==================== if_stage
Fig. 1: if_stage, power grid
(3 px per µm) Pins as bars on the die edge. Tap cells in gray.
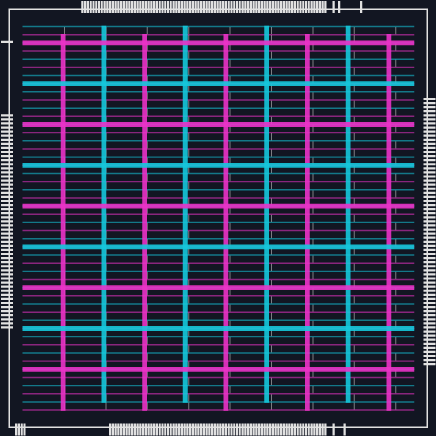

--- config.mk ---
export PLATFORM = sky130hd
export DESIGN_NAME = if_stage
export DESIGN_NICKNAME = d
export VERILOG_FILES = /design/src/rtl/if_stage.sv
export SDC_FILE = /design/constraint.sdc
export NUM_CORES = 1
export LEC_CHECK = 0
export CAP_MARGIN = 20
export CORE_MARGIN = 4
export CORE_UTILIZATION = 46
export CTS_BUF_LIST = sky130_fd_sc_hd__clkbuf_8
export DETAILED_ROUTE_END_ITERATION = 7
export PLACE_DENSITY = 0.83
export SETUP_SLACK_MARGIN = 0.4
export SLEW_MARGIN = 0
export SYNTH_ARGS = -nofsm -noshare
export SYNTH_HDL_FRONTEND = slang
export SYNTH_SLANG_ARGS = --single-unit
export TNS_END_PERCENT = 5
--- constraint.sdc ---
create_clock -name clk -period 2.2 [get_ports clk]
set_input_delay 0.55 -clock clk [delete_from_list [all_inputs] [get_ports clk]]
set_output_delay 0.55 -clock clk [all_outputs]
set_load 0.02 [all_outputs]
--- src/rtl/if_stage.sv ---
// Instruction-fetch stage: owns the PC, addresses instruction memory and
// captures the fetched word into the IF/ID register, with stall/flush/redirect.
module if_stage #(
  parameter logic [31:0] RESET_PC = 32'h0000_0000,
  parameter logic [31:0] NOP_WORD = 32'h0000_0000
) (
  input  logic        clk,
  input  logic        rst,
  input  logic        fetch_en,
  input  logic        stall,
  input  logic        flush,
  input  logic        branch_taken,
  input  logic [31:0] branch_target,
  input  logic        jump,
  input  logic [31:0] jump_target,
  output logic [31:0] im_addr,
  input  logic [31:0] im_data,
  output logic [31:0] pc,
  output logic [31:0] if_id_instr,
  output logic [31:0] if_id_pc4,
  output logic        if_id_valid,
  output logic        running,
  output logic [31:0] fetch_count,
  output logic [31:0] stall_count
);

  localparam int unsigned XLEN = 32;

  typedef enum logic {
    ST_IDLE = 1'b0,
    ST_RUN  = 1'b1
  } state_e;

  state_e            state_q, state_d;
  logic [XLEN-1:0]   pc_q, pc_d;
  logic [XLEN-1:0]   instr_q, instr_d;
  logic [XLEN-1:0]   pc4_q, pc4_d;
  logic              valid_q, valid_d;
  logic              running_q;
  logic [XLEN-1:0]   fetch_cnt_q, fetch_cnt_d;
  logic [XLEN-1:0]   stall_cnt_q, stall_cnt_d;

  logic              redirect_c;
  logic [XLEN-1:0]   target_c;
  logic [XLEN-1:0]   pc_plus4_c;

  // Redirect target: branch beats jump, always word aligned.
  assign redirect_c = branch_taken | jump;
  assign target_c   = (branch_taken ? branch_target : jump_target) & ~XLEN'(3);
  assign pc_plus4_c = pc_q + XLEN'(4);

  always_comb begin
    state_d     = state_q;
    pc_d        = pc_q;
    instr_d     = instr_q;
    pc4_d       = pc4_q;
    valid_d     = valid_q;
    fetch_cnt_d = fetch_cnt_q;
    stall_cnt_d = stall_cnt_q;

    unique case (state_q)
      ST_IDLE: begin
        // IF/ID already holds a bubble here; stall and flush have no effect.
        if (redirect_c) pc_d = target_c;
        if (fetch_en) state_d = ST_RUN;
      end
      ST_RUN: begin
        if (!fetch_en) begin
          state_d = ST_IDLE;
          if (redirect_c) pc_d = target_c;
          instr_d = NOP_WORD;
          valid_d = 1'b0;
        end else if (redirect_c) begin
          pc_d    = target_c;
          instr_d = NOP_WORD;
          valid_d = 1'b0;
        end else if (stall) begin
          stall_cnt_d = stall_cnt_q + XLEN'(1);
          if (flush) begin
            instr_d = NOP_WORD;
            valid_d = 1'b0;
          end
        end else begin
          pc_d = pc_plus4_c;
          if (flush) begin
            instr_d = NOP_WORD;
            valid_d = 1'b0;
          end else begin
            instr_d     = im_data;
            pc4_d       = pc_plus4_c;
            valid_d     = 1'b1;
            fetch_cnt_d = fetch_cnt_q + XLEN'(1);
          end
        end
      end
      default: state_d = ST_IDLE;
    endcase
  end

  always_ff @(posedge clk) begin
    if (rst) begin
      state_q     <= ST_IDLE;
      pc_q        <= RESET_PC;
      instr_q     <= NOP_WORD;
      pc4_q       <= '0;
      valid_q     <= 1'b0;
      running_q   <= 1'b0;
      fetch_cnt_q <= '0;
      stall_cnt_q <= '0;
    end else begin
      state_q     <= state_d;
      pc_q        <= pc_d;
      instr_q     <= instr_d;
      pc4_q       <= pc4_d;
      valid_q     <= valid_d;
      running_q   <= (state_d == ST_RUN);
      fetch_cnt_q <= fetch_cnt_d;
      stall_cnt_q <= stall_cnt_d;
    end
  end

  assign im_addr     = pc_q;
  assign pc          = pc_q;
  assign if_id_instr = instr_q;
  assign if_id_pc4   = pc4_q;
  assign if_id_valid = valid_q;
  assign running     = running_q;
  assign fetch_count = fetch_cnt_q;
  assign stall_count = stall_cnt_q;

endmodule

==================== eth_tx_arbiter
### src/rtl/eth_ctrl_pkg.sv
// eth_ctrl_pkg
// Shared definitions for the Ethernet transmit control path: arbiter state
// encoding, requester identifiers and default timing constants, plus a small
// helper that sizes counters so they can hold a given maximum value.
package eth_ctrl_pkg;

    // Arbiter FSM states
    typedef enum logic [1:0] {
        ST_IDLE  = 2'd0,
        ST_GRANT = 2'd1,
        ST_GAP   = 2'd2
    } arb_state_t;

    // Requester identifiers, also used directly as the engine data mux select
    localparam logic SEL_CMD = 1'b0;
    localparam logic SEL_PIC = 1'b1;

    // One second at the 50 MHz system clock
    localparam int unsigned DEFAULT_TIMEOUT_CYCLES = 50_000_000;
    localparam int unsigned DEFAULT_GAP_CYCLES     = 16;
    localparam int unsigned DEFAULT_MAX_CMD_BURST  = 4;

    // Bits needed to represent 0..max_value; never less than one bit so that
    // counters for a zero-valued parameter still have a legal width.
    function automatic int unsigned width_for(input int unsigned max_value);
        if (max_value == 0)
            width_for = 1;
        else
            width_for = $clog2(max_value + 1);
    endfunction

endpackage

### src/rtl/tx_watchdog.sv
// tx_watchdog
// Loadable down-counter used as a transfer watchdog. Load it with the number
// of cycles minus one when a transfer starts, enable it while the transfer is
// in flight, and watch expire, which is high whenever the count sits at zero.
// The counter stops at zero rather than wrapping.
//
// Ports:
//   clk         clock
//   rst_n       asynchronous active-low reset, clears the count
//   clear       synchronous clear to zero (highest priority)
//   load        synchronous load of load_value
//   load_value  value loaded on load
//   enable      decrement by one per cycle while non-zero
//   expire      count is zero
module tx_watchdog #(
    parameter int unsigned WIDTH = 26
) (
    input  logic             clk,
    input  logic             rst_n,
    input  logic             clear,
    input  logic             load,
    input  logic [WIDTH-1:0] load_value,
    input  logic             enable,
    output logic             expire
);

    logic [WIDTH-1:0] count;

    // Clear beats load, load beats the decrement; holding at zero keeps
    // expire asserted until the owner reloads or clears.
    always_ff @(posedge clk or negedge rst_n) begin
        if (!rst_n)
            count <= '0;
        else if (clear)
            count <= '0;
        else if (load)
            count <= load_value;
        else if (enable && (count != '0))
            count <= count - WIDTH'(1);
    end

    assign expire = (count == '0);

endmodule

### src/rtl/eth_tx_arbiter.sv
// eth_tx_arbiter
// Shares the single UDP transmit engine between the command sender and the
// picture sender. One requester is granted at a time; the engine receives a
// one-cycle start pulse on the first grant cycle, and the owner receives a
// one-cycle done pulse when the engine finishes or the watchdog aborts the
// grant. A fixed idle gap follows every transfer. Command traffic can win at
// most MAX_CMD_BURST consecutive grants while a picture request is waiting.
//
// Ports:
//   sys_clk      50 MHz system clock
//   rst_n        asynchronous active-low reset
//   cmd_req      command requester wants the engine (held until cmd_done)
//   cmd_gnt      command requester owns the engine
//   cmd_done     one-cycle pulse, command transfer finished or aborted
//   pic_req      picture requester wants the engine (held until pic_done)
//   pic_gnt      picture requester owns the engine
//   pic_done     one-cycle pulse, picture transfer finished or aborted
//   tx_start     one-cycle start pulse to the engine
//   tx_sel       engine data mux select, 0 = cmd, 1 = pic
//   tx_done      engine completion pulse
//   timeout_err  one-cycle pulse, grant aborted by the watchdog
//   busy         arbiter is not idle
module eth_tx_arbiter
    import eth_ctrl_pkg::*;
#(
    parameter int unsigned TIMEOUT_CYCLES = DEFAULT_TIMEOUT_CYCLES,
    parameter int unsigned GAP_CYCLES     = DEFAULT_GAP_CYCLES,
    parameter int unsigned MAX_CMD_BURST  = DEFAULT_MAX_CMD_BURST
) (
    input  logic sys_clk,
    input  logic rst_n,
    input  logic cmd_req,
    output logic cmd_gnt,
    output logic cmd_done,
    input  logic pic_req,
    output logic pic_gnt,
    output logic pic_done,
    output logic tx_start,
    output logic tx_sel,
    input  logic tx_done,
    output logic timeout_err,
    output logic busy
);

    localparam int unsigned WD_W  = width_for(TIMEOUT_CYCLES - 1);
    localparam int unsigned ST_W  = width_for(MAX_CMD_BURST);
    localparam int unsigned GAP_W = width_for(GAP_CYCLES);

    localparam logic [WD_W-1:0]  WD_LOAD    = WD_W'(TIMEOUT_CYCLES - 1);
    localparam logic [ST_W-1:0]  STREAK_MAX = ST_W'(MAX_CMD_BURST);
    localparam logic [GAP_W-1:0] GAP_LAST   = GAP_W'((GAP_CYCLES == 0) ? 0 : GAP_CYCLES - 1);

    arb_state_t       state, state_n;
    logic             cmd_gnt_n, pic_gnt_n, tx_start_n, tx_sel_n;
    logic             cmd_done_n, pic_done_n, timeout_err_n;
    logic [ST_W-1:0]  streak, streak_n;
    logic [GAP_W-1:0] gap_cnt, gap_cnt_n;
    logic             wd_load, wd_clear, wd_enable, wd_expire;
    logic             pic_wins;

    // Picture wins when it is the only requester, or when command has already
    // taken its full burst of grants while picture was waiting.
    assign pic_wins  = pic_req && (!cmd_req || (streak == STREAK_MAX));
    assign wd_enable = (state == ST_GRANT);
    assign busy      = (state != ST_IDLE);

    tx_watchdog #(
        .WIDTH (WD_W)
    ) u_watchdog (
        .clk        (sys_clk),
        .rst_n      (rst_n),
        .clear      (wd_clear),
        .load       (wd_load),
        .load_value (WD_LOAD),
        .enable     (wd_enable),
        .expire     (wd_expire)
    );

    // State, registered outputs and counters. Everything here is cleared by
    // reset, which also drops any in-flight transfer without a done pulse.
    always_ff @(posedge sys_clk or negedge rst_n) begin
        if (!rst_n) begin
            state       <= ST_IDLE;
            cmd_gnt     <= 1'b0;
            pic_gnt     <= 1'b0;
            tx_start    <= 1'b0;
            tx_sel      <= 1'b0;
            cmd_done    <= 1'b0;
            pic_done    <= 1'b0;
            timeout_err <= 1'b0;
            streak      <= '0;
            gap_cnt     <= '0;
        end else begin
            state       <= state_n;
            cmd_gnt     <= cmd_gnt_n;
            pic_gnt     <= pic_gnt_n;
            tx_start    <= tx_start_n;
            tx_sel      <= tx_sel_n;
            cmd_done    <= cmd_done_n;
            pic_done    <= pic_done_n;
            timeout_err <= timeout_err_n;
            streak      <= streak_n;
            gap_cnt     <= gap_cnt_n;
        end
    end

    // Next-state and next-output logic. Pulses default low; grants, select,
    // streak and gap counter hold unless a state transition changes them.
    always_comb begin
        state_n       = state;
        cmd_gnt_n     = cmd_gnt;
        pic_gnt_n     = pic_gnt;
        tx_sel_n      = tx_sel;
        tx_start_n    = 1'b0;
        cmd_done_n    = 1'b0;
        pic_done_n    = 1'b0;
        timeout_err_n = 1'b0;
        streak_n      = streak;
        gap_cnt_n     = gap_cnt;
        wd_load       = 1'b0;
        wd_clear      = 1'b0;

        case (state)
            ST_IDLE: begin
                if (cmd_req || pic_req) begin
                    state_n    = ST_GRANT;
                    tx_start_n = 1'b1;
                    wd_load    = 1'b1;
                    if (pic_wins) begin
                        pic_gnt_n = 1'b1;
                        tx_sel_n  = SEL_PIC;
                        streak_n  = '0;
                    end else begin
                        cmd_gnt_n = 1'b1;
                        tx_sel_n  = SEL_CMD;
                        if (!pic_req)
                            streak_n = '0;
                        else if (streak != STREAK_MAX)
                            streak_n = streak + ST_W'(1);
                    end
                end
            end

            // A completion on the watchdog's terminal edge still counts as a
            // success, so timeout_err is only raised when tx_done is absent.
            ST_GRANT: begin
                if (tx_done || wd_expire) begin
                    cmd_gnt_n     = 1'b0;
                    pic_gnt_n     = 1'b0;
                    cmd_done_n    = cmd_gnt;
                    pic_done_n    = pic_gnt;
                    timeout_err_n = !tx_done;
                    wd_clear      = 1'b1;
                    gap_cnt_n     = '0;
                    state_n       = (GAP_CYCLES == 0) ? ST_IDLE : ST_GAP;
                end
            end

            ST_GAP: begin
                if (gap_cnt == GAP_LAST)
                    state_n = ST_IDLE;
                else
                    gap_cnt_n = gap_cnt + GAP_W'(1);
            end

            default: state_n = ST_IDLE;
        endcase
    end

endmodule
### config.mk
export PLATFORM = sky130hd
export DESIGN_NAME = eth_tx_arbiter
export DESIGN_NICKNAME = d
export VERILOG_FILES = /design/src/rtl/eth_ctrl_pkg.sv /design/src/rtl/tx_watchdog.sv /design/src/rtl/eth_tx_arbiter.sv
export SDC_FILE = /design/constraint.sdc
export NUM_CORES = 1
export LEC_CHECK = 0
export CAP_MARGIN = 20
export CORE_AREA = 2 2 78 109
export DETAILED_ROUTE_END_ITERATION = 8
export DIE_AREA = 0 0 80 111
export HOLD_SLACK_MARGIN = 0.15
export PLACE_DENSITY = 0.58
export SYNTH_ARGS = -nofsm -noshare
export SYNTH_HDL_FRONTEND = slang
export SYNTH_HIERARCHICAL = 1
export SYNTH_SLANG_ARGS = --single-unit
### constraint.sdc
create_clock -name sys_clk -period 2.4 [get_ports sys_clk]
set_input_delay 0.36 -clock sys_clk [delete_from_list [all_inputs] [get_ports sys_clk]]
set_output_delay 0.36 -clock sys_clk [all_outputs]
set_load 0.1 [all_outputs]
==================== data_memory_controller_flat
`src/rtl/dmc_pkg.sv`:
```
// ============================================================================
//  Module      : dmc_pkg
//  Description : Shared definitions for the Hack data-memory controller:
//                address map, state encoding and region classification.
//  Revision    : 1.0 - initial release
// ============================================================================
`default_nettype none

package dmc_pkg;

  // Hack data address map (15-bit word addresses)
  localparam logic [14:0] RAM_BASE = 15'h0000;
  localparam logic [14:0] SCR_BASE = 15'h4000;
  localparam logic [14:0] SCR_TOP  = 15'h5FFF;
  localparam logic [14:0] KBD_ADDR = 15'h6000;

  // Latency counter width; covers RAM_LATENCY values 1..7
  localparam int CNT_W = 3;

  // Controller states, kept as plain constants for legacy tools
  typedef logic [1:0] dmc_state_t;
  localparam dmc_state_t ST_IDLE      = 2'd0;
  localparam dmc_state_t ST_WRITE     = 2'd1;
  localparam dmc_state_t ST_READ_WAIT = 2'd2;
  localparam dmc_state_t ST_READ_DONE = 2'd3;

  // Region an address decodes to
  typedef enum logic [1:0] {
    REG_RAM  = 2'd0,
    REG_SCR  = 2'd1,
    REG_KBD  = 2'd2,
    REG_NONE = 2'd3
  } dmc_region_e;

endpackage

`default_nettype wire

```
`src/rtl/data_memory_controller_if.sv`:
```
// ============================================================================
//  Module      : data_memory_controller_if
//  Description : CPU-side and memory-side bus of the data-memory controller.
//                slave = controller view, master = CPU/memory environment.
//  Revision    : 1.0 - initial release
// ============================================================================
`default_nettype none

interface data_memory_controller_if;

  // CPU side
  logic [14:0] address_m;
  logic        read_m;
  logic        write_m_latch;
  logic [14:0] address_m_latch;
  logic [15:0] out_m_latch;
  logic [15:0] in_m;
  logic        hold;

  // RAM port
  logic [13:0] ram_addr;
  logic [15:0] ram_wdata;
  logic        ram_we;
  logic        ram_re;
  logic [15:0] ram_rdata;

  // Screen port
  logic [12:0] scr_addr;
  logic [15:0] scr_wdata;
  logic        scr_we;
  logic        scr_re;
  logic [15:0] scr_rdata;

  // Keyboard
  logic [15:0] kbd;

  modport slave (
    input  address_m, read_m, write_m_latch, address_m_latch, out_m_latch,
    output in_m, hold,
    output ram_addr, ram_wdata, ram_we, ram_re,
    input  ram_rdata,
    output scr_addr, scr_wdata, scr_we, scr_re,
    input  scr_rdata,
    input  kbd
  );

  modport master (
    output address_m, read_m, write_m_latch, address_m_latch, out_m_latch,
    input  in_m, hold,
    input  ram_addr, ram_wdata, ram_we, ram_re,
    output ram_rdata,
    input  scr_addr, scr_wdata, scr_we, scr_re,
    output scr_rdata,
    output kbd
  );

endinterface

`default_nettype wire

```
`src/rtl/mem_addr_decode.sv`:
```
// ============================================================================
//  Module      : mem_addr_decode
//  Description : Classifies a 15-bit Hack data address into RAM, screen,
//                keyboard or unmapped, and returns the region-local index.
//  Revision    : 1.0 - initial release
// ============================================================================
`default_nettype none

module mem_addr_decode
  import dmc_pkg::*;
(
  input  logic [14:0] addr_i,
  output dmc_region_e region_o,
  output logic [13:0] index_o
);

  // Region select and base stripping; unmapped/keyboard indices are 0
  always_comb begin
    region_o = REG_NONE;
    index_o  = '0;
    if (addr_i < SCR_BASE) begin
      region_o = REG_RAM;
      index_o  = addr_i[13:0] - RAM_BASE[13:0];
    end else if (addr_i <= SCR_TOP) begin
      region_o = REG_SCR;
      index_o  = {1'b0, addr_i[12:0]};
    end else if (addr_i == KBD_ADDR) begin
      region_o = REG_KBD;
    end
  end

endmodule

`default_nettype wire

```
`src/rtl/data_memory_controller.sv`:
```
// ============================================================================
//  Module      : data_memory_controller
//  Description : Hack CPU data-memory controller. Issues single-cycle write
//                strobes from the CPU's latched write triple, issues reads to
//                fixed-latency RAM/screen ports, serves keyboard/unmapped
//                reads locally, and stalls the CPU with hold while a read
//                (or a write followed by a read) is in flight.
//                RAM_LATENCY legal range is 1..7.
//  Revision    : 1.0 - initial release
// ============================================================================
`default_nettype none

module data_memory_controller
  import dmc_pkg::*;
#(
  parameter int RAM_LATENCY = 1
) (
  input  logic                           clock,
  input  logic                           reset_n,
  data_memory_controller_if.slave        mem_if
);

  localparam logic [CNT_W-1:0] LAT_INIT = CNT_W'(RAM_LATENCY);
  localparam logic [CNT_W-1:0] CNT_ONE  = CNT_W'(1);

  dmc_state_t       state_q, state_d;
  logic [15:0]      in_m_q, in_m_d;
  logic             wr_done_q, wr_done_d;
  logic [CNT_W-1:0] cnt_q, cnt_d;
  dmc_region_e      rd_region_q, rd_region_d;

  dmc_region_e      wr_region, rd_region;
  logic [13:0]      wr_index, rd_index;

  logic             wr_issue;
  logic             rd_issue;
  logic             hold_c;
  logic             ram_we_c, ram_re_c, scr_we_c, scr_re_c;

  mem_addr_decode u_wr_dec (
    .addr_i   (mem_if.address_m_latch),
    .region_o (wr_region),
    .index_o  (wr_index)
  );

  mem_addr_decode u_rd_dec (
    .addr_i   (mem_if.address_m),
    .region_o (rd_region),
    .index_o  (rd_index)
  );

  // A write goes out once from IDLE; wr_done masks the latch the CPU keeps
  // stable while stalled. A read issues from IDLE unless that same cycle
  // carries a write, in which case it is deferred to the WRITE state so the
  // memory sees write-then-read.
  always_comb begin
    wr_issue = (state_q == ST_IDLE) && mem_if.write_m_latch && !wr_done_q;
    rd_issue = ((state_q == ST_IDLE) && mem_if.read_m && !wr_issue) ||
               (state_q == ST_WRITE);
    hold_c   = (state_q == ST_WRITE) || (state_q == ST_READ_WAIT) ||
               ((state_q == ST_IDLE) && mem_if.read_m);
  end

  // Strobes and hold are forced low while reset is asserted
  always_comb begin
    ram_we_c = reset_n && wr_issue && (wr_region == REG_RAM);
    scr_we_c = reset_n && wr_issue && (wr_region == REG_SCR);
    ram_re_c = reset_n && rd_issue && (rd_region == REG_RAM);
    scr_re_c = reset_n && rd_issue && (rd_region == REG_SCR);
  end

  // Memory port drive; address/data are zero whenever the port is idle
  always_comb begin
    mem_if.ram_we    = ram_we_c;
    mem_if.ram_re    = ram_re_c;
    mem_if.scr_we    = scr_we_c;
    mem_if.scr_re    = scr_re_c;
    mem_if.ram_addr  = ram_we_c ? wr_index :
                       ram_re_c ? rd_index : 14'h0000;
    mem_if.ram_wdata = ram_we_c ? mem_if.out_m_latch : 16'h0000;
    mem_if.scr_addr  = scr_we_c ? wr_index[12:0] :
                       scr_re_c ? rd_index[12:0] : 13'h0000;
    mem_if.scr_wdata = scr_we_c ? mem_if.out_m_latch : 16'h0000;
    mem_if.hold      = reset_n && hold_c;
    mem_if.in_m      = in_m_q;
  end

  // Next-state logic for the controller FSM, read data and write tracking
  always_comb begin
    state_d     = state_q;
    in_m_d      = in_m_q;
    cnt_d       = cnt_q;
    rd_region_d = rd_region_q;
    // wr_done is remembered only across stalled cycles
    wr_done_d   = hold_c ? (wr_done_q | wr_issue) : 1'b0;

    case (state_q)
      ST_IDLE: begin
        if (mem_if.read_m && wr_issue) begin
          state_d = ST_WRITE;
        end
      end
      ST_WRITE: begin
        // read issue handled below
      end
      ST_READ_WAIT: begin
        cnt_d = cnt_q - CNT_ONE;
        if (cnt_q == CNT_ONE) begin
          in_m_d  = (rd_region_q == REG_SCR) ? mem_if.scr_rdata
                                             : mem_if.ram_rdata;
          state_d = ST_READ_DONE;
        end
      end
      ST_READ_DONE: begin
        state_d = ST_IDLE;
      end
      default: begin
        state_d = ST_IDLE;
      end
    endcase

    if (rd_issue) begin
      rd_region_d = rd_region;
      case (rd_region)
        REG_RAM, REG_SCR: begin
          cnt_d   = LAT_INIT;
          state_d = ST_READ_WAIT;
        end
        REG_KBD: begin
          in_m_d  = mem_if.kbd;
          state_d = ST_READ_DONE;
        end
        default: begin
          in_m_d  = 16'h0000;
          state_d = ST_READ_DONE;
        end
      endcase
    end
  end

  // State registers; reset aborts any access in flight
  always_ff @(posedge clock or negedge reset_n) begin
    if (!reset_n) begin
      state_q     <= ST_IDLE;
      in_m_q      <= 16'h0000;
      wr_done_q   <= 1'b0;
      cnt_q       <= '0;
      rd_region_q <= REG_NONE;
    end else begin
      state_q     <= state_d;
      in_m_q      <= in_m_d;
      wr_done_q   <= wr_done_d;
      cnt_q       <= cnt_d;
      rd_region_q <= rd_region_d;
    end
  end

endmodule

`default_nettype wire

```
`src/flat_wrapper.sv`:
```
// flat-port wrapper written by rule: the top's interface ports become plain ports
module data_memory_controller_flat import dmc_pkg::*;
#(
  parameter int RAM_LATENCY = 1
)
  (clock, reset_n, mem_if_address_m, mem_if_read_m, mem_if_write_m_latch, mem_if_address_m_latch, mem_if_out_m_latch, mem_if_in_m, mem_if_hold, mem_if_ram_addr, mem_if_ram_wdata, mem_if_ram_we, mem_if_ram_re, mem_if_ram_rdata, mem_if_scr_addr, mem_if_scr_wdata, mem_if_scr_we, mem_if_scr_re, mem_if_scr_rdata, mem_if_kbd);
  data_memory_controller_if mem_if_i ();
  input  logic clock;
  input  logic reset_n;
  input wire logic [$bits(mem_if_i.address_m)-1:0] mem_if_address_m;
  input wire logic [$bits(mem_if_i.read_m)-1:0] mem_if_read_m;
  input wire logic [$bits(mem_if_i.write_m_latch)-1:0] mem_if_write_m_latch;
  input wire logic [$bits(mem_if_i.address_m_latch)-1:0] mem_if_address_m_latch;
  input wire logic [$bits(mem_if_i.out_m_latch)-1:0] mem_if_out_m_latch;
  output wire logic [$bits(mem_if_i.in_m)-1:0] mem_if_in_m;
  output wire logic [$bits(mem_if_i.hold)-1:0] mem_if_hold;
  output wire logic [$bits(mem_if_i.ram_addr)-1:0] mem_if_ram_addr;
  output wire logic [$bits(mem_if_i.ram_wdata)-1:0] mem_if_ram_wdata;
  output wire logic [$bits(mem_if_i.ram_we)-1:0] mem_if_ram_we;
  output wire logic [$bits(mem_if_i.ram_re)-1:0] mem_if_ram_re;
  input wire logic [$bits(mem_if_i.ram_rdata)-1:0] mem_if_ram_rdata;
  output wire logic [$bits(mem_if_i.scr_addr)-1:0] mem_if_scr_addr;
  output wire logic [$bits(mem_if_i.scr_wdata)-1:0] mem_if_scr_wdata;
  output wire logic [$bits(mem_if_i.scr_we)-1:0] mem_if_scr_we;
  output wire logic [$bits(mem_if_i.scr_re)-1:0] mem_if_scr_re;
  input wire logic [$bits(mem_if_i.scr_rdata)-1:0] mem_if_scr_rdata;
  input wire logic [$bits(mem_if_i.kbd)-1:0] mem_if_kbd;
  assign mem_if_i.address_m = mem_if_address_m;
  assign mem_if_i.read_m = mem_if_read_m;
  assign mem_if_i.write_m_latch = mem_if_write_m_latch;
  assign mem_if_i.address_m_latch = mem_if_address_m_latch;
  assign mem_if_i.out_m_latch = mem_if_out_m_latch;
  assign mem_if_in_m = mem_if_i.in_m;
  assign mem_if_hold = mem_if_i.hold;
  assign mem_if_ram_addr = mem_if_i.ram_addr;
  assign mem_if_ram_wdata = mem_if_i.ram_wdata;
  assign mem_if_ram_we = mem_if_i.ram_we;
  assign mem_if_ram_re = mem_if_i.ram_re;
  assign mem_if_i.ram_rdata = mem_if_ram_rdata;
  assign mem_if_scr_addr = mem_if_i.scr_addr;
  assign mem_if_scr_wdata = mem_if_i.scr_wdata;
  assign mem_if_scr_we = mem_if_i.scr_we;
  assign mem_if_scr_re = mem_if_i.scr_re;
  assign mem_if_i.scr_rdata = mem_if_scr_rdata;
  assign mem_if_i.kbd = mem_if_kbd;
  data_memory_controller #(.RAM_LATENCY(RAM_LATENCY)) u_core (.clock(clock), .reset_n(reset_n), .mem_if(mem_if_i));
endmodule
```
`config.mk`:
```
export PLATFORM = sky130hd
export DESIGN_NAME = data_memory_controller_flat
export DESIGN_NICKNAME = d
export VERILOG_FILES = /design/src/rtl/dmc_pkg.sv /design/src/rtl/data_memory_controller_if.sv /design/src/rtl/mem_addr_decode.sv /design/src/rtl/data_memory_controller.sv /design/src/flat_wrapper.sv
export SDC_FILE = /design/constraint.sdc
export NUM_CORES = 1
export LEC_CHECK = 0
export CAP_MARGIN = 20
export CORE_MARGIN = 2
export CORE_UTILIZATION = 50
export CTS_BUF_LIST = sky130_fd_sc_hd__clkbuf_4
export DETAILED_ROUTE_END_ITERATION = 6
export DONT_BUFFER_PORTS = 1
export RECOVER_POWER = 50
export SYNTH_ARGS = -nofsm -noshare
export SYNTH_HDL_FRONTEND = slang
export SYNTH_SLANG_ARGS = --single-unit
```
`constraint.sdc`:
```
create_clock -name clock -period 6 [get_ports clock]
set_clock_uncertainty 0.15 [all_clocks]
set_input_delay 1.2 -clock clock [delete_from_list [all_inputs] [get_ports clock]]
set_output_delay 1.2 -clock clock [all_outputs]
set_load 0.02 [all_outputs]
```

==> layout pictures side by side <==
Wiring by layer.
panel A
(3 px per µm)
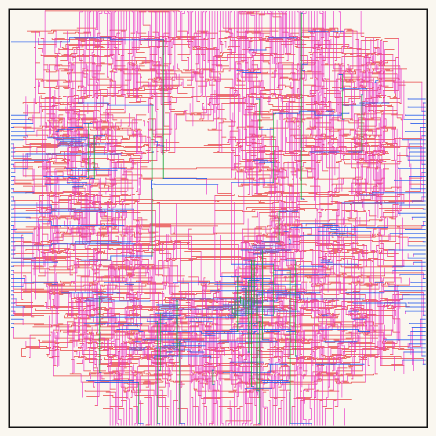
panel B
(6 px per µm)
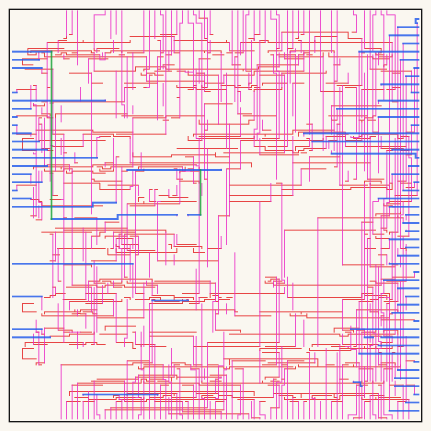
panel C
(4 px per µm)
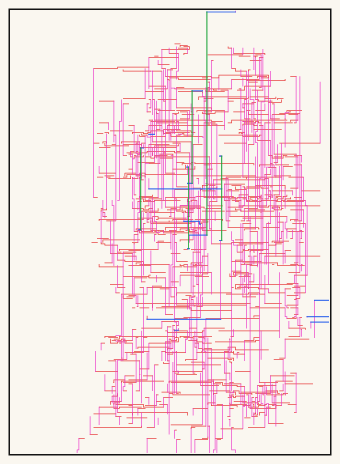
Of these, largest die: panel A
Of these, most wire: panel A
panel A -> if_stage
panel C -> eth_tx_arbiter
panel B -> data_memory_controller_flat

Fig. 2: if_stage, clock routing
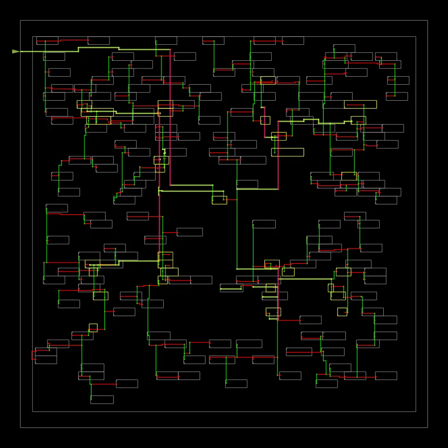
TritonCTS Buffers: 17
power dissipated in the clock network: 2.42 mW
# clk buffers: 18
sequential cell count of the final layout: 162

About Fig. 1:
[magenta] VSS
[cyan] VDD
signal pins: 297
met5 straps: 9
met4 straps: 9

==> summary.txt, if_stage <==
Notes on the physical implementation.

- The critical path class is reg2out, for reference.
- The maximum net fanout on the critical path is 4, for reference.
- In this run the clock root is driven by a clkbuf_8.
- The number of max-slew violations in the final report is 0, for reference.
- The number of antenna diodes in the final layout is 1.
- The later-pin clock latency in the skew report is roughly 470 ps, for reference.
- The run finished with clean final reports.
- STA lists the startpoint of the worst register-to-register path as im_addr[4].
- The placed wire-length estimate after detailed placement is 20700 µm, for reference.
- Summing the areas of all compound-gate instances in the mapped netlist gives roughly a fifth of the synthesized area.
- The final wirelength is 29900 µm, for reference.
- The leakage component of the power is 4.84 nW, for reference.
- The sequential cells in the finished layout cover a total of 3330 µm².
- The worst setup path is captured at an output pin.
- The synthesized design spends more area on one cell type than any other, namely dfxtp_1.
- For reference, the top cells by area after synthesis are dfxtp_1 41%, nor2_1 5.1%, a21oi_1 4.7%, a22oi_1 4.0%, xnor2_1 3.9%.
- The adder and majority cell fraction of the synthesized area is 0.477%, for reference.
- After synthesis, the most frequently instantiated cells are 162 x dfxtp_1, 106 x nor2_1, 74 x a21oi_1.
- The post-synth count of flops with an enable pin is 0.
- The synthesis log from Yosys contains 0 warnings.
- Per report_power, the top consumer among the power groups is registers.
- 297 I/O pins were placed.
- The most common library cell in the layout ignoring fill and taps is clkdlybuf4s50_1, for reference.
- According to the floorplan log, the row count is between 40 and 50.
- For this design the total switching power over the nets is 1.71 mW.
- Setup repair after global routing could not meet its margin everywhere.
- For this run, the leading register cell type out of synthesis is dfxtp_1.
- The post-layout net count is 1384, for reference.
- The remaining routing DRC violations is 0, for reference.
- For the worst reg-to-reg path, the endpoint reported by OpenROAD is im_addr[27].
- The library cell with the highest instance count after synthesis is dfxtp_1, for reference.
- In the synthesized netlist, the dominant kind of combinational cell is simple AND/OR/NAND/NOR gates.
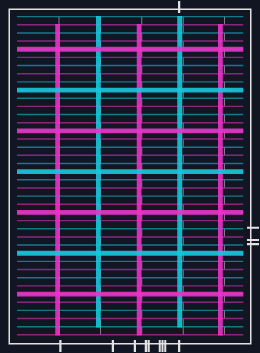
Fig. 3. Power grid (eth_tx_arbiter).
(3 px per µm) Pins as bars on the die edge. Tap cells in gray.
[cyan] VDD
[magenta] VSS
tap cells: 102
met1 rails: 40

==> summary.txt, eth_tx_arbiter <==
Notes on the physical implementation.

- Registers take 1080 µm².
- After layout, the worst setup slack is approximately 150 ps.
- The area growth from synthesis to layout is 21.4%.
- The post-layout net count is 327, for reference.
- The library cell with the highest instance count after synthesis is dfrtp_1, for reference.
- The chip area is 8880 µm², for reference.
- Pin placement for this block handled 13 I/O pins.
- The share of the core area taken by cells at floorplan is 31.8%.
- The number of diodes is 0, for reference.
- Leaving out buffers and inverters, the combinational logic in the layout accounts for approximately 1400 µm².
- The total number of yosys warnings is 6, for reference.
- The proportion of synthesized area in mux cells is 1.18%, for reference.
- The via count of the first global-routing pass was 2119.
- The library cell used as clock root buffer is clkbuf_16, for reference.
- After clock tree synthesis, the repair step resized 0 gates.
- The synthesized area is 2550 µm², for reference.
- Across the whole layout, multi-input logic makes up 45.5% of the cell area.
- The routed via count divided by cell count is between 5 and 6, for reference.
- The run finished with clean final reports.
- The simple-gate area share of the yosys netlist is 23.0%, for reference.
- In the final timing run, aggregate negative setup slack is 0 ps.
- The weighted congestion at the end of routability-driven global placement is between 0.7 and 0.8, for reference.
- Synthesis inferred 43 register bits.
- Sorting the synthesized cells by area gives the leading types as dfrtp_1 42%, a211oi_1 5.6%, nor2_1 4.7%, inv_1 3.2%, and4_1 2.8%.
- The part of the power in the clock network is between 10% and 20%, for reference.
- The number of sequential cells is 43, for reference.
- The leakage component of the power is 1.33 nW, for reference.
- The combinational group power is 1.93 mW, for reference.
- The critical path class is reg2reg, for reference.
- The routed layout has 2113 vias.
- The endpoint class of the critical path is a flip-flop, for reference.
- The final max-slew violation count recorded for this run is 0.
- At the later pin of the worst-skew pair, clock insertion delay measures roughly 280 ps.
- The detailed router reports a met2 wire length of around 3000 µm.
- The utilization of the core after routing is 38.6%, for reference.
- The register share of total power is 35.1%, for reference.
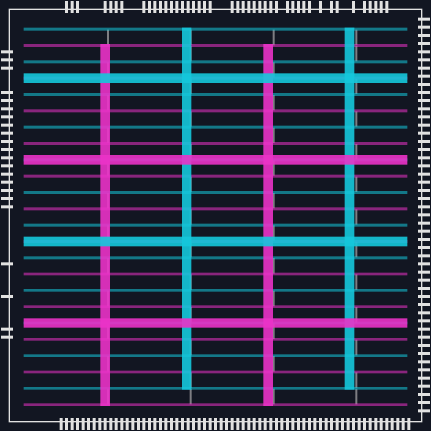
Fig. 4. Power grid (data_memory_controller_flat).
(6 px per µm) Pins as bars on the die edge. Tap cells in gray.
[magenta] VSS
[cyan] VDD
signal pins: 178
met5 straps: 4
met1 rails: 24
met4 straps: 4
rows: 23

==> summary.txt, data_memory_controller_flat <==
Notes on the physical implementation.

- The flow ran to the end, but the final reports show violations.
- The checks that failed: max-capacitance violations, max-slew violations.
- The report lists the number of cells resized after CTS as 0.
- Yosys reports that the most numerous cell types are 51 x nand2_1, 32 x and2_1, 31 x o21ai_0.
- Detailed routing placed a total of roughly 430 µm of wire on met3.
- The synthesized netlist cell count is 252, for reference.
- The number of max-slew violations in the final report is 17, for reference.
- The most used routing layer is met2, for reference.
- In the final layout, multi-input gates take up 62.3% of the cell area.
- The cell count of the worst reg-to-reg path is 5, for reference.
- The area taken by sequential standard cells is reported as 603 µm².
- Max-cap violations in this run came to 1.
- The fill cell total of the finished layout is 395, for reference.
- The endpoint arrival time on the critical path is approximately 2700 ps, for reference.
- In this run the top signal layer used is met4.

==================== cdcm8_tx_encoder
Fig. 5: cdcm8_tx_encoder, placement density heat map
(4 px per µm) The die is cut into 7 by 7 equal tiles; white is low, dark blue is high, 0 to 100% covered.
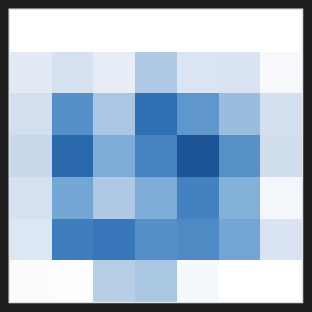

File: src/rtl/cdcm8_tx_encoder.sv
// CDCM-8 TX encoder: link bring-up sequencer and bit-to-waveform mapper
// feeding the serializer's parallel input, one waveform per clkDiv cycle.
module cdcm8_tx_encoder #(
  parameter int                kDevW        = 8,
  parameter logic [kDevW-1:0]  kIdlePattern = 8'hF0,
  parameter logic [kDevW-1:0]  kOnePattern  = 8'hF8,
  parameter logic [kDevW-1:0]  kZeroPattern = 8'hE0,
  parameter int                kTrainCycles = 64,
  parameter int                kCntW        = 16
) (
  input  logic             clkIn,
  input  logic             rstN,
  input  logic             txEnable,
  input  logic             scanFinished,
  input  logic             dataIn,
  input  logic             validIn,
  output logic             readyOut,
  output logic [kDevW-1:0] dOutToDevice,
  output logic             linkUp,
  output logic [kCntW-1:0] underrunCount
);

  localparam int kTcW =
    (kTrainCycles > 1) ? $clog2(kTrainCycles) : 1;
  localparam logic [kTcW-1:0] kTrainLast =
    kTcW'(kTrainCycles - 1);

  typedef enum logic [1:0] {
    S_WAIT,
    S_TRAIN,
    S_RUN
  } state_e;

  state_e           state_q, state_d;
  logic [kTcW-1:0]  train_q, train_d;
  logic             ready_q, ready_d;
  logic [kDevW-1:0] dout_q, dout_d;
  logic [kCntW-1:0] under_q, under_d;
  logic             link_ok;
  logic             accept;

  assign link_ok = txEnable && scanFinished;
  assign accept  = validIn && ready_q;

  always_comb begin
    state_d = state_q;
    train_d = train_q;
    unique case (state_q)
      S_WAIT: begin
        if (link_ok) begin
          state_d = S_TRAIN;
          train_d = '0;
        end
      end
      S_TRAIN: begin
        if (!link_ok) begin
          state_d = S_WAIT;
          train_d = '0;
        end else if (train_q == kTrainLast) begin
          state_d = S_RUN;
        end else begin
          train_d = train_q + 1'b1;
        end
      end
      S_RUN: begin
        if (!link_ok) state_d = S_WAIT;
      end
      default: begin
        state_d = S_WAIT;
        train_d = '0;
      end
    endcase
  end

  // readyOut is a look-ahead of the state so it is high in the first RUN cycle
  assign ready_d = (state_d == S_RUN);

  always_comb begin
    dout_d = kIdlePattern;
    unique case (1'b1)
      !accept:           dout_d = kIdlePattern;
      accept && dataIn:  dout_d = kOnePattern;
      accept && !dataIn: dout_d = kZeroPattern;
      default:           dout_d = kIdlePattern;
    endcase
  end

  always_comb begin
    under_d = under_q;
    if (ready_q && !validIn && (under_q != '1)) begin
      under_d = under_q + 1'b1;
    end
  end

  always_ff @(posedge clkIn or negedge rstN) begin
    if (!rstN) begin
      state_q <= S_WAIT;
      train_q <= '0;
      ready_q <= 1'b0;
      dout_q  <= kIdlePattern;
      under_q <= '0;
    end else begin
      state_q <= state_d;
      train_q <= train_d;
      ready_q <= ready_d;
      dout_q  <= dout_d;
      under_q <= under_d;
    end
  end

  assign readyOut      = ready_q;
  assign linkUp        = ready_q;
  assign dOutToDevice  = dout_q;
  assign underrunCount = under_q;

endmodule

File: config.mk
export PLATFORM = sky130hd
export DESIGN_NAME = cdcm8_tx_encoder
export DESIGN_NICKNAME = d
export VERILOG_FILES = /design/src/rtl/cdcm8_tx_encoder.sv
export SDC_FILE = /design/constraint.sdc
export NUM_CORES = 1
export LEC_CHECK = 0
export CORE_MARGIN = 5
export CORE_UTILIZATION = 35
export CTS_BUF_LIST = sky130_fd_sc_hd__clkbuf_2
export DETAILED_ROUTE_END_ITERATION = 12
export HOLD_SLACK_MARGIN = 0.12
export PLACE_DENSITY = 0.64
export RECOVER_POWER = 25
export SYNTH_ARGS = -nofsm -noshare
export SYNTH_HDL_FRONTEND = slang
export SYNTH_SLANG_ARGS = --single-unit
export TNS_END_PERCENT = 1
File: constraint.sdc
create_clock -name clkIn -period 3.65 [get_ports clkIn]
set_clock_uncertainty 0.1 [all_clocks]
set_input_delay 0.9125 -clock clkIn [delete_from_list [all_inputs] [get_ports clkIn]]
set_output_delay 0.9125 -clock clkIn [all_outputs]
set_load 0.02 [all_outputs]
==================== symbol_matrix_writer
File: src/rtl/symbol_matrix_writer.sv
// symbol_matrix_writer
//
// Purpose:
//   Streams one reel symbol, row by row, from the combinational symbol ROM
//   to a MAX7219-style 8x8 LED matrix driver over a 3-wire serial link.
//   After reset it sends the driver's five-frame init sequence. After that,
//   each accepted start pulse redraws the matrix with eight row frames.
//
// Parameters:
//   CLK_DIV    system clocks per ser_clk half-period (>= 1)
//   INTENSITY  brightness value sent in the intensity init frame (reg 0x0A)
//
// Ports:
//   clk            in   system clock
//   rst            in   asynchronous, active-high reset
//   start          in   one-cycle pulse requesting a draw of symbol_in
//   symbol_in      in   [2:0] symbol to draw, sampled when start is accepted
//   busy           out  high while initialising or drawing; start ignored
//   done           out  one-cycle pulse after the last row frame of a draw
//   rom_symbol_id  out  [2:0] symbol address to the ROM, held for a draw
//   rom_row_idx    out  [2:0] row address to the ROM
//   rom_pixels     in   [7:0] combinational ROM response for the row
//   ser_clk        out  serial clock, idles low, device samples on rise
//   ser_data       out  serial data, MSB first, low between frames
//   ser_cs_n       out  chip select, idles high, rising edge latches a frame
//
// Every frame is {4'h0, addr[3:0], data[7:0]} and takes 1 + 33*CLK_DIV
// clocks: one LOAD cycle, 16 bits of 2*CLK_DIV clocks each, then a
// CLK_DIV-cycle gap with chip select high.

module symbol_matrix_writer #(
  parameter int         CLK_DIV   = 2,
  parameter logic [3:0] INTENSITY = 4'h8
) (
  input  logic       clk,
  input  logic       rst,
  input  logic       start,
  input  logic [2:0] symbol_in,
  output logic       busy,
  output logic       done,
  output logic [2:0] rom_symbol_id,
  output logic [2:0] rom_row_idx,
  input  logic [7:0] rom_pixels,
  output logic       ser_clk,
  output logic       ser_data,
  output logic       ser_cs_n
);

  typedef enum logic [1:0] {
    ST_INIT,
    ST_IDLE,
    ST_ROWS
  } state_t;

  typedef enum logic [1:0] {
    PH_LOAD,
    PH_SHIFT,
    PH_GAP
  } phase_t;

  localparam int              DW        = (CLK_DIV > 1) ? $clog2(CLK_DIV) : 1;
  localparam logic [DW-1:0]   DIV_LAST  = DW'(CLK_DIV - 1);
  localparam logic [2:0]      INIT_LAST = 3'd4;

  state_t        state;
  phase_t        phase;
  logic [2:0]    frame_idx;
  logic [DW-1:0] div_cnt;
  logic [3:0]    bit_cnt;
  logic [15:0]   shift_reg;
  logic [15:0]   load_word;

  // Driver init sequence: test mode off, no BCD decode, intensity,
  // scan all 8 digits, leave shutdown.
  function automatic logic [15:0] init_word(input logic [2:0] idx);
    logic [15:0] w;
    case (idx)
      3'd0:    w = 16'h0F00;
      3'd1:    w = 16'h0900;
      3'd2:    w = {12'h0A0, INTENSITY};
      3'd3:    w = 16'h0B07;
      default: w = 16'h0C01;
    endcase
    return w;
  endfunction

  // Word captured at LOAD. Row frames address digit registers 1..8, so
  // the register address is the current row index plus one.
  always_comb begin
    load_word = 16'h0000;
    if (state == ST_ROWS) begin
      load_word = {4'h0, {1'b0, rom_row_idx} + 4'd1, rom_pixels};
    end else begin
      load_word = init_word(frame_idx);
    end
  end

  // The top bit of the shift register is the serial output. The register
  // is cleared at the end of every frame, so data sits low between frames.
  assign ser_data = shift_reg[15];

  // Single FSM. The outer state chooses the frame source (init table or
  // ROM rows). The inner phase walks the LOAD / SHIFT / GAP frame timing.
  // Within SHIFT, each bit is clocked out as CLK_DIV cycles with ser_clk
  // low, then CLK_DIV cycles with ser_clk high. The next bit is presented
  // on the falling edge, so data never moves across a rising edge.
  always_ff @(posedge clk or posedge rst) begin
    if (rst) begin
      state         <= ST_INIT;
      phase         <= PH_LOAD;
      frame_idx     <= 3'd0;
      div_cnt       <= '0;
      bit_cnt       <= 4'd0;
      shift_reg     <= 16'h0000;
      busy          <= 1'b1;
      done          <= 1'b0;
      rom_symbol_id <= 3'd0;
      rom_row_idx   <= 3'd0;
      ser_clk       <= 1'b0;
      ser_cs_n      <= 1'b1;
    end else begin
      done <= 1'b0;
      case (state)
        ST_IDLE: begin
          if (start) begin
            rom_symbol_id <= symbol_in;
            rom_row_idx   <= 3'd0;
            busy          <= 1'b1;
            phase         <= PH_LOAD;
            div_cnt       <= '0;
            state         <= ST_ROWS;
          end
        end

        ST_INIT, ST_ROWS: begin
          case (phase)
            PH_LOAD: begin
              shift_reg <= load_word;
              ser_cs_n  <= 1'b0;
              ser_clk   <= 1'b0;
              div_cnt   <= '0;
              bit_cnt   <= 4'd0;
              phase     <= PH_SHIFT;
            end

            PH_SHIFT: begin
              if (div_cnt != DIV_LAST) begin
                div_cnt <= div_cnt + 1'b1;
              end else begin
                div_cnt <= '0;
                if (!ser_clk) begin
                  ser_clk <= 1'b1;
                end else begin
                  ser_clk <= 1'b0;
                  if (bit_cnt == 4'd15) begin
                    shift_reg <= 16'h0000;
                    ser_cs_n  <= 1'b1;
                    phase     <= PH_GAP;
                  end else begin
                    bit_cnt   <= bit_cnt + 4'd1;
                    shift_reg <= {shift_reg[14:0], 1'b0};
                  end
                end
              end
            end

            PH_GAP: begin
              if (div_cnt != DIV_LAST) begin
                div_cnt <= div_cnt + 1'b1;
              end else begin
                div_cnt <= '0;
                phase   <= PH_LOAD;
                if (state == ST_INIT) begin
                  if (frame_idx == INIT_LAST) begin
                    frame_idx <= 3'd0;
                    busy      <= 1'b0;
                    state     <= ST_IDLE;
                  end else begin
                    frame_idx <= frame_idx + 3'd1;
                  end
                end else begin
                  // Advance the row here so the ROM address is settled
                  // for the whole cycle before the next LOAD. After row 7
                  // it wraps back to 0.
                  rom_row_idx <= rom_row_idx + 3'd1;
                  if (rom_row_idx == 3'd7) begin
                    done  <= 1'b1;
                    busy  <= 1'b0;
                    state <= ST_IDLE;
                  end
                end
              end
            end

            default: phase <= PH_LOAD;
          endcase
        end

        default: state <= ST_IDLE;
      endcase
    end
  end

endmodule
File: config.mk
export PLATFORM = sky130hd
export DESIGN_NAME = symbol_matrix_writer
export DESIGN_NICKNAME = d
export VERILOG_FILES = /design/src/rtl/symbol_matrix_writer.sv
export SDC_FILE = /design/constraint.sdc
export NUM_CORES = 1
export LEC_CHECK = 0
export ABC_AREA = 1
export ABC_CLOCK_PERIOD_IN_PS = 1800
export CORE_MARGIN = 4
export CORE_UTILIZATION = 53
export DETAILED_ROUTE_END_ITERATION = 6
export PLACE_DENSITY = 0.86
export SYNTH_ARGS = -nofsm -noshare
export SYNTH_HDL_FRONTEND = slang
export SYNTH_SLANG_ARGS = --single-unit
export TNS_END_PERCENT = 30
File: constraint.sdc
create_clock -name clk -period 1.8 [get_ports clk]
set_clock_uncertainty 0.05 [all_clocks]
set_input_delay 0.36 -clock clk [delete_from_list [all_inputs] [get_ports clk]]
set_output_delay 0.36 -clock clk [all_outputs]
set_load 0.02 [all_outputs]
Fig. 6: cdcm8_tx_encoder, sequential cells colored by netlist name
(6 px per µm) Other sequential cells in the stronger gray, the rest of the logic in the fainter gray.
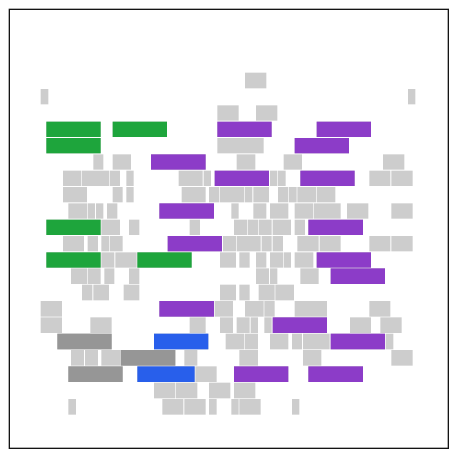
[green] train_q | sequential cells: 6
[blue] dOutToDevice | sequential cells: 2
[purple] underrunCount | sequential cells: 16
not colored: 3

Notes on Fig. 5 above:
mean over tiles: 31%
fullest tile: 86%
tiles over 75% full: 4.1%
emptiest ninth of the die: upper right
densest ninth of the die: center
end-of-flow core utilization: 45.0%
core box area: 3740 µm²
starting density of the core: 37.0%

==> summary.txt, cdcm8_tx_encoder <==
Notes on the physical implementation.

- The achievable clock frequency is 387 MHz, for reference.
- The actual transition at the worst max-transition pin is between 1000 and 1500 ps, for reference.
- The number of cells in the design after placement is a little under 200, for reference.
- The depth of the worst hold-timing path is 1, for reference.
- Per the detail_route report, the via count comes to about 1000.
- For this block, wires on met1 add up to 1130 µm.
- After the flow finishes, the layout carries non-filler instances totaling roughly 200.
- The post-route standard cell area excluding fillers is ~1700 µm², for reference.
- The register with the most flip-flops in the layout has 16 of them.
- The report counts max-capacitance violations totalling 0.
- In this run the count of I/O pins placed on the die edge is 32.
- The timing report attributes the biggest portion of critical-path delay to buffers and inverters.
- Yosys printed 0 warnings.
- The sequential fraction of total cell area is between 40% and 50%, for reference.
- After synthesis, the cell types taking the most area are dfrtp_1 47%, xor2_1 5.1%, buf_4 3.8%, mux2_2 3.2%, nand3_1 2.9%.
- The worst VDD IR drop from the latest analysis is 151 µV.
- By area, the class that comes first in the final layout consists of registers.
- For reference, the final report shows the hold violation count at 0.
- The count of endpoints failing setup in the final report is 0, for reference.
- In the detailed route, the total length drawn on met2 is 1260 µm.
- The global-route met2 utilization is 17.5%, for reference.
- The via count of the first global-routing pass came to ~960.
- Data on the critical path arrives at its endpoint at 1570 ps.
- TritonCTS created 3 clock buffers.
- The clock passes through at most 2 buffers.
- Before any placement, the netlist area is recorded as about 1400 µm².
- The number of well taps is roughly 48, for reference.
- The slack of the critical path is 1070 ps, for reference.
- Walking the worst path, the cells encountered are clkdlybuf4s50_1.
- The cell count of the worst reg-to-reg path is 5, for reference.
- The post-synthesis to final-layout area growth is 21.4%, for reference.
- According to the dpl log, the detail-placed design has an HPWL of 1990 µm.
- After Yosys synthesis, AND-OR and OR-AND compound gates account for 5.96% of the synthesized area.
- In the power breakdown, the biggest contributor is registers.
- The power of the sequential group is 0.304 mW, for reference.
- Per the final layout report, the fraction of cells sized above drive strength 1 comes to 10.5%.
- The run finished with clean final reports.
- The multi-input gate area in the final layout is about 670 µm², for reference.
- Recorded from the global router log, the overflow total was 0.
- The layout report lists the non-clock buffer share of cell area as 15.1%.
- The power per standard cell area is 267 nW/µm², for reference.
- The combinational group power is 0.0242 mW, for reference.
- The synthesized netlist handed to floorplanning was reported with a cell count of 126.
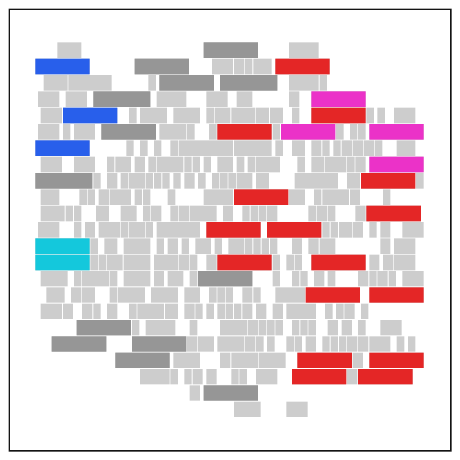
Fig. 7. Sequential cells colored by netlist name (symbol_matrix_writer).
(6 px per µm) Other sequential cells in the stronger gray, the rest of the logic in the fainter gray.
[cyan] state | sequential cells: 2
[red] shift_reg | sequential cells: 16
[blue] rom_symbol_id | sequential cells: 3
[magenta] bit_cnt | sequential cells: 4 | where: upper right
not colored: 13

==> summary.txt, symbol_matrix_writer <==
Notes on the physical implementation.

- The library cell used as clock root buffer is clkbuf_8, for reference.
- The kind of launch point of the worst setup path is a flip-flop, for reference.
- The floorplan step defined a die boundary enclosing around 5400 µm².
- Summing all placed instances gives a cell area of around 2600 µm².
- After floorplanning, the core was divided into 23 placement rows.
- In the global route stage, met2 resource usage came out at 32.6%.
- The post-route standard cell area excluding fillers is 2760 µm², for reference.
- The biggest slice of the total power is consumed by registers.
- The slack of the critical path is 66.9 ps, for reference.
- The power per standard cell area is between 500 and 600 nW/µm², for reference.
- The CTS tree is done, for reference.
- The final cell count without fillers is 363, for reference.
- The library cell with the highest instance count after synthesis is nand2_1, for reference.
- The uppermost layer routed is met4, for reference.
- Across the whole layout, storage elements make up 34.6% of the cell area.
- The part of the Yosys area used for sequential elements is 42.1%, for reference.
- The commonest register cell is dfrtp_1.
- The clock buffers instantiated in the layout total 8.
- 195 cells are multi-input combinational gates.
- The flow ran to the end, and the final reports show no timing, DRC or antenna violations.
- Checking max transition, the worst relative margin is 82.5%.
- The count of endpoints failing setup in the final report is 0, for reference.
- According to the timing report, the data required time at the worst endpoint equals around 1400 ps.
- Of the total synthesized cell area, the portion taken by full adders, half adders and majority gates is around 11%.

==> screenshots <==
Clock routing.
picture 1
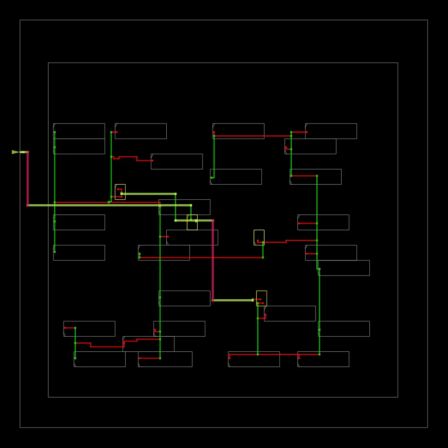
picture 2
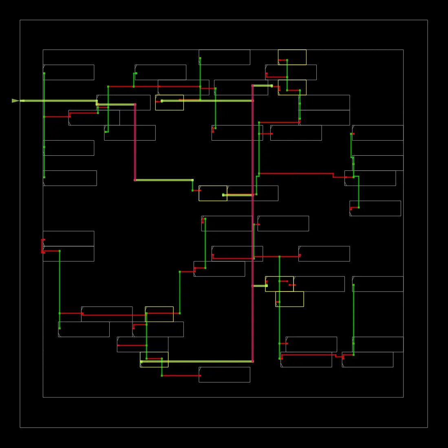
- most clock buffers: picture 2
- most sequential cells: picture 2
cdcm8_tx_encoder -> picture 1
symbol_matrix_writer -> picture 2


==================== scheduler_spawnout_mq_flat
Fig. 8: scheduler_spawnout_mq_flat, wiring by layer
(2 px per µm)
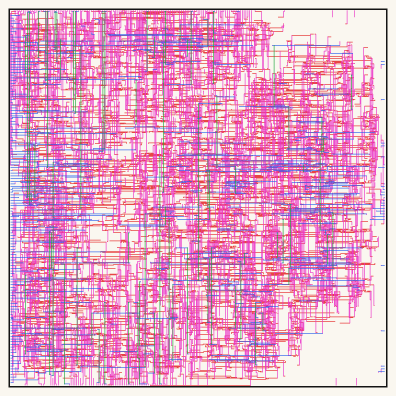
Fig. 9: scheduler_spawnout_mq_flat, clock routing
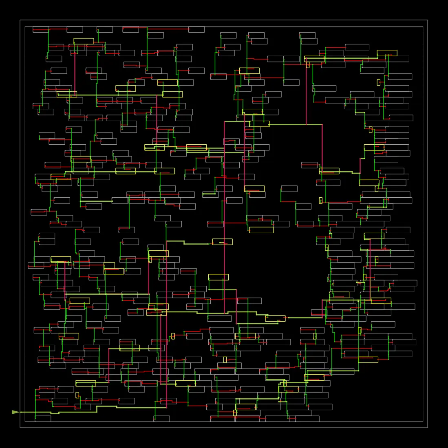
**config.mk**
```make
export PLATFORM = sky130hd
export DESIGN_NAME = scheduler_spawnout_mq_flat
export DESIGN_NICKNAME = d
export VERILOG_FILES = /design/src/rtl/scheduler_spawnout_mq_pkg.sv /design/src/rtl/scheduler_spawnout_mq_if.sv /design/src/rtl/scheduler_spawnout_mq_slot_calc.sv /design/src/rtl/scheduler_spawnout_mq.sv /design/src/flat_wrapper.sv
export SDC_FILE = /design/constraint.sdc
export NUM_CORES = 1
export LEC_CHECK = 0
export ABC_AREA = 1
export ABC_CLOCK_PERIOD_IN_PS = 4200
export CORE_MARGIN = 2
export CORE_UTILIZATION = 55
export CTS_CLUSTER_SIZE = 10
export DETAILED_ROUTE_END_ITERATION = 12
export PLACE_DENSITY = 0.84
export SLEW_MARGIN = 20
export SYNTH_ARGS = -nofsm -noshare
export SYNTH_HDL_FRONTEND = slang
export SYNTH_SLANG_ARGS = --single-unit
```
**constraint.sdc**
```tcl
create_clock -name clk -period 4.2 [get_ports clk]
set_input_delay 0.42 -clock clk [delete_from_list [all_inputs] [get_ports clk]]
set_output_delay 0.42 -clock clk [all_outputs]
set_load 0.01 [all_outputs]
```
**src/rtl/scheduler_spawnout_mq_pkg.sv**
```systemverilog
// Shared OmpSs manager constants for the multi-queue spawn-out writer:
// header field offsets, new-task type word fields and the header packer.
package scheduler_spawnout_mq_pkg;

    localparam int ENTRY_VALID_BYTE_OFFSET = 56;
    localparam int NUM_ARGS_OFFSET         = 32;
    localparam int NUM_DEPS_OFFSET         = 40;
    localparam int NUM_COPS_OFFSET         = 48;

    localparam int CMD_NEWTASK_TASKTYPE_L  = 0;
    localparam int CMD_NEWTASK_ARCHMASK_L  = 32;

    localparam int DEFAULT_COPY_WORDS      = 3;

    localparam logic [7:0] ENTRY_VALID_BYTE = 8'h80;

    function automatic logic [63:0] make_header(input logic [3:0] args,
                                                input logic [3:0] deps,
                                                input logic [3:0] cops);
        logic [63:0] hdr;
        hdr = '0;
        hdr[ENTRY_VALID_BYTE_OFFSET +: 8] = ENTRY_VALID_BYTE;
        hdr[NUM_ARGS_OFFSET +: 8]         = {4'd0, args};
        hdr[NUM_DEPS_OFFSET +: 8]         = {4'd0, deps};
        hdr[NUM_COPS_OFFSET +: 8]         = {4'd0, cops};
        return hdr;
    endfunction

endpackage

```
**src/rtl/scheduler_spawnout_mq_if.sv**
```systemverilog
// Memory port and payload stream of the spawn-out writer.
// master = the writer block, slave = memory/stream environment.
interface scheduler_spawnout_mq_if;

    logic [31:0] mem_addr;
    logic        mem_en;
    logic [7:0]  mem_we;
    logic [63:0] mem_din;
    logic [63:0] mem_dout;

    logic        in_tvalid;
    logic        in_tready;
    logic [63:0] in_tdata;
    logic        in_tlast;

    modport master (
        output mem_addr, mem_en, mem_we, mem_din,
        input  mem_dout,
        input  in_tvalid, in_tdata, in_tlast,
        output in_tready
    );

    modport slave (
        input  mem_addr, mem_en, mem_we, mem_din,
        output mem_dout,
        output in_tvalid, in_tdata, in_tlast,
        input  in_tready
    );

endinterface

```
**src/rtl/scheduler_spawnout_mq_slot_calc.sv**
```systemverilog
// Registered slot count of a task entry: 4 + args + deps + cops*COPY_WORDS.
module spawnout_slot_calc
    import scheduler_spawnout_mq_pkg::*;
#(
    parameter int COPY_WORDS = DEFAULT_COPY_WORDS,
    parameter int SLOT_BITS  = 7
) (
    input  logic                 clk,
    input  logic                 rstn,
    input  logic                 en,
    input  logic [3:0]           args,
    input  logic [3:0]           deps,
    input  logic [3:0]           cops,
    output logic [SLOT_BITS-1:0] slots
);

    logic [SLOT_BITS-1:0] slots_reg;

    always_ff @(posedge clk) begin
        if (!rstn) begin
            slots_reg <= '0;
        end else if (en) begin
            slots_reg <= SLOT_BITS'(4) + SLOT_BITS'(args) + SLOT_BITS'(deps)
                       + SLOT_BITS'(cops) * SLOT_BITS'(COPY_WORDS);
        end
    end

    assign slots = slots_reg;

endmodule

```
**src/rtl/scheduler_spawnout_mq.sv**
```systemverilog
// Multi-queue spawn-out writer: reclaims host-consumed slots, writes task
// entries into per-queue rings of a shared BRAM and commits with the header last.
module scheduler_spawnout_mq
    import scheduler_spawnout_mq_pkg::*;
#(
    parameter int NUM_QUEUES    = 4,
    parameter int QUEUE_LEN     = 1024,
    parameter int QUEUE_BITS    = $clog2(QUEUE_LEN),
    parameter int QSEL_BITS     = (NUM_QUEUES > 1) ? $clog2(NUM_QUEUES) : 1,
    parameter int COPY_WORDS    = DEFAULT_COPY_WORDS,
    parameter int TASKTYPE_BITS = 32,
    parameter int ARCHBITS_BITS = 2
) (
    input  logic                     clk,
    input  logic                     rstn,
    scheduler_spawnout_mq_if.master  bus,
    input  logic                     start,
    input  logic [QSEL_BITS-1:0]     queue_sel,
    input  logic [63:0]              task_id,
    input  logic [63:0]              ptask_id,
    input  logic [TASKTYPE_BITS-1:0] task_type,
    input  logic [ARCHBITS_BITS-1:0] task_arch,
    input  logic [3:0]               num_args,
    input  logic [3:0]               num_deps,
    input  logic [3:0]               num_cops,
    output logic                     busy,
    output logic [1:0]               ret,
    output logic                     err_tlast
);

    // One extra value so the largest possible entry size is representable.
    localparam int SLOT_BITS  = $clog2(34 + 15 * COPY_WORDS + 1);
    localparam int AVAIL_BITS = QUEUE_BITS + 1;
    localparam int CMP_BITS   = (SLOT_BITS > AVAIL_BITS) ? SLOT_BITS : AVAIL_BITS;

    typedef enum logic [3:0] {
        ST_IDLE, ST_CHECK, ST_READ, ST_CALC, ST_RECLAIM,
        ST_TID, ST_PTID, ST_TYPE, ST_PAY, ST_HDR
    } spawnout_mq_state_t;

    spawnout_mq_state_t state_reg, state_next;

    logic [QSEL_BITS-1:0]     q_reg;
    logic [63:0]              task_id_reg, ptask_id_reg;
    logic [TASKTYPE_BITS-1:0] task_type_reg;
    logic [ARCHBITS_BITS-1:0] task_arch_reg;
    logic [3:0]               num_args_reg, num_deps_reg, num_cops_reg;
    logic [3:0]               hdr_args_reg, hdr_deps_reg, hdr_cops_reg;

    logic [QUEUE_BITS-1:0]    widx_reg  [NUM_QUEUES];
    logic [QUEUE_BITS-1:0]    ridx_reg  [NUM_QUEUES];
    logic [AVAIL_BITS-1:0]    avail_reg [NUM_QUEUES];

    logic [QUEUE_BITS-1:0]    ptr_reg;
    logic [SLOT_BITS-1:0]     rem_reg;
    logic [1:0]               ret_reg;
    logic                     err_tlast_reg;

    logic [SLOT_BITS-1:0]     needed, reclaim_slots;
    logic [QUEUE_BITS-1:0]    cur_widx, cur_ridx, mem_idx;
    logic [AVAIL_BITS-1:0]    cur_avail;
    logic                     fits, reject_hit, last_beat;
    logic                     mem_en_c, in_tready_c;
    logic [7:0]               mem_we_c;
    logic [63:0]              mem_din_c, type_word;
    logic                     unused_dout_bits;

    assign cur_widx  = widx_reg[q_reg];
    assign cur_ridx  = ridx_reg[q_reg];
    assign cur_avail = avail_reg[q_reg];
    assign fits      = CMP_BITS'(needed) <= CMP_BITS'(cur_avail);
    assign last_beat = (rem_reg == SLOT_BITS'(1));
    // An empty queue has nothing to reclaim, so an oversized request is refused.
    assign reject_hit = bus.mem_dout[ENTRY_VALID_BYTE_OFFSET + 7]
                     || (cur_avail == AVAIL_BITS'(QUEUE_LEN));
    assign unused_dout_bits = ^bus.mem_dout;

    spawnout_slot_calc #(.COPY_WORDS(COPY_WORDS), .SLOT_BITS(SLOT_BITS)) u_req_calc (
        .clk   (clk),
        .rstn  (rstn),
        .en    (state_reg == ST_IDLE && start),
        .args  (num_args),
        .deps  (num_deps),
        .cops  (num_cops),
        .slots (needed)
    );

    spawnout_slot_calc #(.COPY_WORDS(COPY_WORDS), .SLOT_BITS(SLOT_BITS)) u_reclaim_calc (
        .clk   (clk),
        .rstn  (rstn),
        .en    (state_reg == ST_CALC),
        .args  (hdr_args_reg),
        .deps  (hdr_deps_reg),
        .cops  (hdr_cops_reg),
        .slots (reclaim_slots)
    );

    always_comb begin
        type_word = '0;
        type_word[CMD_NEWTASK_TASKTYPE_L +: TASKTYPE_BITS] = task_type_reg;
        type_word[CMD_NEWTASK_ARCHMASK_L +: ARCHBITS_BITS] = task_arch_reg;
    end

    always_comb begin
        state_next  = state_reg;
        mem_en_c    = 1'b0;
        mem_we_c    = 8'hFF;
        mem_idx     = '0;
        mem_din_c   = '0;
        in_tready_c = 1'b0;
        case (state_reg)
            ST_IDLE: begin
                if (start) state_next = ST_CHECK;
            end
            ST_CHECK: begin
                mem_en_c   = 1'b1;
                mem_we_c   = 8'h00;
                mem_idx    = cur_ridx;
                state_next = fits ? ST_TID : ST_READ;
            end
            ST_READ:    state_next = reject_hit ? ST_IDLE : ST_CALC;
            ST_CALC:    state_next = ST_RECLAIM;
            ST_RECLAIM: state_next = ST_CHECK;
            ST_TID: begin
                mem_en_c   = 1'b1;
                mem_idx    = cur_widx + QUEUE_BITS'(1);
                mem_din_c  = task_id_reg;
                state_next = ST_PTID;
            end
            ST_PTID: begin
                mem_en_c   = 1'b1;
                mem_idx    = cur_widx + QUEUE_BITS'(2);
                mem_din_c  = ptask_id_reg;
                state_next = ST_TYPE;
            end
            ST_TYPE: begin
                mem_en_c   = 1'b1;
                mem_idx    = cur_widx + QUEUE_BITS'(3);
                mem_din_c  = type_word;
                state_next = (needed == SLOT_BITS'(4)) ? ST_HDR : ST_PAY;
            end
            ST_PAY: begin
                in_tready_c = 1'b1;
                mem_en_c    = bus.in_tvalid;
                mem_idx     = ptr_reg;
                mem_din_c   = bus.in_tdata;
                if (bus.in_tvalid && last_beat) state_next = ST_HDR;
            end
            ST_HDR: begin
                mem_en_c   = 1'b1;
                mem_idx    = cur_widx;
                mem_din_c  = make_header(num_args_reg, num_deps_reg, num_cops_reg);
                state_next = ST_IDLE;
            end
            default: state_next = ST_IDLE;
        endcase
    end

    assign bus.mem_en    = mem_en_c;
    assign bus.mem_we    = mem_we_c;
    assign bus.mem_din   = mem_din_c;
    assign bus.mem_addr  = (32'(q_reg) * 32'(QUEUE_LEN) + 32'(mem_idx)) << 3;
    assign bus.in_tready = in_tready_c;

    always_ff @(posedge clk) begin
        if (!rstn) begin
            state_reg     <= ST_IDLE;
            q_reg         <= '0;
            task_id_reg   <= '0;
            ptask_id_reg  <= '0;
            task_type_reg <= '0;
            task_arch_reg <= '0;
            num_args_reg  <= '0;
            num_deps_reg  <= '0;
            num_cops_reg  <= '0;
            hdr_args_reg  <= '0;
            hdr_deps_reg  <= '0;
            hdr_cops_reg  <= '0;
            ptr_reg       <= '0;
            rem_reg       <= '0;
            ret_reg       <= 2'd0;
            err_tlast_reg <= 1'b0;
            for (int i = 0; i < NUM_QUEUES; i++) begin
                widx_reg[i]  <= '0;
                ridx_reg[i]  <= '0;
                avail_reg[i] <= AVAIL_BITS'(QUEUE_LEN);
            end
        end else begin
            state_reg <= state_next;
            ret_reg   <= 2'd0;
            case (state_reg)
                ST_IDLE: begin
                    if (start) begin
                        q_reg         <= queue_sel & QSEL_BITS'(NUM_QUEUES - 1);
                        task_id_reg   <= task_id;
                        ptask_id_reg  <= ptask_id;
                        task_type_reg <= task_type;
                        task_arch_reg <= task_arch;
                        num_args_reg  <= num_args;
                        num_deps_reg  <= num_deps;
                        num_cops_reg  <= num_cops;
                    end
                end
                ST_READ: begin
                    hdr_args_reg <= bus.mem_dout[NUM_ARGS_OFFSET +: 4];
                    hdr_deps_reg <= bus.mem_dout[NUM_DEPS_OFFSET +: 4];
                    hdr_cops_reg <= bus.mem_dout[NUM_COPS_OFFSET +: 4];
                    if (reject_hit) ret_reg <= 2'd2;
                end
                ST_RECLAIM: begin
                    avail_reg[q_reg] <= cur_avail + AVAIL_BITS'(reclaim_slots);
                    ridx_reg[q_reg]  <= cur_ridx + QUEUE_BITS'(reclaim_slots);
                end
                ST_TYPE: begin
                    ptr_reg <= cur_widx + QUEUE_BITS'(4);
                    rem_reg <= needed - SLOT_BITS'(4);
                end
                ST_PAY: begin
                    if (bus.in_tvalid) begin
                        ptr_reg <= ptr_reg + QUEUE_BITS'(1);
                        rem_reg <= rem_reg - SLOT_BITS'(1);
                        if (bus.in_tlast != last_beat) err_tlast_reg <= 1'b1;
                    end
                end
                ST_HDR: begin
                    widx_reg[q_reg]  <= cur_widx + QUEUE_BITS'(needed);
                    avail_reg[q_reg] <= cur_avail - AVAIL_BITS'(needed);
                    ret_reg          <= 2'd1;
                end
                default: ;
            endcase
        end
    end

    assign busy      = (state_reg != ST_IDLE);
    assign ret       = ret_reg;
    assign err_tlast = err_tlast_reg;

endmodule
```
**src/flat_wrapper.sv**
```systemverilog
// flat-port wrapper written by rule: the top's interface ports become plain ports
module scheduler_spawnout_mq_flat import scheduler_spawnout_mq_pkg::*;
#(
    parameter int NUM_QUEUES    = 4,
    parameter int QUEUE_LEN     = 1024,
    parameter int QUEUE_BITS    = $clog2(QUEUE_LEN),
    parameter int QSEL_BITS     = (NUM_QUEUES > 1) ? $clog2(NUM_QUEUES) : 1,
    parameter int COPY_WORDS    = DEFAULT_COPY_WORDS,
    parameter int TASKTYPE_BITS = 32,
    parameter int ARCHBITS_BITS = 2
)
  (clk, rstn, start, queue_sel, task_id, ptask_id, task_type, task_arch, num_args, num_deps, num_cops, busy, ret, err_tlast, bus_mem_addr, bus_mem_en, bus_mem_we, bus_mem_din, bus_mem_dout, bus_in_tvalid, bus_in_tdata, bus_in_tlast, bus_in_tready);
  scheduler_spawnout_mq_if bus_i ();
  input  logic clk;
  input  logic rstn;
  input  logic start;
  input  logic [QSEL_BITS-1:0] queue_sel;
  input  logic [63:0] task_id;
  input  logic [63:0] ptask_id;
  input  logic [TASKTYPE_BITS-1:0] task_type;
  input  logic [ARCHBITS_BITS-1:0] task_arch;
  input  logic [3:0] num_args;
  input  logic [3:0] num_deps;
  input  logic [3:0] num_cops;
  output logic busy;
  output logic [1:0] ret;
  output logic err_tlast;
  output wire logic [$bits(bus_i.mem_addr)-1:0] bus_mem_addr;
  output wire logic [$bits(bus_i.mem_en)-1:0] bus_mem_en;
  output wire logic [$bits(bus_i.mem_we)-1:0] bus_mem_we;
  output wire logic [$bits(bus_i.mem_din)-1:0] bus_mem_din;
  input wire logic [$bits(bus_i.mem_dout)-1:0] bus_mem_dout;
  input wire logic [$bits(bus_i.in_tvalid)-1:0] bus_in_tvalid;
  input wire logic [$bits(bus_i.in_tdata)-1:0] bus_in_tdata;
  input wire logic [$bits(bus_i.in_tlast)-1:0] bus_in_tlast;
  output wire logic [$bits(bus_i.in_tready)-1:0] bus_in_tready;
  assign bus_mem_addr = bus_i.mem_addr;
  assign bus_mem_en = bus_i.mem_en;
  assign bus_mem_we = bus_i.mem_we;
  assign bus_mem_din = bus_i.mem_din;
  assign bus_i.mem_dout = bus_mem_dout;
  assign bus_i.in_tvalid = bus_in_tvalid;
  assign bus_i.in_tdata = bus_in_tdata;
  assign bus_i.in_tlast = bus_in_tlast;
  assign bus_in_tready = bus_i.in_tready;
  scheduler_spawnout_mq #(.NUM_QUEUES(NUM_QUEUES), .QUEUE_LEN(QUEUE_LEN), .QUEUE_BITS(QUEUE_BITS), .QSEL_BITS(QSEL_BITS), .COPY_WORDS(COPY_WORDS), .TASKTYPE_BITS(TASKTYPE_BITS), .ARCHBITS_BITS(ARCHBITS_BITS)) u_core (.clk(clk), .rstn(rstn), .bus(bus_i), .start(start), .queue_sel(queue_sel), .task_id(task_id), .ptask_id(ptask_id), .task_type(task_type), .task_arch(task_arch), .num_args(num_args), .num_deps(num_deps), .num_cops(num_cops), .busy(busy), .ret(ret), .err_tlast(err_tlast));
endmodule
```
==> summary.txt <==
Notes on the physical implementation.

- The cell sequence reported for the critical path is inv_2 > nand2_1 > nand2_1 > nand2_1 > nand2_1 > ha_1 > inv_1 > nor2_2 > inv_1 > o21ai_1 > nand3_1 > nand3_1 > clkdlybuf4s50_1.
- The global-route met2 utilization is 57.1%, for reference.
- The placed standard-cell area is 22100 µm², for reference.
- The met1 demand-to-capacity share in global routing is 38.6%, for reference.
- The DRC violation total left in the routed layout is recorded as 0.
- The switching component of the power is 3.03 mW, for reference.
- The setup slack at placement is 690 ps, for reference.
- The final timing report counts setup violations totalling 0.
- The tool warning count for the run is approximately 90.
- The weighted congestion at the end of routability-driven global placement is 0.967, for reference.
- The wire length of the first global-routing pass is 92100 µm, for reference.
- Across the placement rows, the number of tap cells is 448.
- The warning tally printed by Yosys for this design is 0.
- The final clock skew is 22.1 ps, for reference.
- The post-route standard cell area excluding fillers is ~23000 µm², for reference.
- The count of plain and timing-repair buffers in the layout is 370, for reference.
- The global router reports that the layer with the highest usage is met2.
- Across all checked pins, the minimum headroom to the slew limit is 25.6%.
- The worst setup path is captured at an output pin.
- The cell at the slowest stage of the critical path is clkdlybuf4s50_1, for reference.
- The tightest hold path in the finished design has a slack of 303 ps.
- Switching power as a fraction of the total was reported as between 30% and 40%.
- The maximum buffer depth of the clock tree is 3, for reference.
- The proportion of layout cells with a drive suffix above 1 is 4.81%, for reference.
- The fraction of post-synthesis cell area in the top cell type by area is 24.5%, for reference.
- The met1 routed wirelength after detailed routing is 22400 µm, for reference.
- For the sequential group, total power comes out at approximately 4.0 mW.
- The worst register-to-register path has a setup slack of 790 ps.
- The cell total in the yosys stat output is 2395, for reference.
- In the detailed route, the total length drawn on met3 is 5480 µm.
- The later pin in the worst-skew pair is clocked with a latency of 540 ps.
- The TritonCTS sink count is about 350, for reference.
- Combinational cells account for about 25% of the total power.
- Combinational cells consume a total of approximately 2.4 mW.
- Across the whole layout, storage elements account for 8290 µm².
- The timing report shows the most common cell along the critical path to be nand2_1.
- Counting tap cells, the placed design contains a total of between 3000 and 4000 instances.
- For this block, the initial DRC count from the detailed router was 1443.
- The endpoint of the worst setup timing path is bus_mem_addr[11], for reference.
- The run finished with clean final reports.
- Of all cell types, the one taking the most synthesized area is dfxtp_1.
- The non-clock buffer area fraction after layout is between 15 and 20%, for reference.
## Picture notes: Fig. 8
[green] met4 | wire length: 2610 µm
[red] met1 | wire length: 22.4 mm
[magenta] met2 | wire length: 29.5 mm
[blue] met3 | wire length: 5480 µm

## Picture notes: Fig. 9
TritonCTS Buffers: 41
power dissipated in the clock network: 3.18 mW
sequential cell count of the final layout: 352



## Gallery

Sequential cells colored by netlist name.
(a)
(6 px per µm) Other sequential cells in the stronger gray, the rest of the logic in the fainter gray.
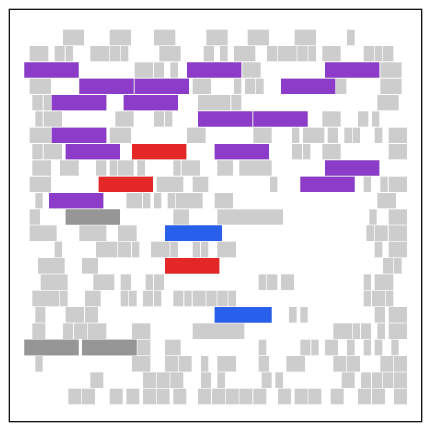
(b)
(2 px per µm) Other sequential cells in the stronger gray, the rest of the logic in the fainter gray.
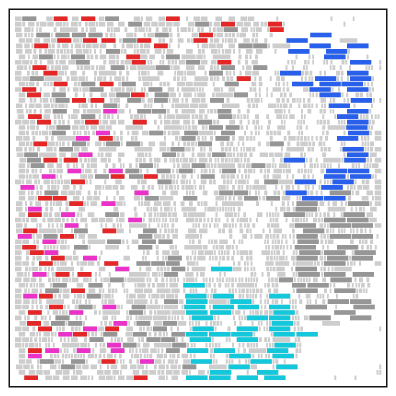
(c)
(4 px per µm) Other sequential cells in the stronger gray, the rest of the logic in the fainter gray.
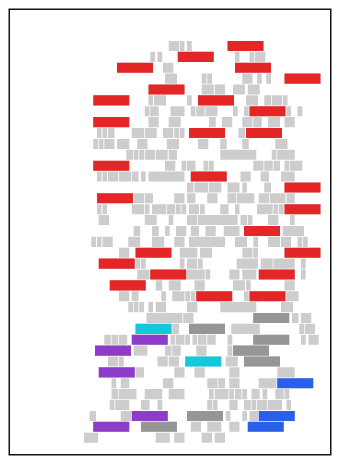
The one with the fewest sequential cells is (a).
The one with the most cells is (b).
eth_tx_arbiter is (c).
data_memory_controller_flat is (a).
scheduler_spawnout_mq_flat is (b).

Key to (a):
[purple] u_core.mem_if.in_m | sequential cells: 16
[blue] u_core.rd_region_q | sequential cells: 2
[red] u_core.cnt_q | sequential cells: 3
not colored: 3


==> layout pictures side by side <==
Placement density heat map.
Plate I
(3 px per µm) The die is cut into 14 by 14 equal tiles; white is low, dark blue is high, 0 to 100% covered.
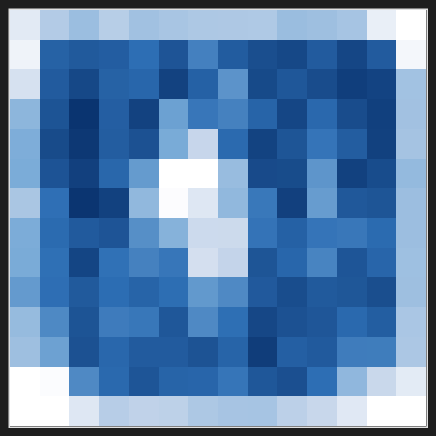
Plate II
(6 px per µm) The die is cut into 7 by 7 equal tiles; white is low, dark blue is high, 0 to 100% covered.
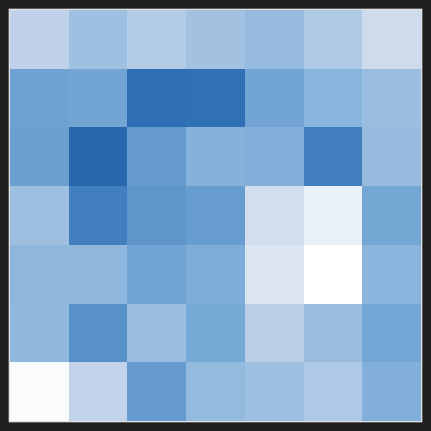
Plate III
(3 px per µm) The die is cut into 8 by 11 equal tiles; white is low, dark blue is high, 0 to 100% covered.
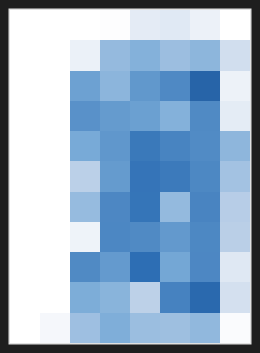
Plate IV
(4 px per µm) The die is cut into 7 by 7 equal tiles; white is low, dark blue is high, 0 to 100% covered.
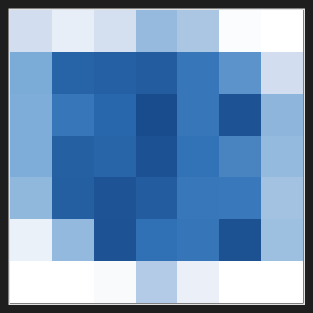
Plate V
(2 px per µm) The die is cut into 19 by 19 equal tiles; white is low, dark blue is high, 0 to 100% covered.
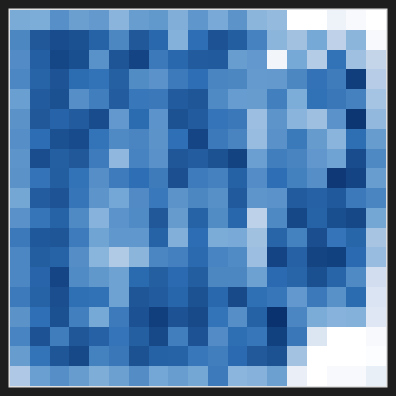
Plate I: if_stage
Plate II: data_memory_controller_flat
Plate IV: symbol_matrix_writer
Plate III: eth_tx_arbiter
Plate V: scheduler_spawnout_mq_flat
- lowest utilization: Plate III
- largest die: Plate V

No activity file was given, so power comes from the tool's default toggle rates.
